=== block 1 ===
### Gate-type map, block 1

Scale bar: 50 um.
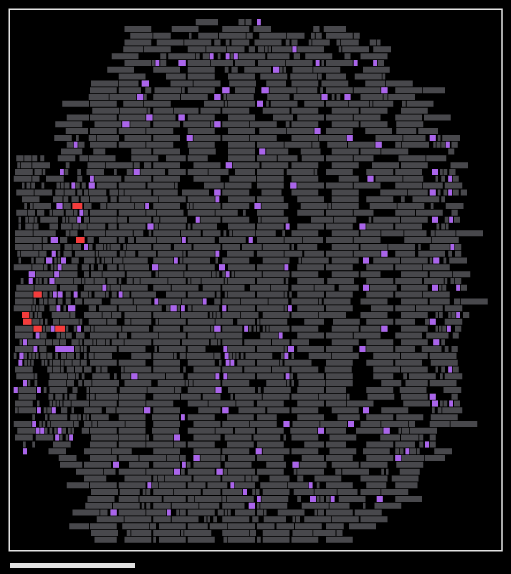
### Signal wires by layer, block 1

Only two layers are drawn.
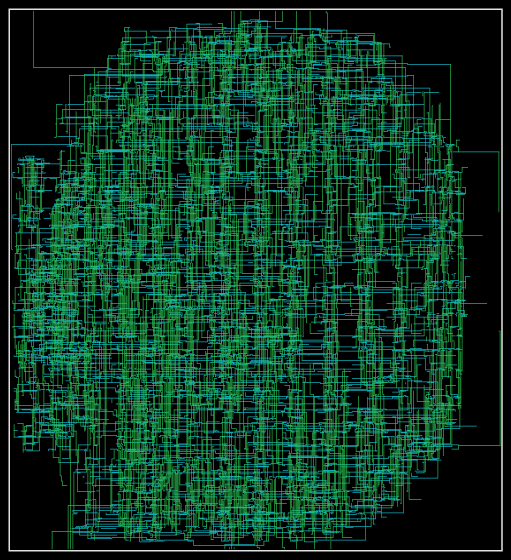
**src/rtl/sock_frame_rx.sv**
```systemverilog
// Socket byte-stream frame receiver: hunts SOF, buffers payload words until the
// XOR checksum is verified, then replays good frames as a 32-bit word stream.
module sock_frame_rx #(
  parameter int         MAX_WORDS = 16,
  parameter int         TIMEOUT   = 255,
  parameter logic [7:0] SOF       = 8'hA5
) (
  input  logic        clk,
  input  logic        rst,
  input  logic        in_valid,
  input  logic [7:0]  in_data,
  output logic        in_ready,
  output logic        out_valid,
  output logic [31:0] out_data,
  output logic [7:0]  out_cmd,
  output logic        out_last,
  input  logic        out_ready,
  output logic        frame_ok,
  output logic        frame_err,
  output logic [1:0]  err_code
);

  localparam int PW = $clog2(MAX_WORDS + 1);
  localparam int AW = (MAX_WORDS > 1) ? $clog2(MAX_WORDS) : 1;
  localparam int TW = $clog2(TIMEOUT + 1);

  typedef enum logic [2:0] {S_HUNT, S_CMD, S_LEN, S_PAY, S_CSUM, S_DRAIN} state_t;

  state_t        r_state, w_nstate;
  logic          r_in_ready, r_out_valid, r_out_last, r_ok, r_err;
  logic [31:0]   r_out_data;
  logic [7:0]    r_out_cmd, r_cmd, r_xor;
  logic [1:0]    r_code, w_code, r_bcnt;
  logic [23:0]   r_asm;
  logic [PW-1:0] r_len, r_wr, r_rd;
  logic [TW-1:0] r_tmo;
  logic [31:0]   r_buf [MAX_WORDS];
  logic          w_ok, w_err, w_acc, w_infr, w_tmo_hit, w_wr_en, w_hs;

  assign w_acc     = in_valid && r_in_ready;
  assign w_infr    = (r_state == S_CMD) || (r_state == S_LEN) ||
                     (r_state == S_PAY) || (r_state == S_CSUM);
  // An accepted byte in the threshold cycle wins over the timeout.
  assign w_tmo_hit = w_infr && !w_acc && (r_tmo == TW'(TIMEOUT - 1));
  assign w_wr_en   = (r_state == S_PAY) && w_acc && (r_bcnt == 2'd3);
  assign w_hs      = r_out_valid && out_ready;

  always_comb begin
    w_nstate = r_state;
    w_ok     = 1'b0;
    w_err    = 1'b0;
    w_code   = 2'd0;
    case (r_state)
      S_HUNT: if (w_acc && in_data == SOF) w_nstate = S_CMD;
      S_CMD:  if (w_acc) w_nstate = S_LEN;
      S_LEN:
        if (w_acc) begin
          if (in_data > 8'(MAX_WORDS)) begin
            w_err    = 1'b1;
            w_code   = 2'd2;
            w_nstate = S_HUNT;
          end else if (in_data == 8'd0) begin
            w_nstate = S_CSUM;
          end else begin
            w_nstate = S_PAY;
          end
        end
      S_PAY: if (w_wr_en && r_wr == r_len - PW'(1)) w_nstate = S_CSUM;
      S_CSUM:
        if (w_acc) begin
          if (in_data == r_xor) begin
            w_ok     = 1'b1;
            w_nstate = (r_len == '0) ? S_HUNT : S_DRAIN;
          end else begin
            w_err    = 1'b1;
            w_code   = 2'd1;
            w_nstate = S_HUNT;
          end
        end
      S_DRAIN: if (w_hs && r_out_last) w_nstate = S_HUNT;
      default: w_nstate = S_HUNT;
    endcase
    if (w_tmo_hit) begin
      w_err    = 1'b1;
      w_code   = 2'd3;
      w_nstate = S_HUNT;
    end
  end

  always_ff @(posedge clk)
    if (w_wr_en) r_buf[r_wr[AW-1:0]] <= {in_data, r_asm};

  always_ff @(posedge clk) begin
    if (rst) begin
      r_state     <= S_HUNT;
      r_in_ready  <= 1'b0;
      r_out_valid <= 1'b0;
      r_out_last  <= 1'b0;
      r_out_data  <= '0;
      r_out_cmd   <= '0;
      r_ok        <= 1'b0;
      r_err       <= 1'b0;
      r_code      <= '0;
      r_cmd       <= '0;
      r_xor       <= '0;
      r_bcnt      <= '0;
      r_asm       <= '0;
      r_len       <= '0;
      r_wr        <= '0;
      r_rd        <= '0;
      r_tmo       <= '0;
    end else begin
      r_state    <= w_nstate;
      r_ok       <= w_ok;
      r_err      <= w_err;
      r_code     <= w_code;
      r_in_ready <= (w_nstate != S_DRAIN);
      r_tmo      <= (w_infr && !w_acc && !w_tmo_hit) ? r_tmo + TW'(1) : '0;
      case (r_state)
        S_HUNT:
          if (w_acc && in_data == SOF) begin
            r_wr   <= '0;
            r_rd   <= '0;
            r_bcnt <= '0;
          end
        S_CMD:
          if (w_acc) begin
            r_cmd <= in_data;
            r_xor <= in_data;
          end
        S_LEN:
          if (w_acc) begin
            r_xor <= r_xor ^ in_data;
            r_len <= in_data[PW-1:0];
          end
        S_PAY:
          if (w_acc) begin
            r_xor  <= r_xor ^ in_data;
            r_asm  <= {in_data, r_asm[23:8]};
            r_bcnt <= r_bcnt + 2'd1;
            if (r_bcnt == 2'd3) r_wr <= r_wr + PW'(1);
          end
        S_CSUM:
          if (w_acc && in_data == r_xor && r_len != '0) begin
            r_out_valid <= 1'b1;
            r_out_data  <= r_buf[0];
            r_out_cmd   <= r_cmd;
            r_out_last  <= (r_len == PW'(1));
            r_rd        <= PW'(1);
          end
        S_DRAIN:
          if (w_hs) begin
            if (r_out_last) begin
              r_out_valid <= 1'b0;
              r_out_last  <= 1'b0;
            end else begin
              r_out_data <= r_buf[r_rd[AW-1:0]];
              r_out_last <= (r_rd == r_len - PW'(1));
              r_rd       <= r_rd + PW'(1);
            end
          end
        default: ;
      endcase
    end
  end

  assign in_ready  = r_in_ready;
  assign out_valid = r_out_valid;
  assign out_data  = r_out_data;
  assign out_cmd   = r_out_cmd;
  assign out_last  = r_out_last;
  assign frame_ok  = r_ok;
  assign frame_err = r_err;
  assign err_code  = r_code;

endmodule

```
**config.mk**
```make
export PLATFORM = sky130hd
export DESIGN_NAME = sock_frame_rx
export DESIGN_NICKNAME = d
export VERILOG_FILES = /design/src/rtl/sock_frame_rx.sv
export SDC_FILE = /design/constraint.sdc
export NUM_CORES = 1
export LEC_CHECK = 0
export CAP_MARGIN = 10
export CORE_ASPECT_RATIO = 1.1
export CORE_UTILIZATION = 60
export CTS_CLUSTER_DIAMETER = 100
export DETAILED_ROUTE_END_ITERATION = 10
export DONT_BUFFER_PORTS = 1
export HOLD_SLACK_MARGIN = 0.02
export PLACE_DENSITY = 0.86
export SLEW_MARGIN = 25
export SYNTH_ARGS = -nofsm -noshare
export SYNTH_HDL_FRONTEND = slang
export SYNTH_SLANG_ARGS = --single-unit
```
**constraint.sdc**
```tcl
create_clock -name clk -period 9.1 [get_ports clk]
set_input_delay 1.82 -clock clk [delete_from_list [all_inputs] [get_ports clk]]
set_output_delay 1.82 -clock clk [all_outputs]
set_load 0.05 [all_outputs]
```
==> run summary <==
Status: finished, final reports clean
Critical path type: in -> reg
Top cells excl fill/tap: edfxtp_1, nand2_1, mux4_2, dfxtp_1, a21oi_1
Critical path endpoint category: flip-flop
Register share after synthesis: 71.3%
Vias in the first global route: 14900
Flops out of synthesis: 631
Core Area: 0.0406 sq mm
Maximum clock rate: 289 MHz
Post-synth EDFFs: 512
Tightest Hold Check Type: reg -> reg
CTS sink count: 631
Met2 wire len: 31200 um
Max Cap Violations: 0
Tmin final: 3.46 ns
I/O Pins: 59
VDD IR max: 0.246 mV
Chip area: 0.0423 sq mm
Power Dens Cells: 197 mW/mm^2
Worst path bufs/invs: 1
Proportion of cell area occupied by registers: 64.0%
Period utilization: 38.0%
Met2 usage: 48.4%
# fillers: 2417
Initial antenna violation count: 1
PostCTS Resize Cnt: 0
Met1 usage in global routing: 37.0%
Setup Fix Bufs, Post-CTS: 0
Antenna Cells: 0
Yosys aoi share: 4.52%
## Picture notes: 'Gate-type map' of block 1
legend:
  inverting AOI/OAI gates:
    color: purple
    cells: 169
    where: spread over the die
  AND-OR and OR-AND gates:
    color: red
    cells: 7
    where: middle left
final cell count without fillers: 2120
logic share of the area: 24.7%

## Picture notes: 'Signal wires by layer' of block 1
legend:
  met2:
    color: green
    wire_length: 31.2 mm
  met1:
    color: cyan
    wire_length: 21.1 mm
DR vias: 14500
final WL: 61100 um
GRT Total Usage: 29.2%

[metrics by stage]
stage / instance area, sq um / worst slack, ns / std cells / hold WS, ns / util (%)
after global placement: 25500 / 5.06 / 1995 / 0.436 / 62.8
after CTS: 27600 / 5.67 / 2114 / 0.453 / 68.0
after floorplan: 24900 / 3.99 / 1524 / 0.437 / -
final: 27800 / 5.64 / 2120 / 0.454 / 68.5
after global routing: 27800 / 5.61 / 2120 / 0.480 / 68.5
after detailed placement: 25800 / 5.05 / 2006 / 0.444 / 63.5
[cell usage after synthesis, types with 2 or more instances]
master    count
dfxtp_1     119
nand2b_1      4
a21oi_1      86
nand4_1       5
buf_4         3
and2_1       10
buf_2        15
nor2_1       46
and4_1        2
ha_1         10
and3b_1       3
a2111o_1      2
inv_1         8
a22oi_1      65
o21ai_0       3
a31oi_1       4
nand3b_1      3
edfxtp_1    512
buf_1         6
a221o_1       2
nand3_1      71
buf_6         2
or4_1         2
nor4b_1       3
a32oi_1       6
nor2b_1       4
xnor2_1      17
mux2i_1       9
clkbuf_1     74
mux4_2      128
and3_1        6
xor2_1       21
nor3_1       12
nor3b_1      66
or3_1         5
nand2_1     176

=== block 2 ===
<file path="src/rtl/serdes_tx_arbiter.sv">
// serdes_tx_arbiter: round-robin burst scheduler of two FWFT FIFOs onto one 64-bit SERDES tx word stream.
// Define SERDES_TX_ARB_TRAILER_EN to append a trailer word carrying channel, per-channel sequence and word count.
module serdes_tx_arbiter #(
  parameter int MAX_BURST  = 256,
  parameter int CH0_THRESH = 512,
  parameter int LVL_W      = 10
) (
  input  logic             I_sys_clk,
  input  logic             I_rst_n,
  input  logic             I_enable,
  input  logic [63:0]      I_ch0_dat,
  input  logic             I_ch0_empty,
  input  logic [LVL_W-1:0] I_ch0_level,
  output logic             O_ch0_rd_en,
  input  logic [63:0]      I_ch1_dat,
  input  logic             I_ch1_empty,
  output logic             O_ch1_rd_en,
  output logic [63:0]      O_tx_dat,
  output logic             O_tx_is_k,
  output logic             O_busy,
  output logic             O_cur_chan
);
  localparam logic [2:0] S_ARB = 3'd0;
  localparam logic [2:0] S_H0  = 3'd1;
  localparam logic [2:0] S_H1  = 3'd2;
  localparam logic [2:0] S_H2  = 3'd3;
  localparam logic [2:0] S_PAY = 3'd4;
  localparam logic [63:0] IDLE  = 64'hc5bc_c5bc_c5bc_c5bc;
  localparam logic [63:0] HDR0  = 64'h1c1c_1c1c_1c1c_1c1c;
  localparam logic [63:0] HDR1  = 64'h3c3c_3c3c_3c3c_3c3c;
  localparam logic [63:0] HDR2A = 64'h5c5c_5c5c_5c5c_5c5c;
  localparam logic [63:0] HDR2B = 64'h7c7c_7c7c_7c7c_7c7c;
  localparam logic [9:0] LAST = 10'(MAX_BURST - 1);
  localparam logic [LVL_W-1:0] THR = LVL_W'(CH0_THRESH);
`ifdef SERDES_TX_ARB_TRAILER_EN
  localparam logic [2:0] S_TRL = 3'd5;
  localparam logic [2:0] S_END = S_TRL;
`else
  localparam logic [2:0] S_END = S_ARB;
`endif
  logic [2:0]  r_state, w_next;
  logic [9:0]  r_cnt;
  logic        r_rr_last, w_elig0, w_elig1, w_grant, w_cur_empty, w_pay;
  logic [63:0] w_cur_dat, w_tx_dat, w_tail;
  assign w_elig0     = I_enable & ~I_ch0_empty & (I_ch0_level >= THR);
  assign w_elig1     = I_enable & ~I_ch1_empty;
  assign w_grant     = (w_elig0 & w_elig1) ? ~r_rr_last : w_elig1;
  assign w_cur_empty = O_cur_chan ? I_ch1_empty : I_ch0_empty;
  assign w_cur_dat   = O_cur_chan ? I_ch1_dat : I_ch0_dat;
  assign w_pay       = (r_state == S_PAY) & ~w_cur_empty;
  assign O_ch0_rd_en = w_pay & ~O_cur_chan;
  assign O_ch1_rd_en = w_pay & O_cur_chan;
  always_comb begin
    w_next = S_ARB;
    case (r_state)
      S_ARB:   w_next = (w_elig0 | w_elig1) ? S_H0 : S_ARB;
      S_H0:    w_next = S_H1;
      S_H1:    w_next = S_H2;
      S_H2:    w_next = S_PAY;
      S_PAY:   w_next = (w_cur_empty || r_cnt == LAST) ? S_END : S_PAY;
      default: w_next = S_ARB;
    endcase
  end
`ifdef SERDES_TX_ARB_TRAILER_EN
  logic [7:0] r_seq0, r_seq1;
  assign w_tail = (r_state == S_TRL) ?
    {16'hfdfd, 7'd0, O_cur_chan, O_cur_chan ? r_seq1 : r_seq0, 16'd0, 6'd0, r_cnt} : IDLE;
  always_ff @(posedge I_sys_clk or negedge I_rst_n)
    if (!I_rst_n) begin
      r_seq0 <= 8'd0;
      r_seq1 <= 8'd0;
    end else if (r_state == S_TRL) begin
      r_seq0 <= O_cur_chan ? r_seq0 : r_seq0 + 8'd1;
      r_seq1 <= O_cur_chan ? r_seq1 + 8'd1 : r_seq1;
    end
`else
  assign w_tail = IDLE;
`endif
  // An empty granted FIFO in PAY falls through to w_tail, which is the idle word there
  assign w_tx_dat = (r_state == S_H0) ? HDR0 :
                    (r_state == S_H1) ? HDR1 :
                    (r_state == S_H2) ? (O_cur_chan ? HDR2B : HDR2A) :
                    w_pay ? w_cur_dat : w_tail;
  always_ff @(posedge I_sys_clk or negedge I_rst_n)
    if (!I_rst_n) begin
      r_state    <= S_ARB;
      r_cnt      <= 10'd0;
      r_rr_last  <= 1'b1;
      O_tx_dat   <= 64'h0;
      O_tx_is_k  <= 1'b0;
      O_busy     <= 1'b0;
      O_cur_chan <= 1'b0;
    end else begin
      r_state   <= w_next;
      O_busy    <= w_next != S_ARB;
      O_tx_dat  <= w_tx_dat;
      O_tx_is_k <= w_pay;
      r_cnt     <= (w_next == S_H0) ? 10'd0 : r_cnt + {9'd0, w_pay};
      if (w_next == S_H0) begin
        r_rr_last  <= w_grant;
        O_cur_chan <= w_grant;
      end
    end
endmodule

</file>
<file path="config.mk">
export PLATFORM = sky130hd
export DESIGN_NAME = serdes_tx_arbiter
export DESIGN_NICKNAME = d
export VERILOG_FILES = /design/src/rtl/serdes_tx_arbiter.sv
export SDC_FILE = /design/constraint.sdc
export NUM_CORES = 1
export LEC_CHECK = 0
export CAP_MARGIN = 20
export CORE_ASPECT_RATIO = 0.9
export CORE_MARGIN = 2
export CORE_UTILIZATION = 39
export CTS_CLUSTER_DIAMETER = 30
export CTS_CLUSTER_SIZE = 8
export DETAILED_ROUTE_END_ITERATION = 10
export PLACE_DENSITY = 0.86
export SETUP_SLACK_MARGIN = 0.1
export SKIP_CTS_REPAIR_TIMING = 1
export SYNTH_ARGS = -nofsm -noshare
export SYNTH_HDL_FRONTEND = slang
export SYNTH_SLANG_ARGS = --single-unit
</file>
<file path="constraint.sdc">
create_clock -name I_sys_clk -period 4.26 [get_ports I_sys_clk]
set_input_delay 0.852 -clock I_sys_clk [delete_from_list [all_inputs] [get_ports I_sys_clk]]
set_output_delay 0.852 -clock I_sys_clk [all_outputs]
set_load 0.005 [all_outputs]
</file>
### Gate-type map, block 2

Scale bar: 20 um.
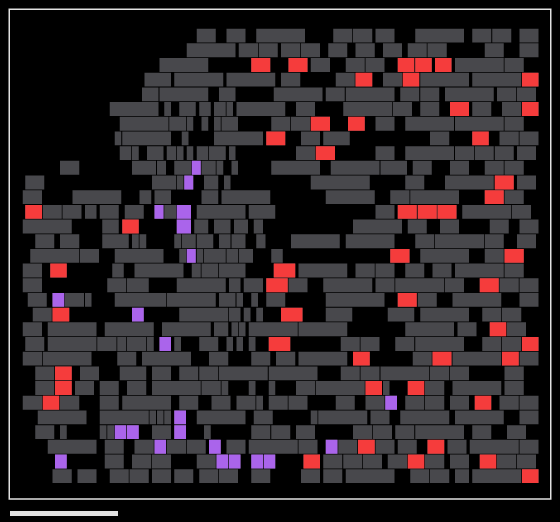
legend:
  AND-OR and OR-AND gates:
    color: red
    cells: 49
    where: spread over the die
  inverting AOI/OAI gates:
    color: purple
    cells: 22

==> run summary <==
Status: finished, final reports clean
Sw power: 0.000816 W
Worst path bufs/invs: 3
Combinational gate count: 151
Commonest cells in the netlist: dfrtp_1, nor2_1, o22a_1
Proportion of cell area occupied by registers: 37.1%
Post-Syn Area per Cell: 12.7 sq um
Top cells excl fill/tap: clkdlybuf4s50_1, dfrtp_1, nor2_1, o22a_1
Core Area: 0.00807 sq mm
Gate Area: 0.00104 sq mm
Power Dens Cells: 516 mW/mm^2
Register share after synthesis: 62.7%
PortBufs: 202
DR vias: 2832
Tightest Hold Check Type: reg -> reg
Largest net degree at the start of global routing: 82
Busiest grt layer: met2
Leakage power: 2.22 nW
Post-Syn Instances: 254
Dominant kind of combinational cell: AND-OR/OR-AND gates
Max Cap Violations: 0
Worst-Skew Late Latency: 0.35 ns
FF-to-FF setup slack: 1.79 ns
Non-clock buffer count in the final layout: 205
Most numerous logic cell after layout: clkdlybuf4s50_1
Residual DRC: 0
Pint: 0.00201 W
Synthesis-to-layout area growth: 69.0%
Gpl congestion: 0.818
Gr ovfl total: 0
### Register map, names as in the netlist, block 2

Scale bar: 20 um. Other sequential cells in the stronger gray, the rest of the logic in the fainter gray.
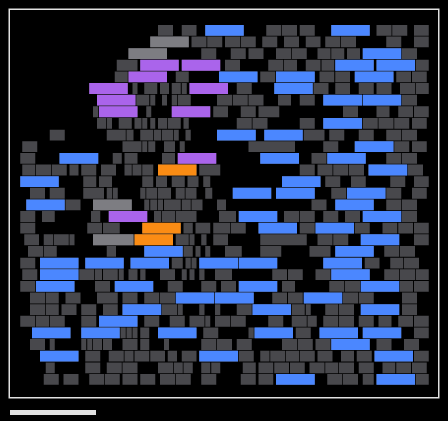
legend:
  O_tx_dat:
    color: blue
    sequential_cells: 64
    where: spread over the die
  r_state:
    color: orange
    sequential_cells: 3
  r_cnt:
    color: purple
    sequential_cells: 10

[per-stage QoR]
stage	total power [W]	hold WS (ns)	setup slack, ns	instances	util, %
final	0.00282	0.555	0.648	555	67.8
after global routing	0.00299	0.609	0.588	555	67.8
after CTS	0.00286	0.562	0.660	555	67.8
after detailed placement	0.00224	0.544	0.657	540	65.1
after global placement	0.00219	0.526	0.703	540	65.1
after floorplan	0.00157	0.502	1.78	254	-
[state kept, by name, summed over array words and instances (netlist names)]
register,count
O_tx_dat,64
O_tx_is_k,1
O_cur_chan,1
r_cnt,10
r_rr_last,1
O_busy,1
r_state,3
[final timing paths]
kind | startpoint | to | depth (start not counted)
max in group asynchronous | I_rst_n | r_cnt[6] | 1
min in group asynchronous | I_rst_n | O_tx_dat[34] | 1
setup / recovery | I_ch1_empty | O_ch1_rd_en | 4
hold / removal | r_state[0] | r_state[0] | 1
setup reg to reg | r_state[1] | r_cnt[9] | 7
hold reg to reg | r_state[0] | r_state[0] | 1
[metal layers]
metal | wire length (um) | share of wire, %
met3 | 865 | 8.7
met2 | 5070 | 51
met4 | 217 | 2.2
met1 | 3780 | 38
met5 | 0 | 0

=== block 3 ===
===== src/rtl/rtc_bcd_clock.sv =====
// rtc_bcd_clock
// Real-time clock core. Divides clk down to a 1 Hz time base and keeps
// hh:mm:ss as six BCD digits, always in 24-hour form internally. It also
// holds one daily hh:mm alarm with a sticky flag, and maps the hours to
// 12-hour form for display when mode_12h is set.
//
// Ports
//   clk, reset            system clock; asynchronous active-high reset
//   run                   1 = prescaler counts, 0 = prescaler and time hold
//   mode_12h              0 = 24-hour display, 1 = 12-hour display
//   load, load_time       one-cycle request to load a BCD hhmmss (24-hour form)
//   alarm_wr, alarm_time  one-cycle request to write a BCD hhmm alarm
//   alarm_en, alarm_ack   alarm match enable; clear for the sticky alarm flag
//   sec_*/min_*/hour_*    displayed BCD digits
//   pm                    internal hour >= 12, in either display mode
//   tick                  one-cycle pulse with each new second value
//   alarm                 sticky alarm flag
//   load_err              one-cycle pulse on a rejected load or alarm_wr
module rtc_bcd_clock #(
  parameter int TICKS_PER_SEC = 50_000_000
) (
  input  logic        clk,
  input  logic        reset,
  input  logic        run,
  input  logic        mode_12h,
  input  logic        load,
  input  logic [23:0] load_time,
  input  logic        alarm_wr,
  input  logic [15:0] alarm_time,
  input  logic        alarm_en,
  input  logic        alarm_ack,
  output logic [3:0]  sec_ones,
  output logic [3:0]  sec_tens,
  output logic [3:0]  min_ones,
  output logic [3:0]  min_tens,
  output logic [3:0]  hour_ones,
  output logic [3:0]  hour_tens,
  output logic        pm,
  output logic        tick,
  output logic        alarm,
  output logic        load_err
);

  localparam int PW = $clog2(TICKS_PER_SEC);
  localparam logic [PW-1:0] PRE_LAST = PW'(TICKS_PER_SEC - 1);
  localparam logic [PW-1:0] PRE_ONE  = PW'(1);

  // hh:mm in BCD: digits decimal, minute tens at most 5, hour at most 23.
  function automatic logic hhmm_ok(input logic [15:0] t);
    logic hour_ok;
    hour_ok = ((t[15:12] <= 4'd1) && (t[11:8] <= 4'd9)) ||
              ((t[15:12] == 4'd2) && (t[11:8] <= 4'd3));
    return hour_ok && (t[7:4] <= 4'd5) && (t[3:0] <= 4'd9);
  endfunction

  // hh:mm:ss in BCD: hh:mm rules plus second tens at most 5.
  function automatic logic hhmmss_ok(input logic [23:0] t);
    return hhmm_ok(t[23:8]) && (t[7:4] <= 4'd5) && (t[3:0] <= 4'd9);
  endfunction

  logic [PW-1:0] prescale_r;
  logic [3:0]    sec_ones_r, sec_tens_r, min_ones_r, min_tens_r;
  logic [3:0]    hour_ones_r, hour_tens_r;
  logic [15:0]   alarm_hhmm_r;
  logic          tick_r, alarm_r, load_err_r;

  logic          wrap_s, load_ok_s, alarm_ok_s, load_take_s, set_s;
  logic          so_c_s, st_c_s, mo_c_s, mt_c_s, hour_last_s;
  logic [3:0]    n_so_s, n_st_s, n_mo_s, n_mt_s, n_ho_s, n_ht_s;
  logic [4:0]    hour_bin_s, h12_s;
  logic [3:0]    disp_ht_s, disp_ho_s;

  assign wrap_s      = run && (prescale_r == PRE_LAST);
  assign load_ok_s   = hhmmss_ok(load_time);
  assign alarm_ok_s  = hhmm_ok(alarm_time);
  assign load_take_s = load && load_ok_s;

  // Next-second value: BCD carry chain through seconds, minutes, hours.
  always_comb begin
    so_c_s      = (sec_ones_r == 4'd9);
    st_c_s      = so_c_s && (sec_tens_r == 4'd5);
    mo_c_s      = st_c_s && (min_ones_r == 4'd9);
    mt_c_s      = mo_c_s && (min_tens_r == 4'd5);
    hour_last_s = (hour_tens_r == 4'd2) && (hour_ones_r == 4'd3);
    n_so_s = so_c_s ? 4'd0 : sec_ones_r + 4'd1;
    n_st_s = !so_c_s ? sec_tens_r : (st_c_s ? 4'd0 : sec_tens_r + 4'd1);
    n_mo_s = !st_c_s ? min_ones_r : (mo_c_s ? 4'd0 : min_ones_r + 4'd1);
    n_mt_s = !mo_c_s ? min_tens_r : (mt_c_s ? 4'd0 : min_tens_r + 4'd1);
    if (!mt_c_s) begin
      n_ho_s = hour_ones_r;
      n_ht_s = hour_tens_r;
    end else if (hour_last_s) begin
      n_ho_s = 4'd0;
      n_ht_s = 4'd0;
    end else if (hour_ones_r == 4'd9) begin
      n_ho_s = 4'd0;
      n_ht_s = hour_tens_r + 4'd1;
    end else begin
      n_ho_s = hour_ones_r + 4'd1;
      n_ht_s = hour_tens_r;
    end
  end

  // Alarm fires only on a real increment landing on hh:mm:00, never on a load.
  assign set_s = wrap_s && !load_take_s && alarm_en &&
                 ({n_ht_s, n_ho_s, n_mt_s, n_mo_s} == alarm_hhmm_r) &&
                 (n_st_s == 4'd0) && (n_so_s == 4'd0);

  // Hour display mapping; 12-hour values 1..12 fit in one tens digit of 0/1.
  always_comb begin
    hour_bin_s = {1'b0, hour_tens_r} * 5'd10 + {1'b0, hour_ones_r};
    if (hour_bin_s == 5'd0) begin
      h12_s = 5'd12;
    end else if (hour_bin_s > 5'd12) begin
      h12_s = hour_bin_s - 5'd12;
    end else begin
      h12_s = hour_bin_s;
    end
    if (!mode_12h) begin
      disp_ht_s = hour_tens_r;
      disp_ho_s = hour_ones_r;
    end else if (h12_s >= 5'd10) begin
      disp_ht_s = 4'd1;
      disp_ho_s = h12_s[3:0] - 4'd10;
    end else begin
      disp_ht_s = 4'd0;
      disp_ho_s = h12_s[3:0];
    end
  end

  // Prescaler, time, alarm register and status flags.
  always_ff @(posedge clk or posedge reset) begin
    if (reset) begin
      prescale_r   <= '0;
      sec_ones_r   <= 4'd0;
      sec_tens_r   <= 4'd0;
      min_ones_r   <= 4'd0;
      min_tens_r   <= 4'd0;
      hour_ones_r  <= 4'd0;
      hour_tens_r  <= 4'd0;
      alarm_hhmm_r <= 16'h0000;
      tick_r       <= 1'b0;
      alarm_r      <= 1'b0;
      load_err_r   <= 1'b0;
    end else begin
      load_err_r <= (load && !load_ok_s) || (alarm_wr && !alarm_ok_s);
      // A rejected load is simply ignored; counting carries on as usual.
      if (load_take_s) begin
        prescale_r  <= '0;
        hour_tens_r <= load_time[23:20];
        hour_ones_r <= load_time[19:16];
        min_tens_r  <= load_time[15:12];
        min_ones_r  <= load_time[11:8];
        sec_tens_r  <= load_time[7:4];
        sec_ones_r  <= load_time[3:0];
        tick_r      <= 1'b0;
      end else if (wrap_s) begin
        prescale_r  <= '0;
        hour_tens_r <= n_ht_s;
        hour_ones_r <= n_ho_s;
        min_tens_r  <= n_mt_s;
        min_ones_r  <= n_mo_s;
        sec_tens_r  <= n_st_s;
        sec_ones_r  <= n_so_s;
        tick_r      <= 1'b1;
      end else if (run) begin
        prescale_r  <= prescale_r + PRE_ONE;
        tick_r      <= 1'b0;
      end else begin
        tick_r      <= 1'b0;
      end
      if (alarm_wr && alarm_ok_s) begin
        alarm_hhmm_r <= alarm_time;
      end
      // Set beats a same-cycle acknowledge.
      if (set_s) begin
        alarm_r <= 1'b1;
      end else if (alarm_ack) begin
        alarm_r <= 1'b0;
      end
    end
  end

  assign sec_ones  = sec_ones_r;
  assign sec_tens  = sec_tens_r;
  assign min_ones  = min_ones_r;
  assign min_tens  = min_tens_r;
  assign hour_ones = disp_ho_s;
  assign hour_tens = disp_ht_s;
  assign pm        = (hour_bin_s >= 5'd12);
  assign tick      = tick_r;
  assign alarm     = alarm_r;
  assign load_err  = load_err_r;

endmodule


===== config.mk =====
export PLATFORM = sky130hd
export DESIGN_NAME = rtc_bcd_clock
export DESIGN_NICKNAME = d
export VERILOG_FILES = /design/src/rtl/rtc_bcd_clock.sv
export SDC_FILE = /design/constraint.sdc
export NUM_CORES = 1
export LEC_CHECK = 0
export CAP_MARGIN = 20
export CORE_ASPECT_RATIO = 1.75
export CORE_MARGIN = 2
export CORE_UTILIZATION = 50
export CTS_CLUSTER_DIAMETER = 200
export CTS_CLUSTER_SIZE = 14
export DETAILED_ROUTE_END_ITERATION = 8
export PLACE_DENSITY = 0.75
export SLEW_MARGIN = 10
export SYNTH_ARGS = -nofsm -noshare
export SYNTH_HDL_FRONTEND = slang
export SYNTH_SLANG_ARGS = --single-unit

===== constraint.sdc =====
create_clock -name clk -period 5.24 [get_ports clk]
set_input_delay 0.786 -clock clk [delete_from_list [all_inputs] [get_ports clk]]
set_output_delay 0.786 -clock clk [all_outputs]
set_load 0.005 [all_outputs]

### The clock network, block 3

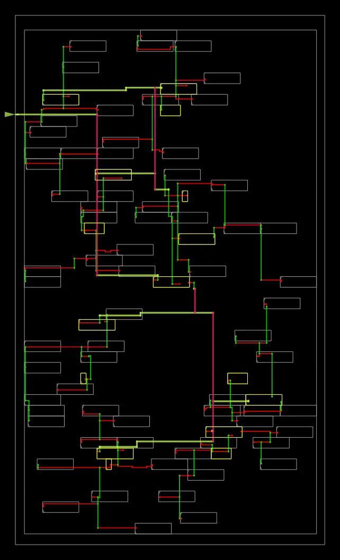
Flop Count: 69
Worst-Skew Late Latency: 0.34 ns

### Signal wires by layer, block 3

Only two layers are drawn.
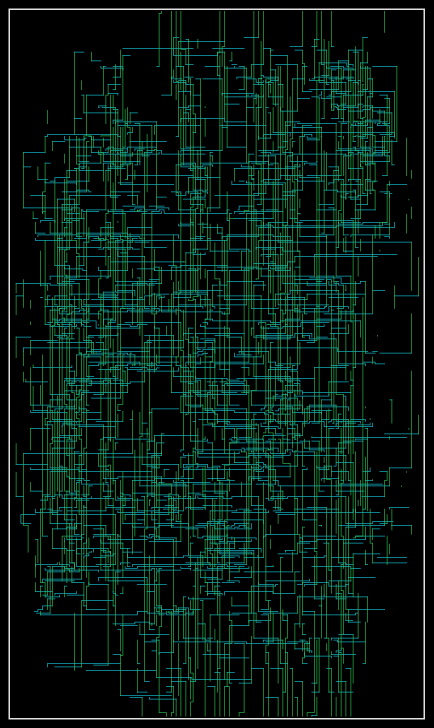
legend:
  met1:
    color: cyan
    wire_length: 4960 um
  met2:
    color: green
    wire_length: 7160 um
GRT Total Usage: 26.3%
final WL: 13200 um

==> run summary <==
Status: finished, final reports clean
Syn Std Cell Area: 0.00485 sq mm
Drt first-iter violations: 262
Tightest Hold Check Type: reg -> reg
Gate Area: 0.00292 sq mm
Gr ovfl total: 0
Reg clk slew, reported paths: 0.06 ns
CTS sink count: 69
Power Dens Cells: 277 mW/mm^2
Buffer share of cell area: 13.2%
CP Cell Sequence: ha_1 -> ha_1 -> xor2_1 -> ha_1 -> nand2_1 -> nand2_1 -> a21oi_1 -> o21ba_2 -> ha_1 -> o41ai_1 -> a21boi_2 -> or2_1 -> a31oi_1 -> clkdlybuf4s50_1
Critical path type: reg -> out
Hold Crit Start: alarm
Sw power: 0.000477 W
Clock root cell: clkbuf_16
Final instance area: 0.00596 sq mm
Antenna Cells: 0
Non-clock buffer count in the final layout: 80
Logic share of the area: 49.0%
Hold Buf Count CTS: 0
-- logic make-up after synthesis --
logic type      Yosys count  share of synthesized area (%)
buf+inv                  47                           4.41
flops                    69                           35.6
fa+ha+maj                20                           5.31
mux                      23                           5.16
compound gates          129                           16.5
simple gates            230                           25.2
xor+xnor                 42                           7.87
-- synthesized netlist by cell type (4+ instances only) --
library cell	count
and3b_1	4
nor2_1	57
dfrtp_1	69
ha_1	19
o21a_1	5
xor2_1	14
and3_1	13
nand3_1	26
nor2b_1	7
nand2b_1	6
xnor2_1	27
inv_1	22
o21ai_0	45
o211ai_1	4
a21oi_1	36
nand3b_1	4
nand2_1	44
mux2_2	16
buf_2	6
nor3_1	20
nor4_1	10
nand4_1	12
clkbuf_1	13
mux2i_1	7
a211oi_1	4
-- per-stage QoR --
stage,instances,utilization [%]
after detailed placement,737,59.9
after floorplan,560,-
final,753,62.9
after CTS,753,62.9
after global placement,737,59.9
after global routing,753,62.9
-- sequential cells by signal, summed over array words and instances, names as in the netlist --
name          cells
hour_ones_r       4
prescale_r       26
min_tens          4
alarm_hhmm_r     16
sec_tens          4
load_err          1
min_ones          4
alarm             1
hour_tens_r       4
tick              1
sec_ones          4

=== block 4 ===
### Placed cells, one color a class, block 4

Fill, decap, tap and diode cells in gray.
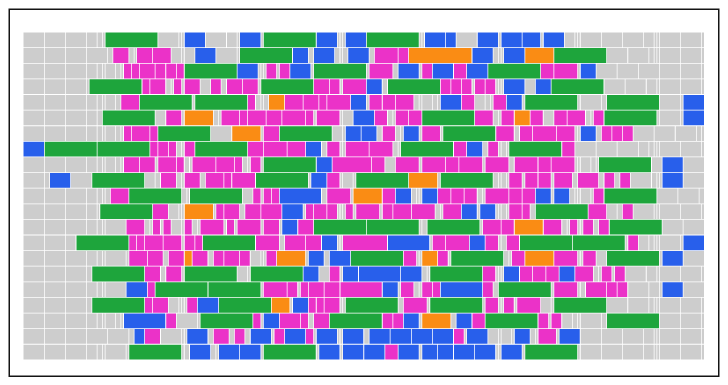
===== src/rtl/imm_ext_pipe.sv =====
// Registered immediate-extension stage (sign / zero / upper / branch) with a 2-entry skid buffer.
// Optional illegal-mode counter enabled by defining EXT_ERR_CNT_EN.
module imm_ext_pipe #(
  parameter int I_NBITS  = 16,
  parameter int O_NBITS  = 32,
  parameter int SHIFT_BR = 2
`ifdef EXT_ERR_CNT_EN
  ,
  parameter int CNT_NBITS = 8
`endif
) (
  input  logic               i_clk,
  input  logic               i_reset,
  input  logic               i_flush,
  input  logic [I_NBITS-1:0] i_signal,
  input  logic [2:0]         i_ExtensionMode,
  input  logic               i_valid,
  output logic               o_ready,
  output logic [O_NBITS-1:0] o_ext_signal,
  output logic               o_err,
  output logic               o_valid,
  input  logic               i_ready
`ifdef EXT_ERR_CNT_EN
  ,
  output logic [CNT_NBITS-1:0] o_err_cnt
`endif
);

  localparam int E = O_NBITS - I_NBITS;

  logic [O_NBITS-1:0] sext;
  logic [O_NBITS-1:0] ext_data;
  logic               ext_err;

  assign sext = {{E{i_signal[I_NBITS-1]}}, i_signal};

  always_comb begin
    ext_data = '1;
    ext_err  = 1'b0;
    case (i_ExtensionMode)
      3'b000:  ext_data = sext;
      3'b001:  ext_data = {{E{1'b0}}, i_signal};
      3'b010:  ext_data = {i_signal, {E{1'b0}}};
      3'b011:  ext_data = sext << SHIFT_BR;
      default: begin
        ext_data = '1;
        ext_err  = 1'b1;
      end
    endcase
  end

  // Valid/ready: a beat transfers on an edge where valid and ready are both high;
  // the producer holds its beat stable until that edge, the consumer never retracts ready on its own beat.
  logic               m_valid, s_valid;
  logic [O_NBITS-1:0] m_data, s_data;
  logic               m_err, s_err;
  logic               accept, pop;

  assign o_ready = ~s_valid;
  assign accept  = i_valid & o_ready;
  assign pop     = m_valid & i_ready;

  always_ff @(posedge i_clk or negedge i_reset) begin
    if (!i_reset) begin
      m_valid <= 1'b0;
      s_valid <= 1'b0;
      m_data  <= '0;
      s_data  <= '0;
      m_err   <= 1'b0;
      s_err   <= 1'b0;
    end else if (i_flush) begin
      m_valid <= 1'b0;
      s_valid <= 1'b0;
    end else if (!m_valid || pop) begin
      // Skid contents always drain before a new beat so ordering is kept.
      if (s_valid) begin
        m_valid <= 1'b1;
        m_data  <= s_data;
        m_err   <= s_err;
        s_valid <= 1'b0;
      end else if (accept) begin
        m_valid <= 1'b1;
        m_data  <= ext_data;
        m_err   <= ext_err;
      end else begin
        m_valid <= 1'b0;
      end
    end else if (accept) begin
      s_valid <= 1'b1;
      s_data  <= ext_data;
      s_err   <= ext_err;
    end
  end

  assign o_valid      = m_valid;
  assign o_ext_signal = m_data;
  assign o_err        = m_err;

`ifdef EXT_ERR_CNT_EN
  // Counts every accepted illegal beat, flushed or not, saturating.
  always_ff @(posedge i_clk or negedge i_reset) begin
    if (!i_reset) begin
      o_err_cnt <= '0;
    end else if (accept && ext_err && (o_err_cnt != '1)) begin
      o_err_cnt <= o_err_cnt + 1'b1;
    end
  end
`endif

endmodule


===== config.mk =====
export PLATFORM = sky130hd
export DESIGN_NAME = imm_ext_pipe
export DESIGN_NICKNAME = d
export VERILOG_FILES = /design/src/rtl/imm_ext_pipe.sv
export SDC_FILE = /design/constraint.sdc
export NUM_CORES = 1
export LEC_CHECK = 0
export CAP_MARGIN = 5
export CORE_ASPECT_RATIO = 0.5
export CORE_MARGIN = 2
export CORE_UTILIZATION = 50
export CTS_BUF_LIST = sky130_fd_sc_hd__clkbuf_8
export DETAILED_ROUTE_END_ITERATION = 12
export PLACE_DENSITY = 0.85
export SYNTH_ARGS = -nofsm -noshare
export SYNTH_HDL_FRONTEND = slang
export SYNTH_SLANG_ARGS = --single-unit

===== constraint.sdc =====
create_clock -name i_clk -period 1.93 [get_ports i_clk]
set_clock_uncertainty 0.1 [all_clocks]
set_input_delay 0.2895 -clock i_clk [delete_from_list [all_inputs] [get_ports i_clk]]
set_output_delay 0.2895 -clock i_clk [all_outputs]
set_load 0.02 [all_outputs]

==> run summary <==
PortBufs: 58
CP max stage delay: 0.45 ns
Dominant kind of combinational cell: AND-OR/OR-AND gates
Worst Path Arrival: 1.44 ns
Chip area: 0.00786 sq mm
Gate Area: 0.00168 sq mm
Placed cell areas: 0.00446 sq mm
Synth cell types: 29
Flops out of synthesis: 68
Simple share: 14.0%
Max Root-Sink Buffers: 2
Met2 wire len: 4860 um
Sequential power share: 44.7%
Status: finished, final reports clean
GRT Total Usage: 28.1%
Drt first-iter violations: 341
Pre-antenna DRT Iters: 5
HPWL after DPL: 6900 um
About 'Placed cells, one color a class' of block 4:
legend:
  all other logic:
    color: magenta
    cells: 245
    share_of_their_area: 37%
  flip-flops:
    color: green
    cells: 68
    share_of_their_area: 37%
  other buffers and delay cells:
    color: blue
    cells: 100
    share_of_their_area: 21%
  clock drivers and dummy loads:
    color: orange
    cells: 16
    share_of_their_area: 4.4%

[critical path: cells and delay by family, from the launching register on]
kind                   cells  cell delay (ns)
buffers and inverters      3             0.64
flip-flops                 1             0.45
[layout make-up]
class	count	share of cell area, %
sequential	68	36.4
inverter	6	0.482
multi-input combinational	239	36.0
timing repair buffer	100	20.3
clock buffer	10	2.95
clock inverter	6	1.39
tap	92	2.46
[registers in the layout, summed over array words and instances (netlist names)]
register,cells
s_valid,1
o_err,1
s_err,1
o_ext_signal,32
s_data,32
o_valid,1
[path summary, 6_finish.rpt]
check / from / end / cells past startpoint
max in group asynchronous: i_reset / s_data[12] / 3
hold reg to reg: o_err / o_err / 2
setup reg to reg: s_valid / s_data[31] / 5
hold / removal: i_reset / s_data[28] / 2
setup / recovery: s_valid / o_ready / 3
min in group i_clk: o_err / o_err / 2
[power by group through the flow]
stage	Clock (W)	Combinational, W	Sequential (W)
after floorplan	0	0.000478	0.00204
after global placement	0	0.00112	0.00190
after detailed placement	0	0.00115	0.00193
after CTS	0.00121	0.00116	0.00190
after global routing	0.00127	0.00125	0.00194
final	0.00120	0.00116	0.00191

=== block 5 ===
### Register map, names as in the netlist, block 5

Scale bar: 20 um. Other sequential cells in the stronger gray, the rest of the logic in the fainter gray.
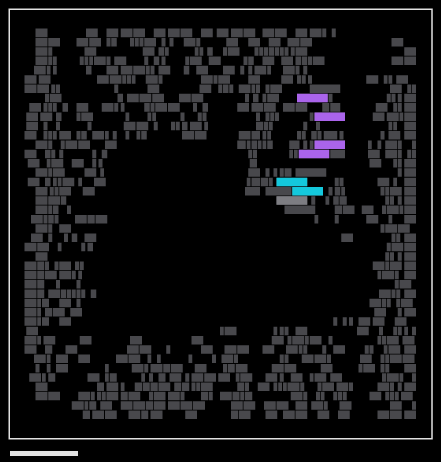
### Gate-type map, block 5

Scale bar: 20 um.
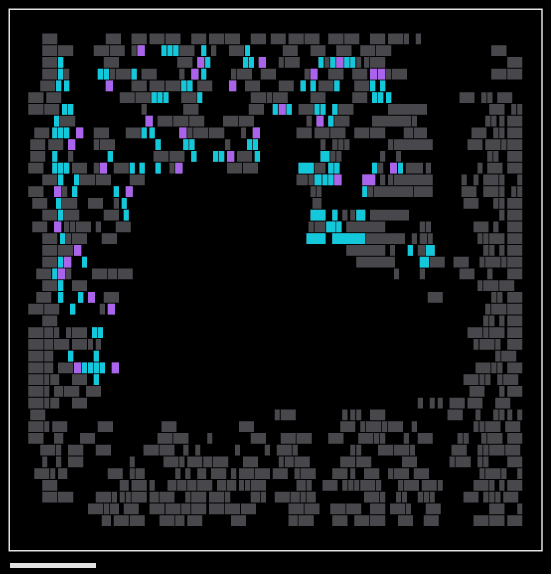
### Signal wires by layer, block 5

Only two layers are drawn.
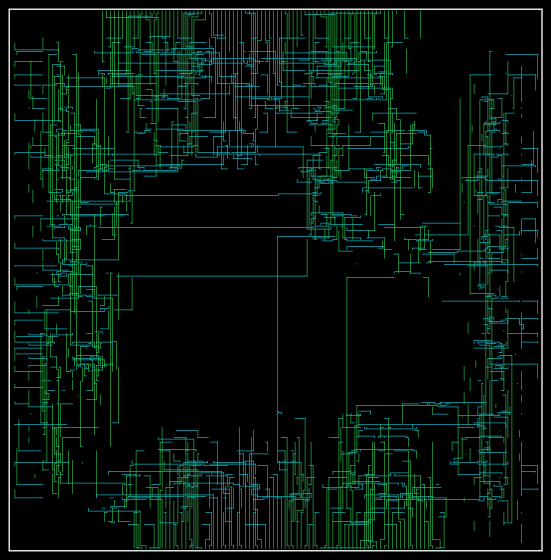
`src/rtl/mem_port_arbiter.sv`:
```
// Three-way arbiter (fetch/load/store) onto one synchronous single-port RAM.
// Responses appear one cycle after grant. Misaligned word accesses return exceptions and never reach the RAM.
module mem_port_arbiter #(
  parameter int ADDR_W       = 32,
  parameter int DATA_W       = 32,
  parameter int STARVE_LIMIT = 4
) (
  input  logic              CLK,
  input  logic              RESET,
  input  logic              fetch_req_valid,
  input  logic [ADDR_W-1:0] fetch_req_addr,
  output logic              fetch_req_ready,
  output logic              fetch_rsp_valid,
  output logic [DATA_W-1:0] fetch_rsp_data,
  output logic              fetch_rsp_exc_valid,
  output logic [3:0]        fetch_rsp_exc,
  input  logic              load_req_valid,
  input  logic [ADDR_W-1:0] load_req_addr,
  output logic              load_req_ready,
  output logic              load_rsp_valid,
  output logic [DATA_W-1:0] load_rsp_data,
  output logic              load_rsp_exc_valid,
  output logic [3:0]        load_rsp_exc,
  input  logic              store_req_valid,
  input  logic [ADDR_W-1:0] store_req_addr,
  input  logic [DATA_W-1:0] store_req_data,
  output logic              store_req_ready,
  output logic              store_rsp_valid,
  output logic              store_rsp_exc_valid,
  output logic [3:0]        store_rsp_exc,
  output logic              ram_en,
  output logic              ram_we,
  output logic [ADDR_W-3:0] ram_addr,
  output logic [DATA_W-1:0] ram_wdata,
  input  logic [DATA_W-1:0] ram_rdata
);

  typedef enum logic [1:0] {SRC_NONE, SRC_FETCH, SRC_LOAD, SRC_STORE} src_e;

  localparam logic [3:0] LIMIT = 4'(STARVE_LIMIT);

  src_e              gnt_src;
  logic [ADDR_W-1:0] gnt_addr;
  logic              gnt_mis;
  logic              ram_go;
  src_e              src_q;
  logic              mis_q;
  logic [3:0]        starve_q, starve_d;

  // A fetch starved for LIMIT cycles jumps ahead of store and load.
  always_comb begin
    gnt_src = SRC_NONE;
    if (!RESET) begin
      if (fetch_req_valid && (starve_q >= LIMIT)) gnt_src = SRC_FETCH;
      else if (store_req_valid)                   gnt_src = SRC_STORE;
      else if (load_req_valid)                    gnt_src = SRC_LOAD;
      else if (fetch_req_valid)                   gnt_src = SRC_FETCH;
    end
  end

  always_comb begin
    gnt_addr = '0;
    case (gnt_src)
      SRC_FETCH: gnt_addr = fetch_req_addr;
      SRC_LOAD:  gnt_addr = load_req_addr;
      SRC_STORE: gnt_addr = store_req_addr;
      default:   gnt_addr = '0;
    endcase
  end

  assign gnt_mis = (gnt_addr[1:0] != 2'b00);
  assign ram_go  = (gnt_src != SRC_NONE) && !gnt_mis;

  assign fetch_req_ready = (gnt_src == SRC_FETCH);
  assign load_req_ready  = (gnt_src == SRC_LOAD);
  assign store_req_ready = (gnt_src == SRC_STORE);

  assign ram_en    = ram_go;
  assign ram_we    = ram_go && (gnt_src == SRC_STORE);
  assign ram_addr  = ram_go ? gnt_addr[ADDR_W-1:2] : '0;
  assign ram_wdata = (ram_go && (gnt_src == SRC_STORE)) ? store_req_data : '0;

  always_comb begin
    starve_d = starve_q;
    if (gnt_src == SRC_FETCH)                       starve_d = 4'd0;
    else if (fetch_req_valid && (starve_q < LIMIT)) starve_d = starve_q + 4'd1;
  end

  // Clearing src_q on reset drops any response still in flight.
  always_ff @(posedge CLK or posedge RESET) begin
    if (RESET) begin
      src_q    <= SRC_NONE;
      mis_q    <= 1'b0;
      starve_q <= 4'd0;
    end else begin
      src_q    <= gnt_src;
      mis_q    <= gnt_mis;
      starve_q <= starve_d;
    end
  end

  // RAM read data arrives the cycle after ram_en, so it passes straight through to the granted port.
  assign fetch_rsp_valid     = (src_q == SRC_FETCH);
  assign fetch_rsp_exc_valid = fetch_rsp_valid && mis_q;
  assign fetch_rsp_exc       = 4'd0;
  assign fetch_rsp_data      = (fetch_rsp_valid && !mis_q) ? ram_rdata : '0;

  assign load_rsp_valid      = (src_q == SRC_LOAD);
  assign load_rsp_exc_valid  = load_rsp_valid && mis_q;
  assign load_rsp_exc        = load_rsp_exc_valid ? 4'd4 : 4'd0;
  assign load_rsp_data       = (load_rsp_valid && !mis_q) ? ram_rdata : '0;

  assign store_rsp_valid     = (src_q == SRC_STORE);
  assign store_rsp_exc_valid = store_rsp_valid && mis_q;
  assign store_rsp_exc       = store_rsp_exc_valid ? 4'd6 : 4'd0;

endmodule

```
`config.mk`:
```
export PLATFORM = sky130hd
export DESIGN_NAME = mem_port_arbiter
export DESIGN_NICKNAME = d
export VERILOG_FILES = /design/src/rtl/mem_port_arbiter.sv
export SDC_FILE = /design/constraint.sdc
export NUM_CORES = 1
export LEC_CHECK = 0
export ABC_AREA = 1
export CAP_MARGIN = 20
export CORE_AREA = 4 4 119 121
export DETAILED_ROUTE_END_ITERATION = 6
export DIE_AREA = 0 0 123 125
export PLACE_DENSITY = 0.59
export SETUP_SLACK_MARGIN = 0.1
export SLEW_MARGIN = 30
export SYNTH_ARGS = -nofsm -noshare
export SYNTH_HDL_FRONTEND = slang
export SYNTH_SLANG_ARGS = --single-unit
export TNS_END_PERCENT = 100
```
`constraint.sdc`:
```
create_clock -name CLK -period 4.7 [get_ports CLK]
set_input_delay 0.94 -clock CLK [delete_from_list [all_inputs] [get_ports CLK]]
set_output_delay 0.94 -clock CLK [all_outputs]
set_load 0.01 [all_outputs]
```
==> run summary <==
Layout Nets: 866
Vias per inst: 3.86
Critical path endpoint category: output port
CP max stage cell: clkdlybuf4s50_1
# fillers: 1377
Endpoints failing setup: 0
Flops out of synthesis: 7
Status: finished, final reports clean
R2R Path End: starve_q[0]
Setup TNS: 0 ns
HPWL after DPL: 9800 um
Gpl congestion: 0.801
PostCTS Resize Cnt: 0
CTS Buf Count: 3
Post-Syn Area per Cell: 4.90 sq um
Power Dens Cells: 171 mW/mm^2
Critical path type: in -> out
Fp util: 15.5%
I/O Pins: 314
Combinational gate count: 297
Hold Buf Count CTS: 0
Tool warning count: 26
Dominant kind of combinational cell: simple AND/OR/NAND/NOR gates
FF-to-FF setup slack: 3.04 ns
Max-slew violations: 0
Yosys warns: 0
Max-slew headroom: 54.7%
CP top delay family: simple AND/OR/NAND/NOR gates
Simple share: 53.2%
H-tree depth: 1
## Picture notes: 'Register map, names as in the netlist' of block 5
legend:
  src_q:
    color: cyan
    sequential_cells: 2
  starve_q:
    color: purple
    sequential_cells: 4
    where: upper right

## Picture notes: 'Gate-type map' of block 5
legend:
  inverting AOI/OAI gates:
    color: purple
    cells: 33
  NAND gates:
    color: cyan
    cells: 110
most numerous logic cell after layout: clkdlybuf4s50_1
final cell count without fillers: 875
logic share of the area: 25.5%

## Picture notes: 'Signal wires by layer' of block 5
legend:
  met2:
    color: green
    wire_length: 6070 um
  met1:
    color: cyan
    wire_length: 3730 um

## flip-flops by register name, indices dropped and copies added, names as in the netlist
signal    count
src_q         2
mis_q         1
starve_q      4
## how the worst min path moves through the flow
stage	startpoint	to	slack (ns)	depth (start not counted)
after floorplan	starve_q[3]	starve_q[3]	0.48	2
after global placement	starve_q[3]	starve_q[3]	0.51	2
after detailed placement	starve_q[3]	starve_q[3]	0.51	2
after CTS	starve_q[3]	starve_q[3]	0.52	2
after global routing	starve_q[3]	starve_q[3]	0.58	2
final	starve_q[3]	starve_q[3]	0.52	2
## layer usage
| metal | wire length, um | GRT usage (%) | vias up |
|---|---|---|---|
| met5 | 0 | 0 | - |
| met4 | 181 | 3.45 | 0 |
| met3 | 1310 | 4.43 | 14 |
| li1 | - | - | 1728 |
| met2 | 6070 | 27.3 | 194 |
| met1 | 3730 | 12.7 | 1445 |
## power by group
group / switching (W) / internal, W
combinational: 0.000296 / 0.000354
clock: 0.0000326 / 0.000113
sequential: 0.0000113 / 0.0000768
total: 0.000340 / 0.000544

=== block 6 ===
**config.mk**
```make
export PLATFORM = sky130hd
export DESIGN_NAME = vector_write_back_queue
export DESIGN_NICKNAME = d
export VERILOG_FILES = /design/src/rtl/vector_write_back_queue.sv
export SDC_FILE = /design/constraint.sdc
export NUM_CORES = 1
export LEC_CHECK = 0
export CAP_MARGIN = 20
export CORE_ASPECT_RATIO = 0.75
export CORE_MARGIN = 2
export CORE_UTILIZATION = 50
export CTS_BUF_LIST = sky130_fd_sc_hd__clkbuf_2 sky130_fd_sc_hd__clkbuf_4 sky130_fd_sc_hd__clkbuf_8
export DETAILED_ROUTE_END_ITERATION = 10
export PLACE_DENSITY_LB_ADDON = 0.25
export SYNTH_ARGS = -nofsm -noshare
export SYNTH_HDL_FRONTEND = slang
export SYNTH_SLANG_ARGS = --single-unit
```
**constraint.sdc**
```tcl
create_clock -name clock -period 14.8 [get_ports clock]
set_input_delay 4.44 -clock clock [delete_from_list [all_inputs] [get_ports clock]]
set_output_delay 4.44 -clock clock [all_outputs]
set_load 0.02 [all_outputs]
```
**src/rtl/vector_write_back_queue.sv**
```systemverilog
// vector_write_back_queue
//   Elastic FIFO between the write-back masking unit and the vector register
//   file write port. It keeps packets in program order, absorbs write-port
//   stalls, and answers "is a write to this tag still pending" for the issue
//   stage's RAW hazard check.
//
//   Optional feature: define VECTOR_WRITE_BACK_QUEUE_BYPASS_EN to forward an
//   incoming packet straight to the output when the queue is empty.
//
// Ports
//   clock, reset           clock, synchronous active-high reset
//   flush                  synchronous squash of all entries
//   in_valid/in_ready      upstream handshake, in_tag/in_data payload
//   out_valid/out_ready    register-file handshake, out_tag/out_data head
//   query_tag/query_hit    pending-write probe (combinational)
//   occupancy              number of stored entries
module vector_write_back_queue #(
  parameter int DATA_WIDTH = 64,
  parameter int TAG_WIDTH  = 5,
  parameter int DEPTH      = 4
) (
  input  logic                       clock,
  input  logic                       reset,
  input  logic                       flush,
  input  logic                       in_valid,
  output logic                       in_ready,
  input  logic [TAG_WIDTH-1:0]       in_tag,
  input  logic [DATA_WIDTH-1:0]      in_data,
  output logic                       out_valid,
  input  logic                       out_ready,
  output logic [TAG_WIDTH-1:0]       out_tag,
  output logic [DATA_WIDTH-1:0]      out_data,
  input  logic [TAG_WIDTH-1:0]       query_tag,
  output logic                       query_hit,
  output logic [$clog2(DEPTH):0]     occupancy
);

  localparam int AW = $clog2(DEPTH);
  localparam int PW = AW + 1;

  // Pointers carry one extra wrap bit so full and empty are distinguishable.
  logic [PW-1:0]                        wr_ptr, rd_ptr;
  logic [DEPTH-1:0][TAG_WIDTH-1:0]      tag_q;
  logic [DEPTH-1:0][DATA_WIDTH-1:0]     data_q;
  logic [DEPTH-1:0]                     vld_q;
  logic [DEPTH-1:0]                     hit_vec;

  logic [AW-1:0] wr_idx, rd_idx;
  logic          empty, full, push, pop;

  assign wr_idx    = wr_ptr[AW-1:0];
  assign rd_idx    = rd_ptr[AW-1:0];
  assign empty     = (wr_ptr == rd_ptr);
  assign full      = (wr_idx == rd_idx) && (wr_ptr[AW] != rd_ptr[AW]);
  assign occupancy = wr_ptr - rd_ptr;

  // Readiness ignores out_ready on purpose: no pass-through when full.
  assign in_ready  = !full && !flush;
  assign pop       = !empty && out_ready;

`ifdef VECTOR_WRITE_BACK_QUEUE_BYPASS_EN
  logic bypass;
  assign bypass    = empty && in_valid && !flush;
  assign out_valid = !empty || bypass;
  assign out_tag   = empty ? in_tag  : tag_q[rd_idx];
  assign out_data  = empty ? in_data : data_q[rd_idx];
  // A bypassed packet taken by the register file the same cycle is never stored.
  assign push      = in_valid && in_ready && !(bypass && out_ready);
`else
  assign out_valid = !empty;
  assign out_tag   = tag_q[rd_idx];
  assign out_data  = data_q[rd_idx];
  assign push      = in_valid && in_ready;
`endif

  // Per-entry tag match for the hazard query; popped entry still hits this cycle.
  for (genvar e = 0; e < DEPTH; e++) begin : g_hit
    assign hit_vec[e] = vld_q[e] && (tag_q[e] == query_tag);
  end
  assign query_hit = |hit_vec;

  // Control state. Push and pop never hit the same slot: that would need the
  // queue to be both not-full and not-empty with equal indices.
  always_ff @(posedge clock) begin
    if (reset || flush) begin
      wr_ptr <= '0;
      rd_ptr <= '0;
      vld_q  <= '0;
    end else begin
      if (push) begin
        vld_q[wr_idx] <= 1'b1;
        wr_ptr        <= wr_ptr + PW'(1);
      end
      if (pop) begin
        vld_q[rd_idx] <= 1'b0;
        rd_ptr        <= rd_ptr + PW'(1);
      end
    end
  end

  // Payload storage needs no reset; valid bits gate every use of it.
  always_ff @(posedge clock) begin
    if (push && !reset) begin
      tag_q[wr_idx]  <= in_tag;
      data_q[wr_idx] <= in_data;
    end
  end

endmodule

```
==> run summary <==
Status: finished, final reports clean
Max Cap Violations: 0
Worst Path Arrival: 6.37 ns
Gpl congestion: 0.828
Critical path type: in -> out
Gate Area: 0.00220 sq mm
Top cells excl fill/tap: edfxtp_1, clkdlybuf4s50_1, mux4_2, clkbuf_8, xor2_1
DP Cell Count: 890
# fillers: 1449
FF-to-FF setup slack: 10.60 ns
VDD IR max: 0.0755 mV
Antenna Nets Post-Route: 0
Tool warning count: 33
CTS sink count: 286
Syn Std Cell Area: 0.0108 sq mm
==> report_power, final <==
group / leakage, nW / internal (W) / switching (W)
Combinational: 1.28 / 0.0000409 / 0.0000354
Clock: 0.474 / 0.000365 / 0.000285
Sequential: 2.58 / 0.000895 / 0.00000284
==> stage by stage <==
step | hold WS [ns] | cell area (sq um)
detailed placement | 0.548 | 12700
finish | 0.557 | 13600
CTS | 0.554 | 13600
global route | 0.578 | 13600
global placement | 0.543 | 12700
floorplan | 0.490 | 10800
==> worst max-delay path by stage <==
stage / startpoint / endpoint / slack [ns] / cells past startpoint
6_report: query_tag[2] / query_hit / 3.99 / 6
5_1_grt: query_tag[2] / query_hit / 3.93 / 6
4_1_cts: query_tag[2] / query_hit / 4.00 / 6
3_5_place_dp: query_tag[2] / query_hit / 4.00 / 6
3_3_place_gp: query_tag[3] / query_hit / 4.09 / 7
2_1_floorplan: flush / data_q[0] / 4.07 / 3
==> layer usage <==
layer	vias to the layer above	track usage, %
li1	2306	-
met1	2688	24.7
met2	189	29.0
met3	34	5.57
met4	0	5.63
met5	-	0
### Signal wires by layer, block 6

Only two layers are drawn.
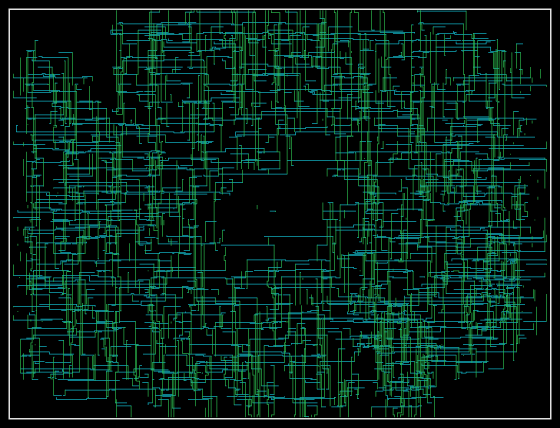
legend:
  met2:
    color: green
    wire_length: 9680 um
  met1:
    color: cyan
    wire_length: 8620 um


=== block 7 ===
### Register map, names as in the netlist, block 7

Scale bar: 20 um. Other sequential cells in the stronger gray, the rest of the logic in the fainter gray.
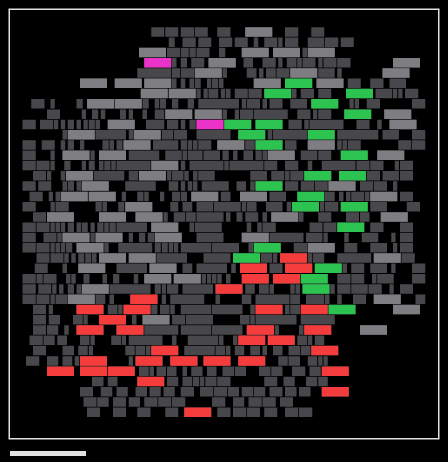
===== config.mk =====
export PLATFORM = sky130hd
export DESIGN_NAME = multibyte_adder_seq
export DESIGN_NICKNAME = d
export VERILOG_FILES = /design/src/rtl/multibyte_adder_seq.sv
export SDC_FILE = /design/constraint.sdc
export NUM_CORES = 1
export LEC_CHECK = 0
export CORE_MARGIN = 3
export CORE_UTILIZATION = 50
export DETAILED_ROUTE_END_ITERATION = 7
export PLACE_DENSITY = 0.76
export SYNTH_ARGS = -nofsm -noshare
export SYNTH_HDL_FRONTEND = slang
export SYNTH_HIERARCHICAL = 1
export SYNTH_SLANG_ARGS = --single-unit

===== constraint.sdc =====
create_clock -name clk -period 6.9 [get_ports clk]
set_input_delay 1.725 -clock clk [delete_from_list [all_inputs] [get_ports clk]]
set_output_delay 1.725 -clock clk [all_outputs]
set_load 0.01 [all_outputs]

===== src/rtl/multibyte_adder_seq.sv =====
// Sequential multi-precision adder/subtractor: streams NBYTES-wide operands
// LSB-first through a single 8-bit ripple-carry adder, one byte per clock.
module multibyte_adder_seq #(
    parameter int NBYTES = 4
) (
    input  logic                clk,
    input  logic                rst,
    input  logic                in_valid,
    output logic                in_ready,
    input  logic [8*NBYTES-1:0] op_a,
    input  logic [8*NBYTES-1:0] op_b,
    input  logic                cin,
    input  logic                sub,
    output logic                out_valid,
    input  logic                out_ready,
    output logic [8*NBYTES-1:0] sum,
    output logic                cout,
    output logic                overflow
);

    localparam int W  = 8 * NBYTES;
    localparam int IW = $clog2(NBYTES);

    typedef enum logic [1:0] {
        IDLE = 2'd0,
        RUN  = 2'd1,
        DONE = 2'd2
    } state_t;

    state_t         state_q, state_d;
    logic [W-1:0]   a_q, a_d;
    logic [W-1:0]   b_q, b_d;
    logic           carry_q, carry_d;
    logic [IW-1:0]  idx_q, idx_d;
    logic [W-1:0]   work_q, work_d;
    logic [W-1:0]   sum_q, sum_d;
    logic           cout_q, cout_d;
    logic           ovf_q, ovf_d;

    logic [7:0]     rca_a_s;
    logic [7:0]     rca_b_s;
    logic [8:0]     rca_s_s;
    logic [W-1:0]   work_ins_s;

    assign rca_a_s = 8'(a_q >> {idx_q, 3'b000});
    assign rca_b_s = 8'(b_q >> {idx_q, 3'b000});

    rca_2op_8bit u_rca (
        .a_i   (rca_a_s),
        .b_i   (rca_b_s),
        .cin_i (carry_q),
        .s_o   (rca_s_s)
    );

    // Work word with the current byte replaced by this cycle's adder result.
    always_comb begin
        work_ins_s = work_q;
        for (int i = 0; i < NBYTES; i++) begin
            if (idx_q == IW'(i)) begin
                work_ins_s[i*8 +: 8] = rca_s_s[7:0];
            end else begin
                work_ins_s[i*8 +: 8] = work_q[i*8 +: 8];
            end
        end
    end

    // Next-state and datapath update for the IDLE -> RUN -> DONE sequence.
    always_comb begin
        state_d = state_q;
        a_d     = a_q;
        b_d     = b_q;
        carry_d = carry_q;
        idx_d   = idx_q;
        work_d  = work_q;
        sum_d   = sum_q;
        cout_d  = cout_q;
        ovf_d   = ovf_q;
        case (state_q)
            IDLE: begin
                if (in_valid) begin
                    a_d     = op_a;
                    b_d     = sub ? ~op_b : op_b;
                    carry_d = sub ? 1'b1 : cin;
                    idx_d   = {IW{1'b0}};
                    state_d = RUN;
                end else begin
                    state_d = IDLE;
                end
            end
            RUN: begin
                work_d  = work_ins_s;
                carry_d = rca_s_s[8];
                if (idx_q == IW'(NBYTES - 1)) begin
                    // Top byte: its sign bit is the adder's bit 7.
                    idx_d   = {IW{1'b0}};
                    sum_d   = work_ins_s;
                    cout_d  = rca_s_s[8];
                    ovf_d   = (a_q[W-1] == b_q[W-1]) && (rca_s_s[7] != a_q[W-1]);
                    state_d = DONE;
                end else begin
                    idx_d   = idx_q + IW'(1);
                    state_d = RUN;
                end
            end
            DONE: begin
                if (out_ready) begin
                    state_d = IDLE;
                end else begin
                    state_d = DONE;
                end
            end
            default: begin
                state_d = IDLE;
            end
        endcase
    end

    // State and datapath registers with synchronous reset.
    always_ff @(posedge clk) begin
        if (rst) begin
            state_q <= IDLE;
            a_q     <= {W{1'b0}};
            b_q     <= {W{1'b0}};
            carry_q <= 1'b0;
            idx_q   <= {IW{1'b0}};
            work_q  <= {W{1'b0}};
            sum_q   <= {W{1'b0}};
            cout_q  <= 1'b0;
            ovf_q   <= 1'b0;
        end else begin
            state_q <= state_d;
            a_q     <= a_d;
            b_q     <= b_d;
            carry_q <= carry_d;
            idx_q   <= idx_d;
            work_q  <= work_d;
            sum_q   <= sum_d;
            cout_q  <= cout_d;
            ovf_q   <= ovf_d;
        end
    end

    assign in_ready  = (state_q == IDLE) && !rst;
    assign out_valid = (state_q == DONE);
    assign sum       = sum_q;
    assign cout      = cout_q;
    assign overflow  = ovf_q;

endmodule

// 8-bit two-operand ripple-carry adder; s_o[8] is the carry-out.
module rca_2op_8bit (
    input  logic [7:0] a_i,
    input  logic [7:0] b_i,
    input  logic       cin_i,
    output logic [8:0] s_o
);

    logic c_s;

    // Bit-serial carry chain.
    always_comb begin
        s_o = 9'b0;
        c_s = cin_i;
        for (int i = 0; i < 8; i++) begin
            s_o[i] = a_i[i] ^ b_i[i] ^ c_s;
            c_s    = (a_i[i] & b_i[i]) | (c_s & (a_i[i] ^ b_i[i]));
        end
        s_o[8] = c_s;
    end

endmodule


==> run summary <==
Sequential power: 0.000796 W
Measured slew at the worst slew-check pin: 1.15 ns
Non-clock buffer count in the final layout: 108
Pint: 0.00151 W
Buffer share of cell area: 14.5%
Worst Path Arrival: 5.60 ns
Antenna Nets Post-Route: 0
Die height: 113 um
Tap cells: 140
Hold Crit Start: a_q[5]
Chip area: 0.0128 sq mm
Area leader share: 44.2%
Met1 usage in global routing: 27.4%
Row count: 38
CP top delay family: adder cells
R2R Path Start: idx_q[1]
CP max stage cell: dfxtp_1
Status: finished, final reports clean
Drt first-iter violations: 287
Flops out of synthesis: 127
Endpoints failing setup: 0
Max Cap Violations: 0
Largest cell class: multi-input combinational cells
Critical path endpoint category: flip-flop
Yosys stat chip area: 0.00575 sq mm
Notes on 'Register map, names as in the netlist' of block 7 above:
legend:
  work_q:
    color: green
    sequential_cells: 24
  state_q:
    color: magenta
    sequential_cells: 2
  b_q:
    color: red
    sequential_cells: 32

## how the worst max path moves through the flow
stage / from / slack, ns / endpoint / cells after the start
finish: idx_q[1] / 1.61 / sum[23] / 15
global route: idx_q[0] / 1.41 / sum[23] / 15
CTS: idx_q[1] / 1.65 / sum[23] / 15
detailed placement: idx_q[0] / 1.69 / sum[23] / 15
global placement: idx_q[1] / 1.97 / sum[15] / 15
floorplan: idx_q[0] / 1.97 / sum[7] / 18
## cells in the final DEF (no fill, tap or decap)
master / instances
nor3_1: 2
nand3b_1: 4
nand2b_1: 2
o31ai_1: 1
nor2_1: 83
clkbuf_16: 17
buf_4: 4
a2bb2oi_1: 1
mux4_2: 16
o21a_1: 1
or3_1: 1
nand4b_1: 1
clkinvlp_4: 2
buf_2: 1
a21oi_1: 44
clkdlybuf4s50_1: 103
or3b_1: 1
xnor2_1: 32
ha_1: 4
clkinv_2: 1
nand3b_2: 1
a211oi_1: 39
nand2_1: 84
mux2i_1: 49
dfxtp_1: 127
o21ai_0: 1
inv_1: 14
nor3b_4: 1
and3b_2: 1
clkinv_4: 3
a211oi_2: 18
bufinv_16: 4
clkbuf_8: 2
nor2b_1: 1
o21bai_1: 1
fa_1: 8
inv_6: 2

=== block 8 ===
[src/rtl/four_bit_pkg.sv]
// Shared definitions for the bit-serial subtractor: FSM encoding and default width.
package four_bit_pkg;

  localparam int DEF_WIDTH = 4;

  typedef enum logic [1:0] {
    IDLE  = 2'd0,
    SHIFT = 2'd1,
    DONE  = 2'd2
  } state_e;

endpackage

[src/rtl/full_adder.sv]
// Single-bit full adder cell; the only arithmetic element in the serial datapath.
module full_adder (
  input  logic a,
  input  logic b,
  input  logic cin,
  output logic s,
  output logic cout
);

  assign s    = a ^ b ^ cin;
  assign cout = (a & b) | (cin & (a ^ b));

endmodule

[src/rtl/four_bit_serial_subtractor.sv]
// Bit-serial two's-complement subtractor: diff = a + ~b + 1, one bit per cycle, LSB first.
// state | meaning
// IDLE  | in_ready=1, waiting for operands
// SHIFT | one bit per cycle through the full adder
// DONE  | result presented, held until out_ready
module four_bit_serial_subtractor
  import four_bit_pkg::*;
#(
  parameter int WIDTH = DEF_WIDTH
) (
  input  logic             clk,
  input  logic             rst_n,
  input  logic             in_valid,
  output logic             in_ready,
  input  logic [WIDTH-1:0] a,
  input  logic [WIDTH-1:0] b,
  output logic             out_valid,
  input  logic             out_ready,
  output logic [WIDTH-1:0] diff,
  output logic             borrow,
  output logic             ovf,
  output logic             zero
);

  localparam int CW = $clog2(WIDTH);

  state_e           state_q, state_d;
  logic [WIDTH-1:0] a_sh_q, a_sh_d;
  logic [WIDTH-1:0] nb_sh_q, nb_sh_d;
  logic [WIDTH-1:0] res_q, res_d;
  logic [WIDTH-1:0] diff_q, diff_d;
  logic [CW-1:0]    cnt_q, cnt_d;
  logic             carry_q, carry_d;
  logic             c_msb_q, c_msb_d;
  logic             out_valid_q, out_valid_d;
  logic             borrow_q, borrow_d;
  logic             ovf_q, ovf_d;
  logic             zero_q, zero_d;

  logic             fa_s;
  logic             fa_c;
  logic [WIDTH-1:0] res_next;

  full_adder u_fa (
    .a   (a_sh_q[0]),
    .b   (nb_sh_q[0]),
    .cin (carry_q),
    .s   (fa_s),
    .cout(fa_c)
  );

  // Sum bits enter at the MSB so the last bit lands the whole word in place.
  assign res_next = {fa_s, res_q[WIDTH-1:1]};

  always_comb begin
    state_d     = state_q;
    a_sh_d      = a_sh_q;
    nb_sh_d     = nb_sh_q;
    res_d       = res_q;
    diff_d      = diff_q;
    cnt_d       = cnt_q;
    carry_d     = carry_q;
    c_msb_d     = c_msb_q;
    out_valid_d = out_valid_q;
    borrow_d    = borrow_q;
    ovf_d       = ovf_q;
    zero_d      = zero_q;

    unique case (state_q)
      IDLE: begin
        if (in_valid) begin
          a_sh_d   = a;
          nb_sh_d  = ~b;
          carry_d  = 1'b1;
          cnt_d    = '0;
          res_d    = '0;
          diff_d   = '0;
          borrow_d = 1'b0;
          ovf_d    = 1'b0;
          zero_d   = 1'b0;
          state_d  = SHIFT;
        end
      end
      SHIFT: begin
        res_d   = res_next;
        a_sh_d  = a_sh_q >> 1;
        nb_sh_d = nb_sh_q >> 1;
        carry_d = fa_c;
        cnt_d   = cnt_q + 1'b1;
        if (cnt_q == CW'(WIDTH - 2)) c_msb_d = fa_c;
        if (cnt_q == CW'(WIDTH - 1)) begin
          diff_d      = res_next;
          borrow_d    = ~fa_c;
          ovf_d       = c_msb_q ^ fa_c;
          zero_d      = (res_next == '0);
          out_valid_d = 1'b1;
          cnt_d       = '0;
          state_d     = DONE;
        end
      end
      DONE: begin
        if (out_ready) begin
          out_valid_d = 1'b0;
          state_d     = IDLE;
        end
      end
      default: state_d = IDLE;
    endcase
  end

  always_ff @(posedge clk) begin
    if (!rst_n) begin
      state_q     <= IDLE;
      a_sh_q      <= '0;
      nb_sh_q     <= '0;
      res_q       <= '0;
      diff_q      <= '0;
      cnt_q       <= '0;
      carry_q     <= 1'b1;
      c_msb_q     <= 1'b0;
      out_valid_q <= 1'b0;
      borrow_q    <= 1'b0;
      ovf_q       <= 1'b0;
      zero_q      <= 1'b0;
    end else begin
      state_q     <= state_d;
      a_sh_q      <= a_sh_d;
      nb_sh_q     <= nb_sh_d;
      res_q       <= res_d;
      diff_q      <= diff_d;
      cnt_q       <= cnt_d;
      carry_q     <= carry_d;
      c_msb_q     <= c_msb_d;
      out_valid_q <= out_valid_d;
      borrow_q    <= borrow_d;
      ovf_q       <= ovf_d;
      zero_q      <= zero_d;
    end
  end

  assign in_ready  = (state_q == IDLE);
  assign out_valid = out_valid_q;
  assign diff      = diff_q;
  assign borrow    = borrow_q;
  assign ovf       = ovf_q;
  assign zero      = zero_q;

endmodule

[config.mk]
export PLATFORM = sky130hd
export DESIGN_NAME = four_bit_serial_subtractor
export DESIGN_NICKNAME = d
export VERILOG_FILES = /design/src/rtl/four_bit_pkg.sv /design/src/rtl/full_adder.sv /design/src/rtl/four_bit_serial_subtractor.sv
export SDC_FILE = /design/constraint.sdc
export NUM_CORES = 1
export LEC_CHECK = 0
export CAP_MARGIN = 20
export CORE_MARGIN = 5
export CORE_UTILIZATION = 53
export CTS_CLUSTER_DIAMETER = 60
export DETAILED_ROUTE_END_ITERATION = 8
export HOLD_SLACK_MARGIN = 0.08
export PLACE_DENSITY_LB_ADDON = 0.25
export SKIP_LAST_GASP = 1
export SLEW_MARGIN = 20
export SYNTH_ARGS = -nofsm -noshare
export SYNTH_HDL_FRONTEND = slang
export SYNTH_SLANG_ARGS = --single-unit
[constraint.sdc]
create_clock -name clk -period 2.45 [get_ports clk]
set_input_delay 0.245 -clock clk [delete_from_list [all_inputs] [get_ports clk]]
set_output_delay 0.245 -clock clk [all_outputs]
set_load 0.03 [all_outputs]
==> run summary <==
Maximum clock rate: 508 MHz
Proportion of cell area occupied by registers: 38.9%
R2R Path Start: state_q[0]
FF-to-FF setup slack: 0.67 ns
I/O Pins: 21
DR vias: 836
Pre-CTS setup slack: 0.663 ns
Final hold slack: 0.485 ns
Yosys stat chip area: 0.00106 sq mm
Final Hold Viols: 0
Met2 wire len: 956 um
Combinational gate count: 69
Register share after synthesis: 47.2%
Status: finished, final reports clean
Largest cell class: flip-flops and latches
Max-slew headroom: 59.9%
Reg2reg path depth: 3
CP startpoint kind: flip-flop
Period utilization: 80.4%
Setup TNS: 0 ns
Inverters, non-clock: 10
Yosys warns: 0
Worst Path Max Fanout: 15
Met1 usage in global routing: 19.7%
Chip area: 0.00299 sq mm
Synth top area cells: dfxtp_1, a22o_1, nor2_1
## cell families (layout without fill, tap and decap cells)
logic type                 Yosys count  in the layout  share of synthesized area, %
and+or+nand+nor                     28             28                          12.8
xor gates and xnor gates             1              1                         0.827
muxes                                1              1                          1.06
AOI/OAI and AO/OA                   36             36                          26.9
DFF                                 25             25                          47.2
buffers and inverters               16             34                          6.97
adders and majority gates            3              3                          4.25
## worst max-delay path, delay by kind of cell, from the launching register on
kind                   cells  cell delay [ns]
buffers and inverters      1             0.70
DFF                        1             0.47
and+or+nand+nor            1             0.24
## worst max path at each step
stage / from / end / slack [ns] / depth (start not counted)
4_1_cts: state_q[0] / in_ready / 0.47 / 2
3_5_place_dp: in_valid / zero / 0.66 / 4
5_1_grt: state_q[0] / in_ready / 0.35 / 2
6_report: state_q[0] / in_ready / 0.48 / 2
3_3_place_gp: in_valid / diff[3] / 0.70 / 4
2_1_floorplan: state_q[0] / a_sh_q[3] / 1.08 / 4
## power by group
group | switching (W) | leakage [nW] | internal (W)
sequential | 0.0000150 | 0.204 | 0.000425
clock | 0.000115 | 0.0177 | 0.0000609
combinational | 0.0000571 | 0.281 | 0.0000571
### Signal wires by layer, block 8

Only two layers are drawn.
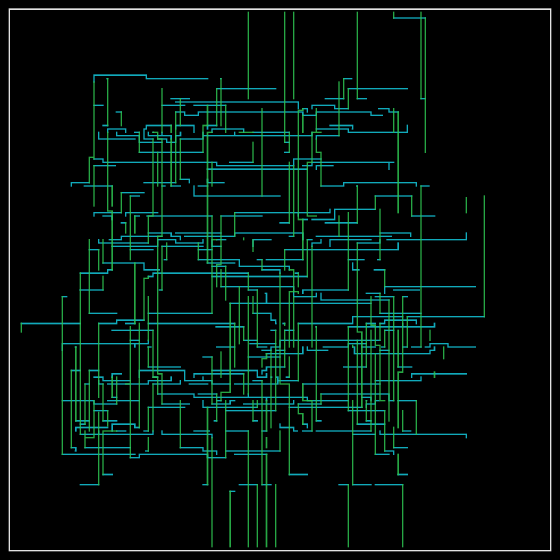
legend:
  met1:
    color: cyan
    wire_length: 934 um
  met2:
    color: green
    wire_length: 957 um

### Gate-type map, block 8

Scale bar: 20 um.
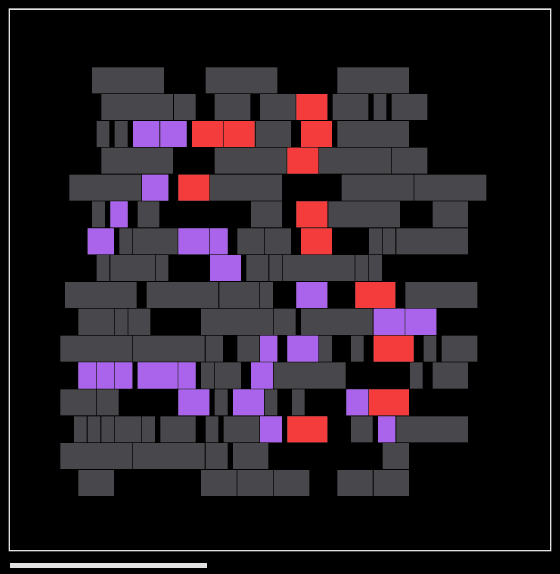
legend:
  AND-OR and OR-AND gates:
    color: red
    cells: 12
  inverting AOI/OAI gates:
    color: purple
    cells: 24
final cell count without fillers: 155
logic share of the area: 37.8%


=== block 9 ===
### config.mk
export PLATFORM = sky130hd
export DESIGN_NAME = store_buffer
export DESIGN_NICKNAME = d
export VERILOG_FILES = /design/src/rtl/mips_pkg.sv /design/src/rtl/sb_fwd_select.sv /design/src/rtl/store_buffer.sv
export SDC_FILE = /design/constraint.sdc
export NUM_CORES = 1
export LEC_CHECK = 0
export CAP_MARGIN = 20
export CORE_ASPECT_RATIO = 0.5
export CORE_MARGIN = 8
export CORE_UTILIZATION = 55
export CTS_CLUSTER_DIAMETER = 50
export DETAILED_ROUTE_END_ITERATION = 7
export PLACE_DENSITY = 0.89
export SLEW_MARGIN = 20
export SYNTH_ARGS = -nofsm -noshare
export SYNTH_HDL_FRONTEND = slang
export SYNTH_SLANG_ARGS = --single-unit
### constraint.sdc
create_clock -name clk -period 5.1 [get_ports clk]
set_clock_uncertainty 0.05 [all_clocks]
set_input_delay 1.02 -clock clk [delete_from_list [all_inputs] [get_ports clk]]
set_output_delay 1.02 -clock clk [all_outputs]
set_load 0.02 [all_outputs]
### src/rtl/mips_pkg.sv
// rtl/mips_pkg.sv - shared widths and store buffer entry type
package mips_pkg;

  localparam int WORD_W    = 32;
  localparam int DM_IDX_HI = 9;
  localparam int DM_IDX_LO = 2;
  localparam int DM_IDX_W  = DM_IDX_HI - DM_IDX_LO + 1;

  typedef struct packed {
    logic [WORD_W-1:0] addr;
    logic [WORD_W-1:0] data;
  } sb_entry_t;

endpackage

### src/rtl/sb_fwd_select.sv
// rtl/sb_fwd_select.sv - youngest-match load forwarding search over buffered stores
module sb_fwd_select
  import mips_pkg::*;
#(
  parameter int DEPTH = 4,
  parameter int PTR_W = $clog2(DEPTH)
) (
  input  logic [DEPTH-1:0]            valid_i,
  input  sb_entry_t [DEPTH-1:0]       entries_i,
  input  logic [PTR_W-1:0]            tail_i,
  input  logic [DM_IDX_W-1:0]         ld_idx_i,
  output logic                        hit_o,
  output logic [WORD_W-1:0]           data_o
);

  logic [PTR_W-1:0] idx;
  logic             unused_addr_bits;

  // Walk from the oldest slot (tail-DEPTH) to the youngest (tail-1);
  // later matches overwrite earlier ones so the youngest store wins.
  always_comb begin
    hit_o  = 1'b0;
    data_o = '0;
    idx    = '0;
    for (int k = DEPTH; k >= 1; k--) begin
      idx = tail_i - PTR_W'(k);
      if (valid_i[idx] &&
          entries_i[idx].addr[DM_IDX_HI:DM_IDX_LO] == ld_idx_i) begin
        hit_o  = 1'b1;
        data_o = entries_i[idx].data;
      end
    end
  end

  always_comb begin
    unused_addr_bits = 1'b0;
    for (int k = 0; k < DEPTH; k++) begin
      unused_addr_bits = unused_addr_bits ^
                         (^{entries_i[k].addr[WORD_W-1:DM_IDX_HI+1],
                            entries_i[k].addr[DM_IDX_LO-1:0]});
    end
  end

endmodule

### src/rtl/store_buffer.sv
// rtl/store_buffer.sv - posted-write FIFO between store path and data memory
module store_buffer
  import mips_pkg::*;
#(
  parameter int DEPTH = 4,
  parameter int CNT_W = $clog2(DEPTH + 1)
) (
  input  logic              clk,
  input  logic              rst_sb,
  input  logic              sb_push,
  input  logic [WORD_W-1:0] sb_push_addr,
  input  logic [WORD_W-1:0] sb_push_data,
  output logic              sb_full,
  output logic              sb_empty,
  output logic [CNT_W-1:0]  sb_count,
  output logic              sb_overflow,
  input  logic [WORD_W-1:0] sb_ld_addr,
  output logic              sb_ld_hit,
  output logic [WORD_W-1:0] sb_ld_data,
  input  logic              dm_ready,
  output logic              dm_wr_en,
  output logic [WORD_W-1:0] dm_wr_addr,
  output logic [WORD_W-1:0] dm_wr_data
);

  localparam int PTR_W = $clog2(DEPTH);

  sb_entry_t [DEPTH-1:0] mem_q;
  logic [PTR_W-1:0]      head_q, head_d;
  logic [PTR_W-1:0]      tail_q, tail_d;
  logic [CNT_W-1:0]      count_q, count_d;
  logic                  ovf_q, ovf_d;
  logic                  push_ok;
  logic                  pop;
  logic [DEPTH-1:0]      valid;
  logic [DM_IDX_W-1:0]   ld_idx;
  logic                  unused_ld_bits;

  assign sb_full     = (count_q == CNT_W'(DEPTH));
  assign sb_empty    = (count_q == '0);
  assign sb_count    = count_q;
  assign sb_overflow = ovf_q;

  // Acceptance looks only at the registered count, so a same-edge pop never
  // makes room and dm_ready has no path into the push side.
  assign push_ok = sb_push && !sb_full;
  assign dm_wr_en = !sb_empty && dm_ready;
  assign pop      = dm_wr_en;

  assign dm_wr_addr = mem_q[head_q].addr;
  assign dm_wr_data = mem_q[head_q].data;

  always_comb begin
    head_d  = head_q;
    tail_d  = tail_q;
    count_d = count_q;
    ovf_d   = ovf_q;
    if (push_ok) begin
      tail_d = tail_q + 1'b1;
    end
    if (pop) begin
      head_d = head_q + 1'b1;
    end
    case ({push_ok, pop})
      2'b10:   count_d = count_q + 1'b1;
      2'b01:   count_d = count_q - 1'b1;
      default: count_d = count_q;
    endcase
    if (sb_push && sb_full) begin
      ovf_d = 1'b1;
    end
  end

  always_ff @(posedge clk or posedge rst_sb) begin
    if (rst_sb) begin
      head_q  <= '0;
      tail_q  <= '0;
      count_q <= '0;
      ovf_q   <= 1'b0;
    end else begin
      head_q  <= head_d;
      tail_q  <= tail_d;
      count_q <= count_d;
      ovf_q   <= ovf_d;
    end
  end

  always_ff @(posedge clk) begin
    if (push_ok) begin
      mem_q[tail_q] <= '{addr: sb_push_addr, data: sb_push_data};
    end
  end

  // A slot is live when its distance from head is below the occupancy.
  for (genvar i = 0; i < DEPTH; i++) begin : g_valid
    logic [PTR_W-1:0] off;
    assign off      = PTR_W'(i) - head_q;
    assign valid[i] = (CNT_W'(off) < count_q);
  end

  assign ld_idx         = sb_ld_addr[DM_IDX_HI:DM_IDX_LO];
  assign unused_ld_bits = ^{sb_ld_addr[WORD_W-1:DM_IDX_HI+1], sb_ld_addr[DM_IDX_LO-1:0]};

  sb_fwd_select #(
    .DEPTH (DEPTH),
    .PTR_W (PTR_W)
  ) u_fwd (
    .valid_i   (valid),
    .entries_i (mem_q),
    .tail_i    (tail_q),
    .ld_idx_i  (ld_idx),
    .hit_o     (sb_ld_hit),
    .data_o    (sb_ld_data)
  );

endmodule

==> run summary <==
Worst Path Arrival: 3.94 ns
Status: finished, final reports clean
Number of cells in Yosys stat: 914
Reg clk slew, reported paths: 0.07 ns
Endpoints failing setup: 0
Gr ovfl total: 0
Clock root cell: clkbuf_16
Met2 usage: 39.5%
Async S/R FF share, synth: 3.03%
Main synth FF type: edfxtp_1
Post-layout util: 67.7%
H-tree depth: 1
Switching share of power: 38.3%
M1 WL: 14600 um
Critical path endpoint category: output port
[power by group through the flow]
stage,Sequential (W),Clock (W),Combinational [W]
5_1_grt,0.00326,0.00201,0.00741
6_report,0.00322,0.00190,0.00700
3_5_place_dp,0.00324,0,0.00687
3_3_place_gp,0.00318,0,0.00669
4_1_cts,0.00320,0.00192,0.00694
2_1_floorplan,0.00315,0,0.00488
[cell usage after synthesis, drive strengths merged, types with 2 or more instances]
cell type,count,area share [%]
o21ai,7,0.25
a21oi,5,0.16
nor2,39,1.1
o21a,16,0.77
o22ai,2,0.080
a22o,17,0.96
xor2,20,1.1
a2111oi,3,0.17
and3,15,0.60
nand4,5,0.20
mux4,199,29
mux2i,59,3.8
o211ai,18,0.87
ha,9,0.72
a211oi,2,0.097
and2,6,0.24
nor3,4,0.13
inv,14,0.34
edfxtp,256,49
nand2,9,0.23
nor2b,8,0.32
nand3,18,0.58
dfrtp,8,1.3
a31oi,4,0.16
clkbuf,37,0.89
nand2b,3,0.12
nor4,2,0.18
xnor2,31,1.7
a21o,2,0.097
o22a,16,0.90
a21boi,2,0.097
buf,48,1.8
a221oi,18,1.0
### Gate-type map, block 9

Scale bar: 100 um.
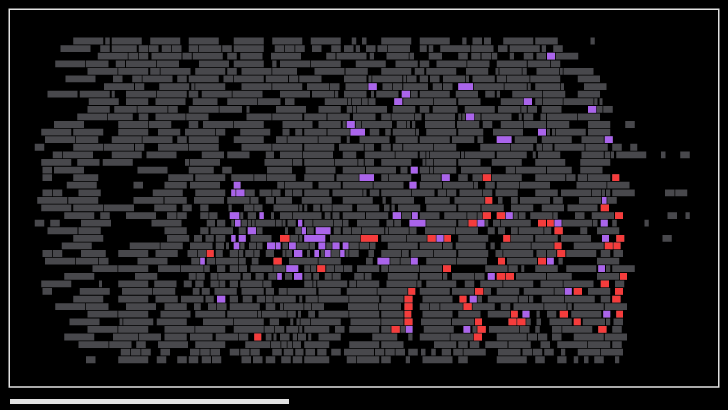
legend:
  inverting AOI/OAI gates:
    color: purple
    cells: 67
  AND-OR and OR-AND gates:
    color: red
    cells: 54
most numerous logic cell after layout: edfxtp_1
final cell count without fillers: 1497
logic share of the area: 38.7%

### The clock network, block 9

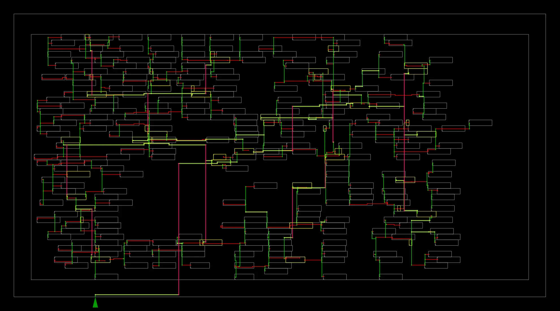
CTS sink count: 264
clkbuf count: 32
Worst-Skew Late Latency: 0.54 ns
Clk. pwr: 0.00190 W
CTS Buf Count: 25



==> gallery <==
Ports around the boundary.
Pins as bars across the die edge, other pins in gray.
panel A
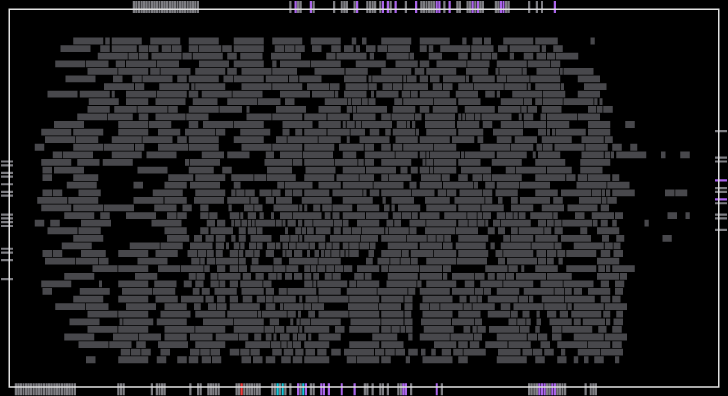
panel B
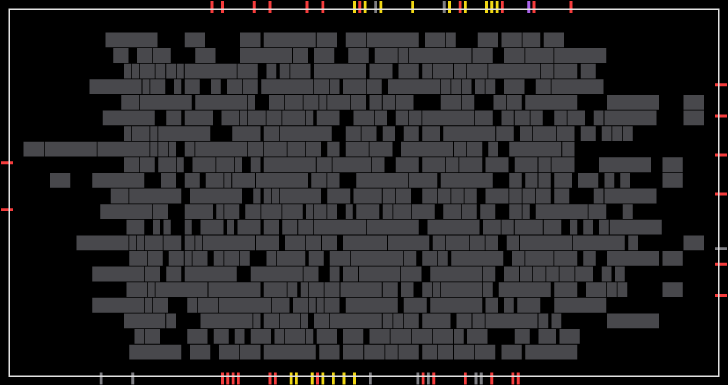
panel C
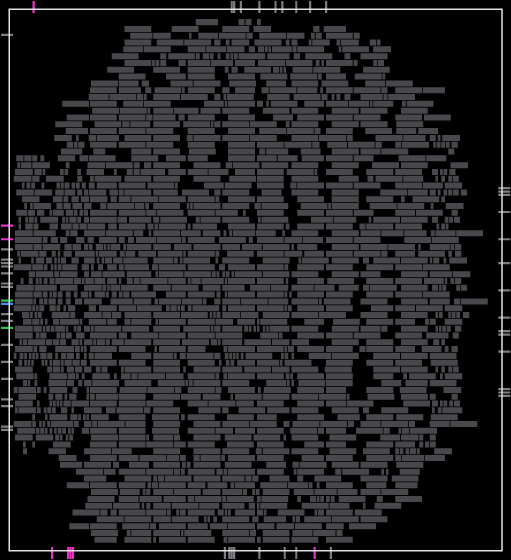
panel D
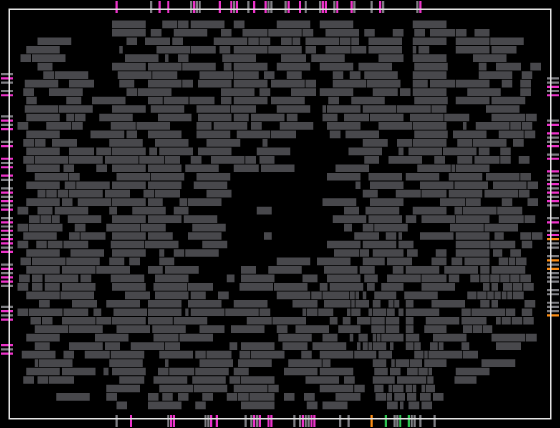
panel E
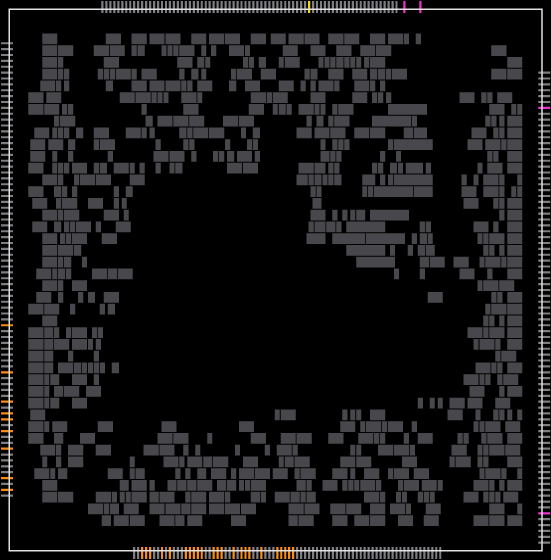
panel F
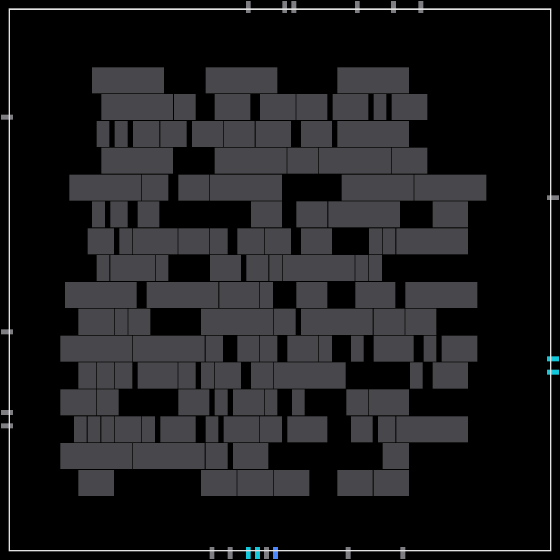
Of these, fewest pins: panel F
Of these, most pins: panel E
- block 9 = panel A
- block 6 = panel D
- block 1 = panel C
- block 8 = panel F
- block 4 = panel B
- block 5 = panel E


==> gallery <==
Gate-type map.
image #1
Scale bar: 20 um.
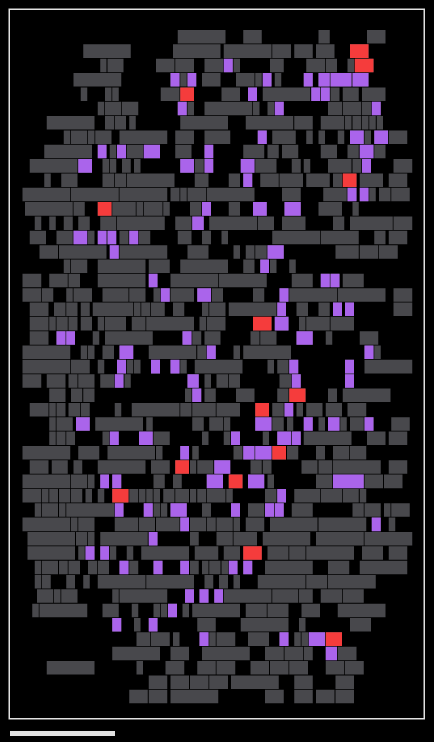
image #2
Scale bar: 50 um.
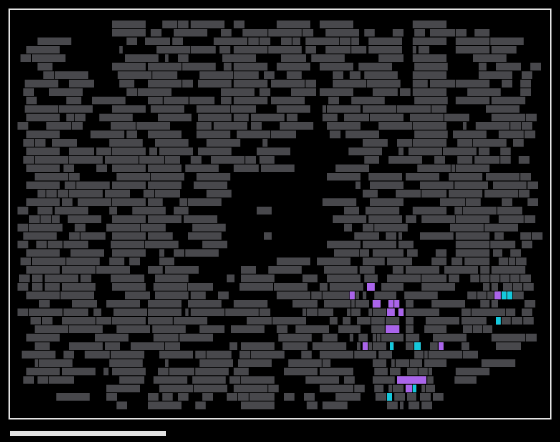
image #3
Scale bar: 20 um.
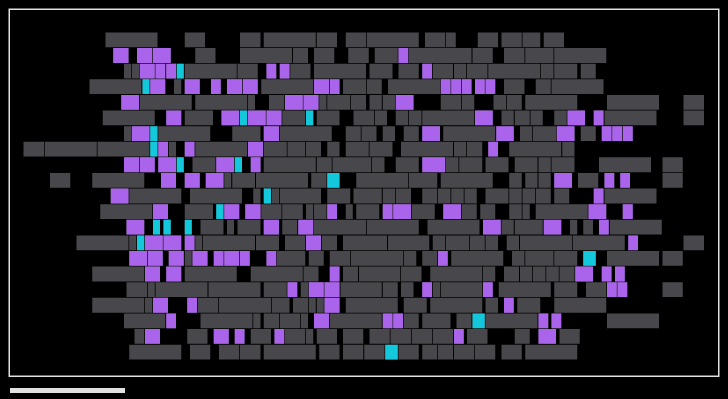
image #4
Scale bar: 20 um.
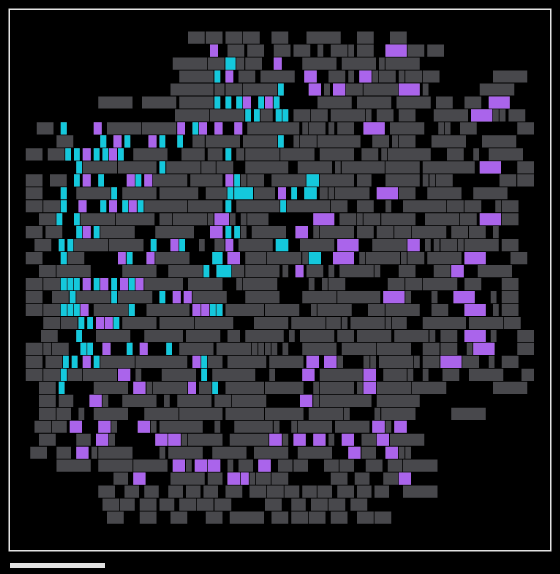
block 3 -> image #1
block 6 -> image #2
block 4 -> image #3
block 7 -> image #4

Key to image #2:
legend:
  NAND gates:
    color: cyan
    cells: 7
    where: lower right
  inverting AOI/OAI gates:
    color: purple
    cells: 13

Power and IR drop assume default switching activity.
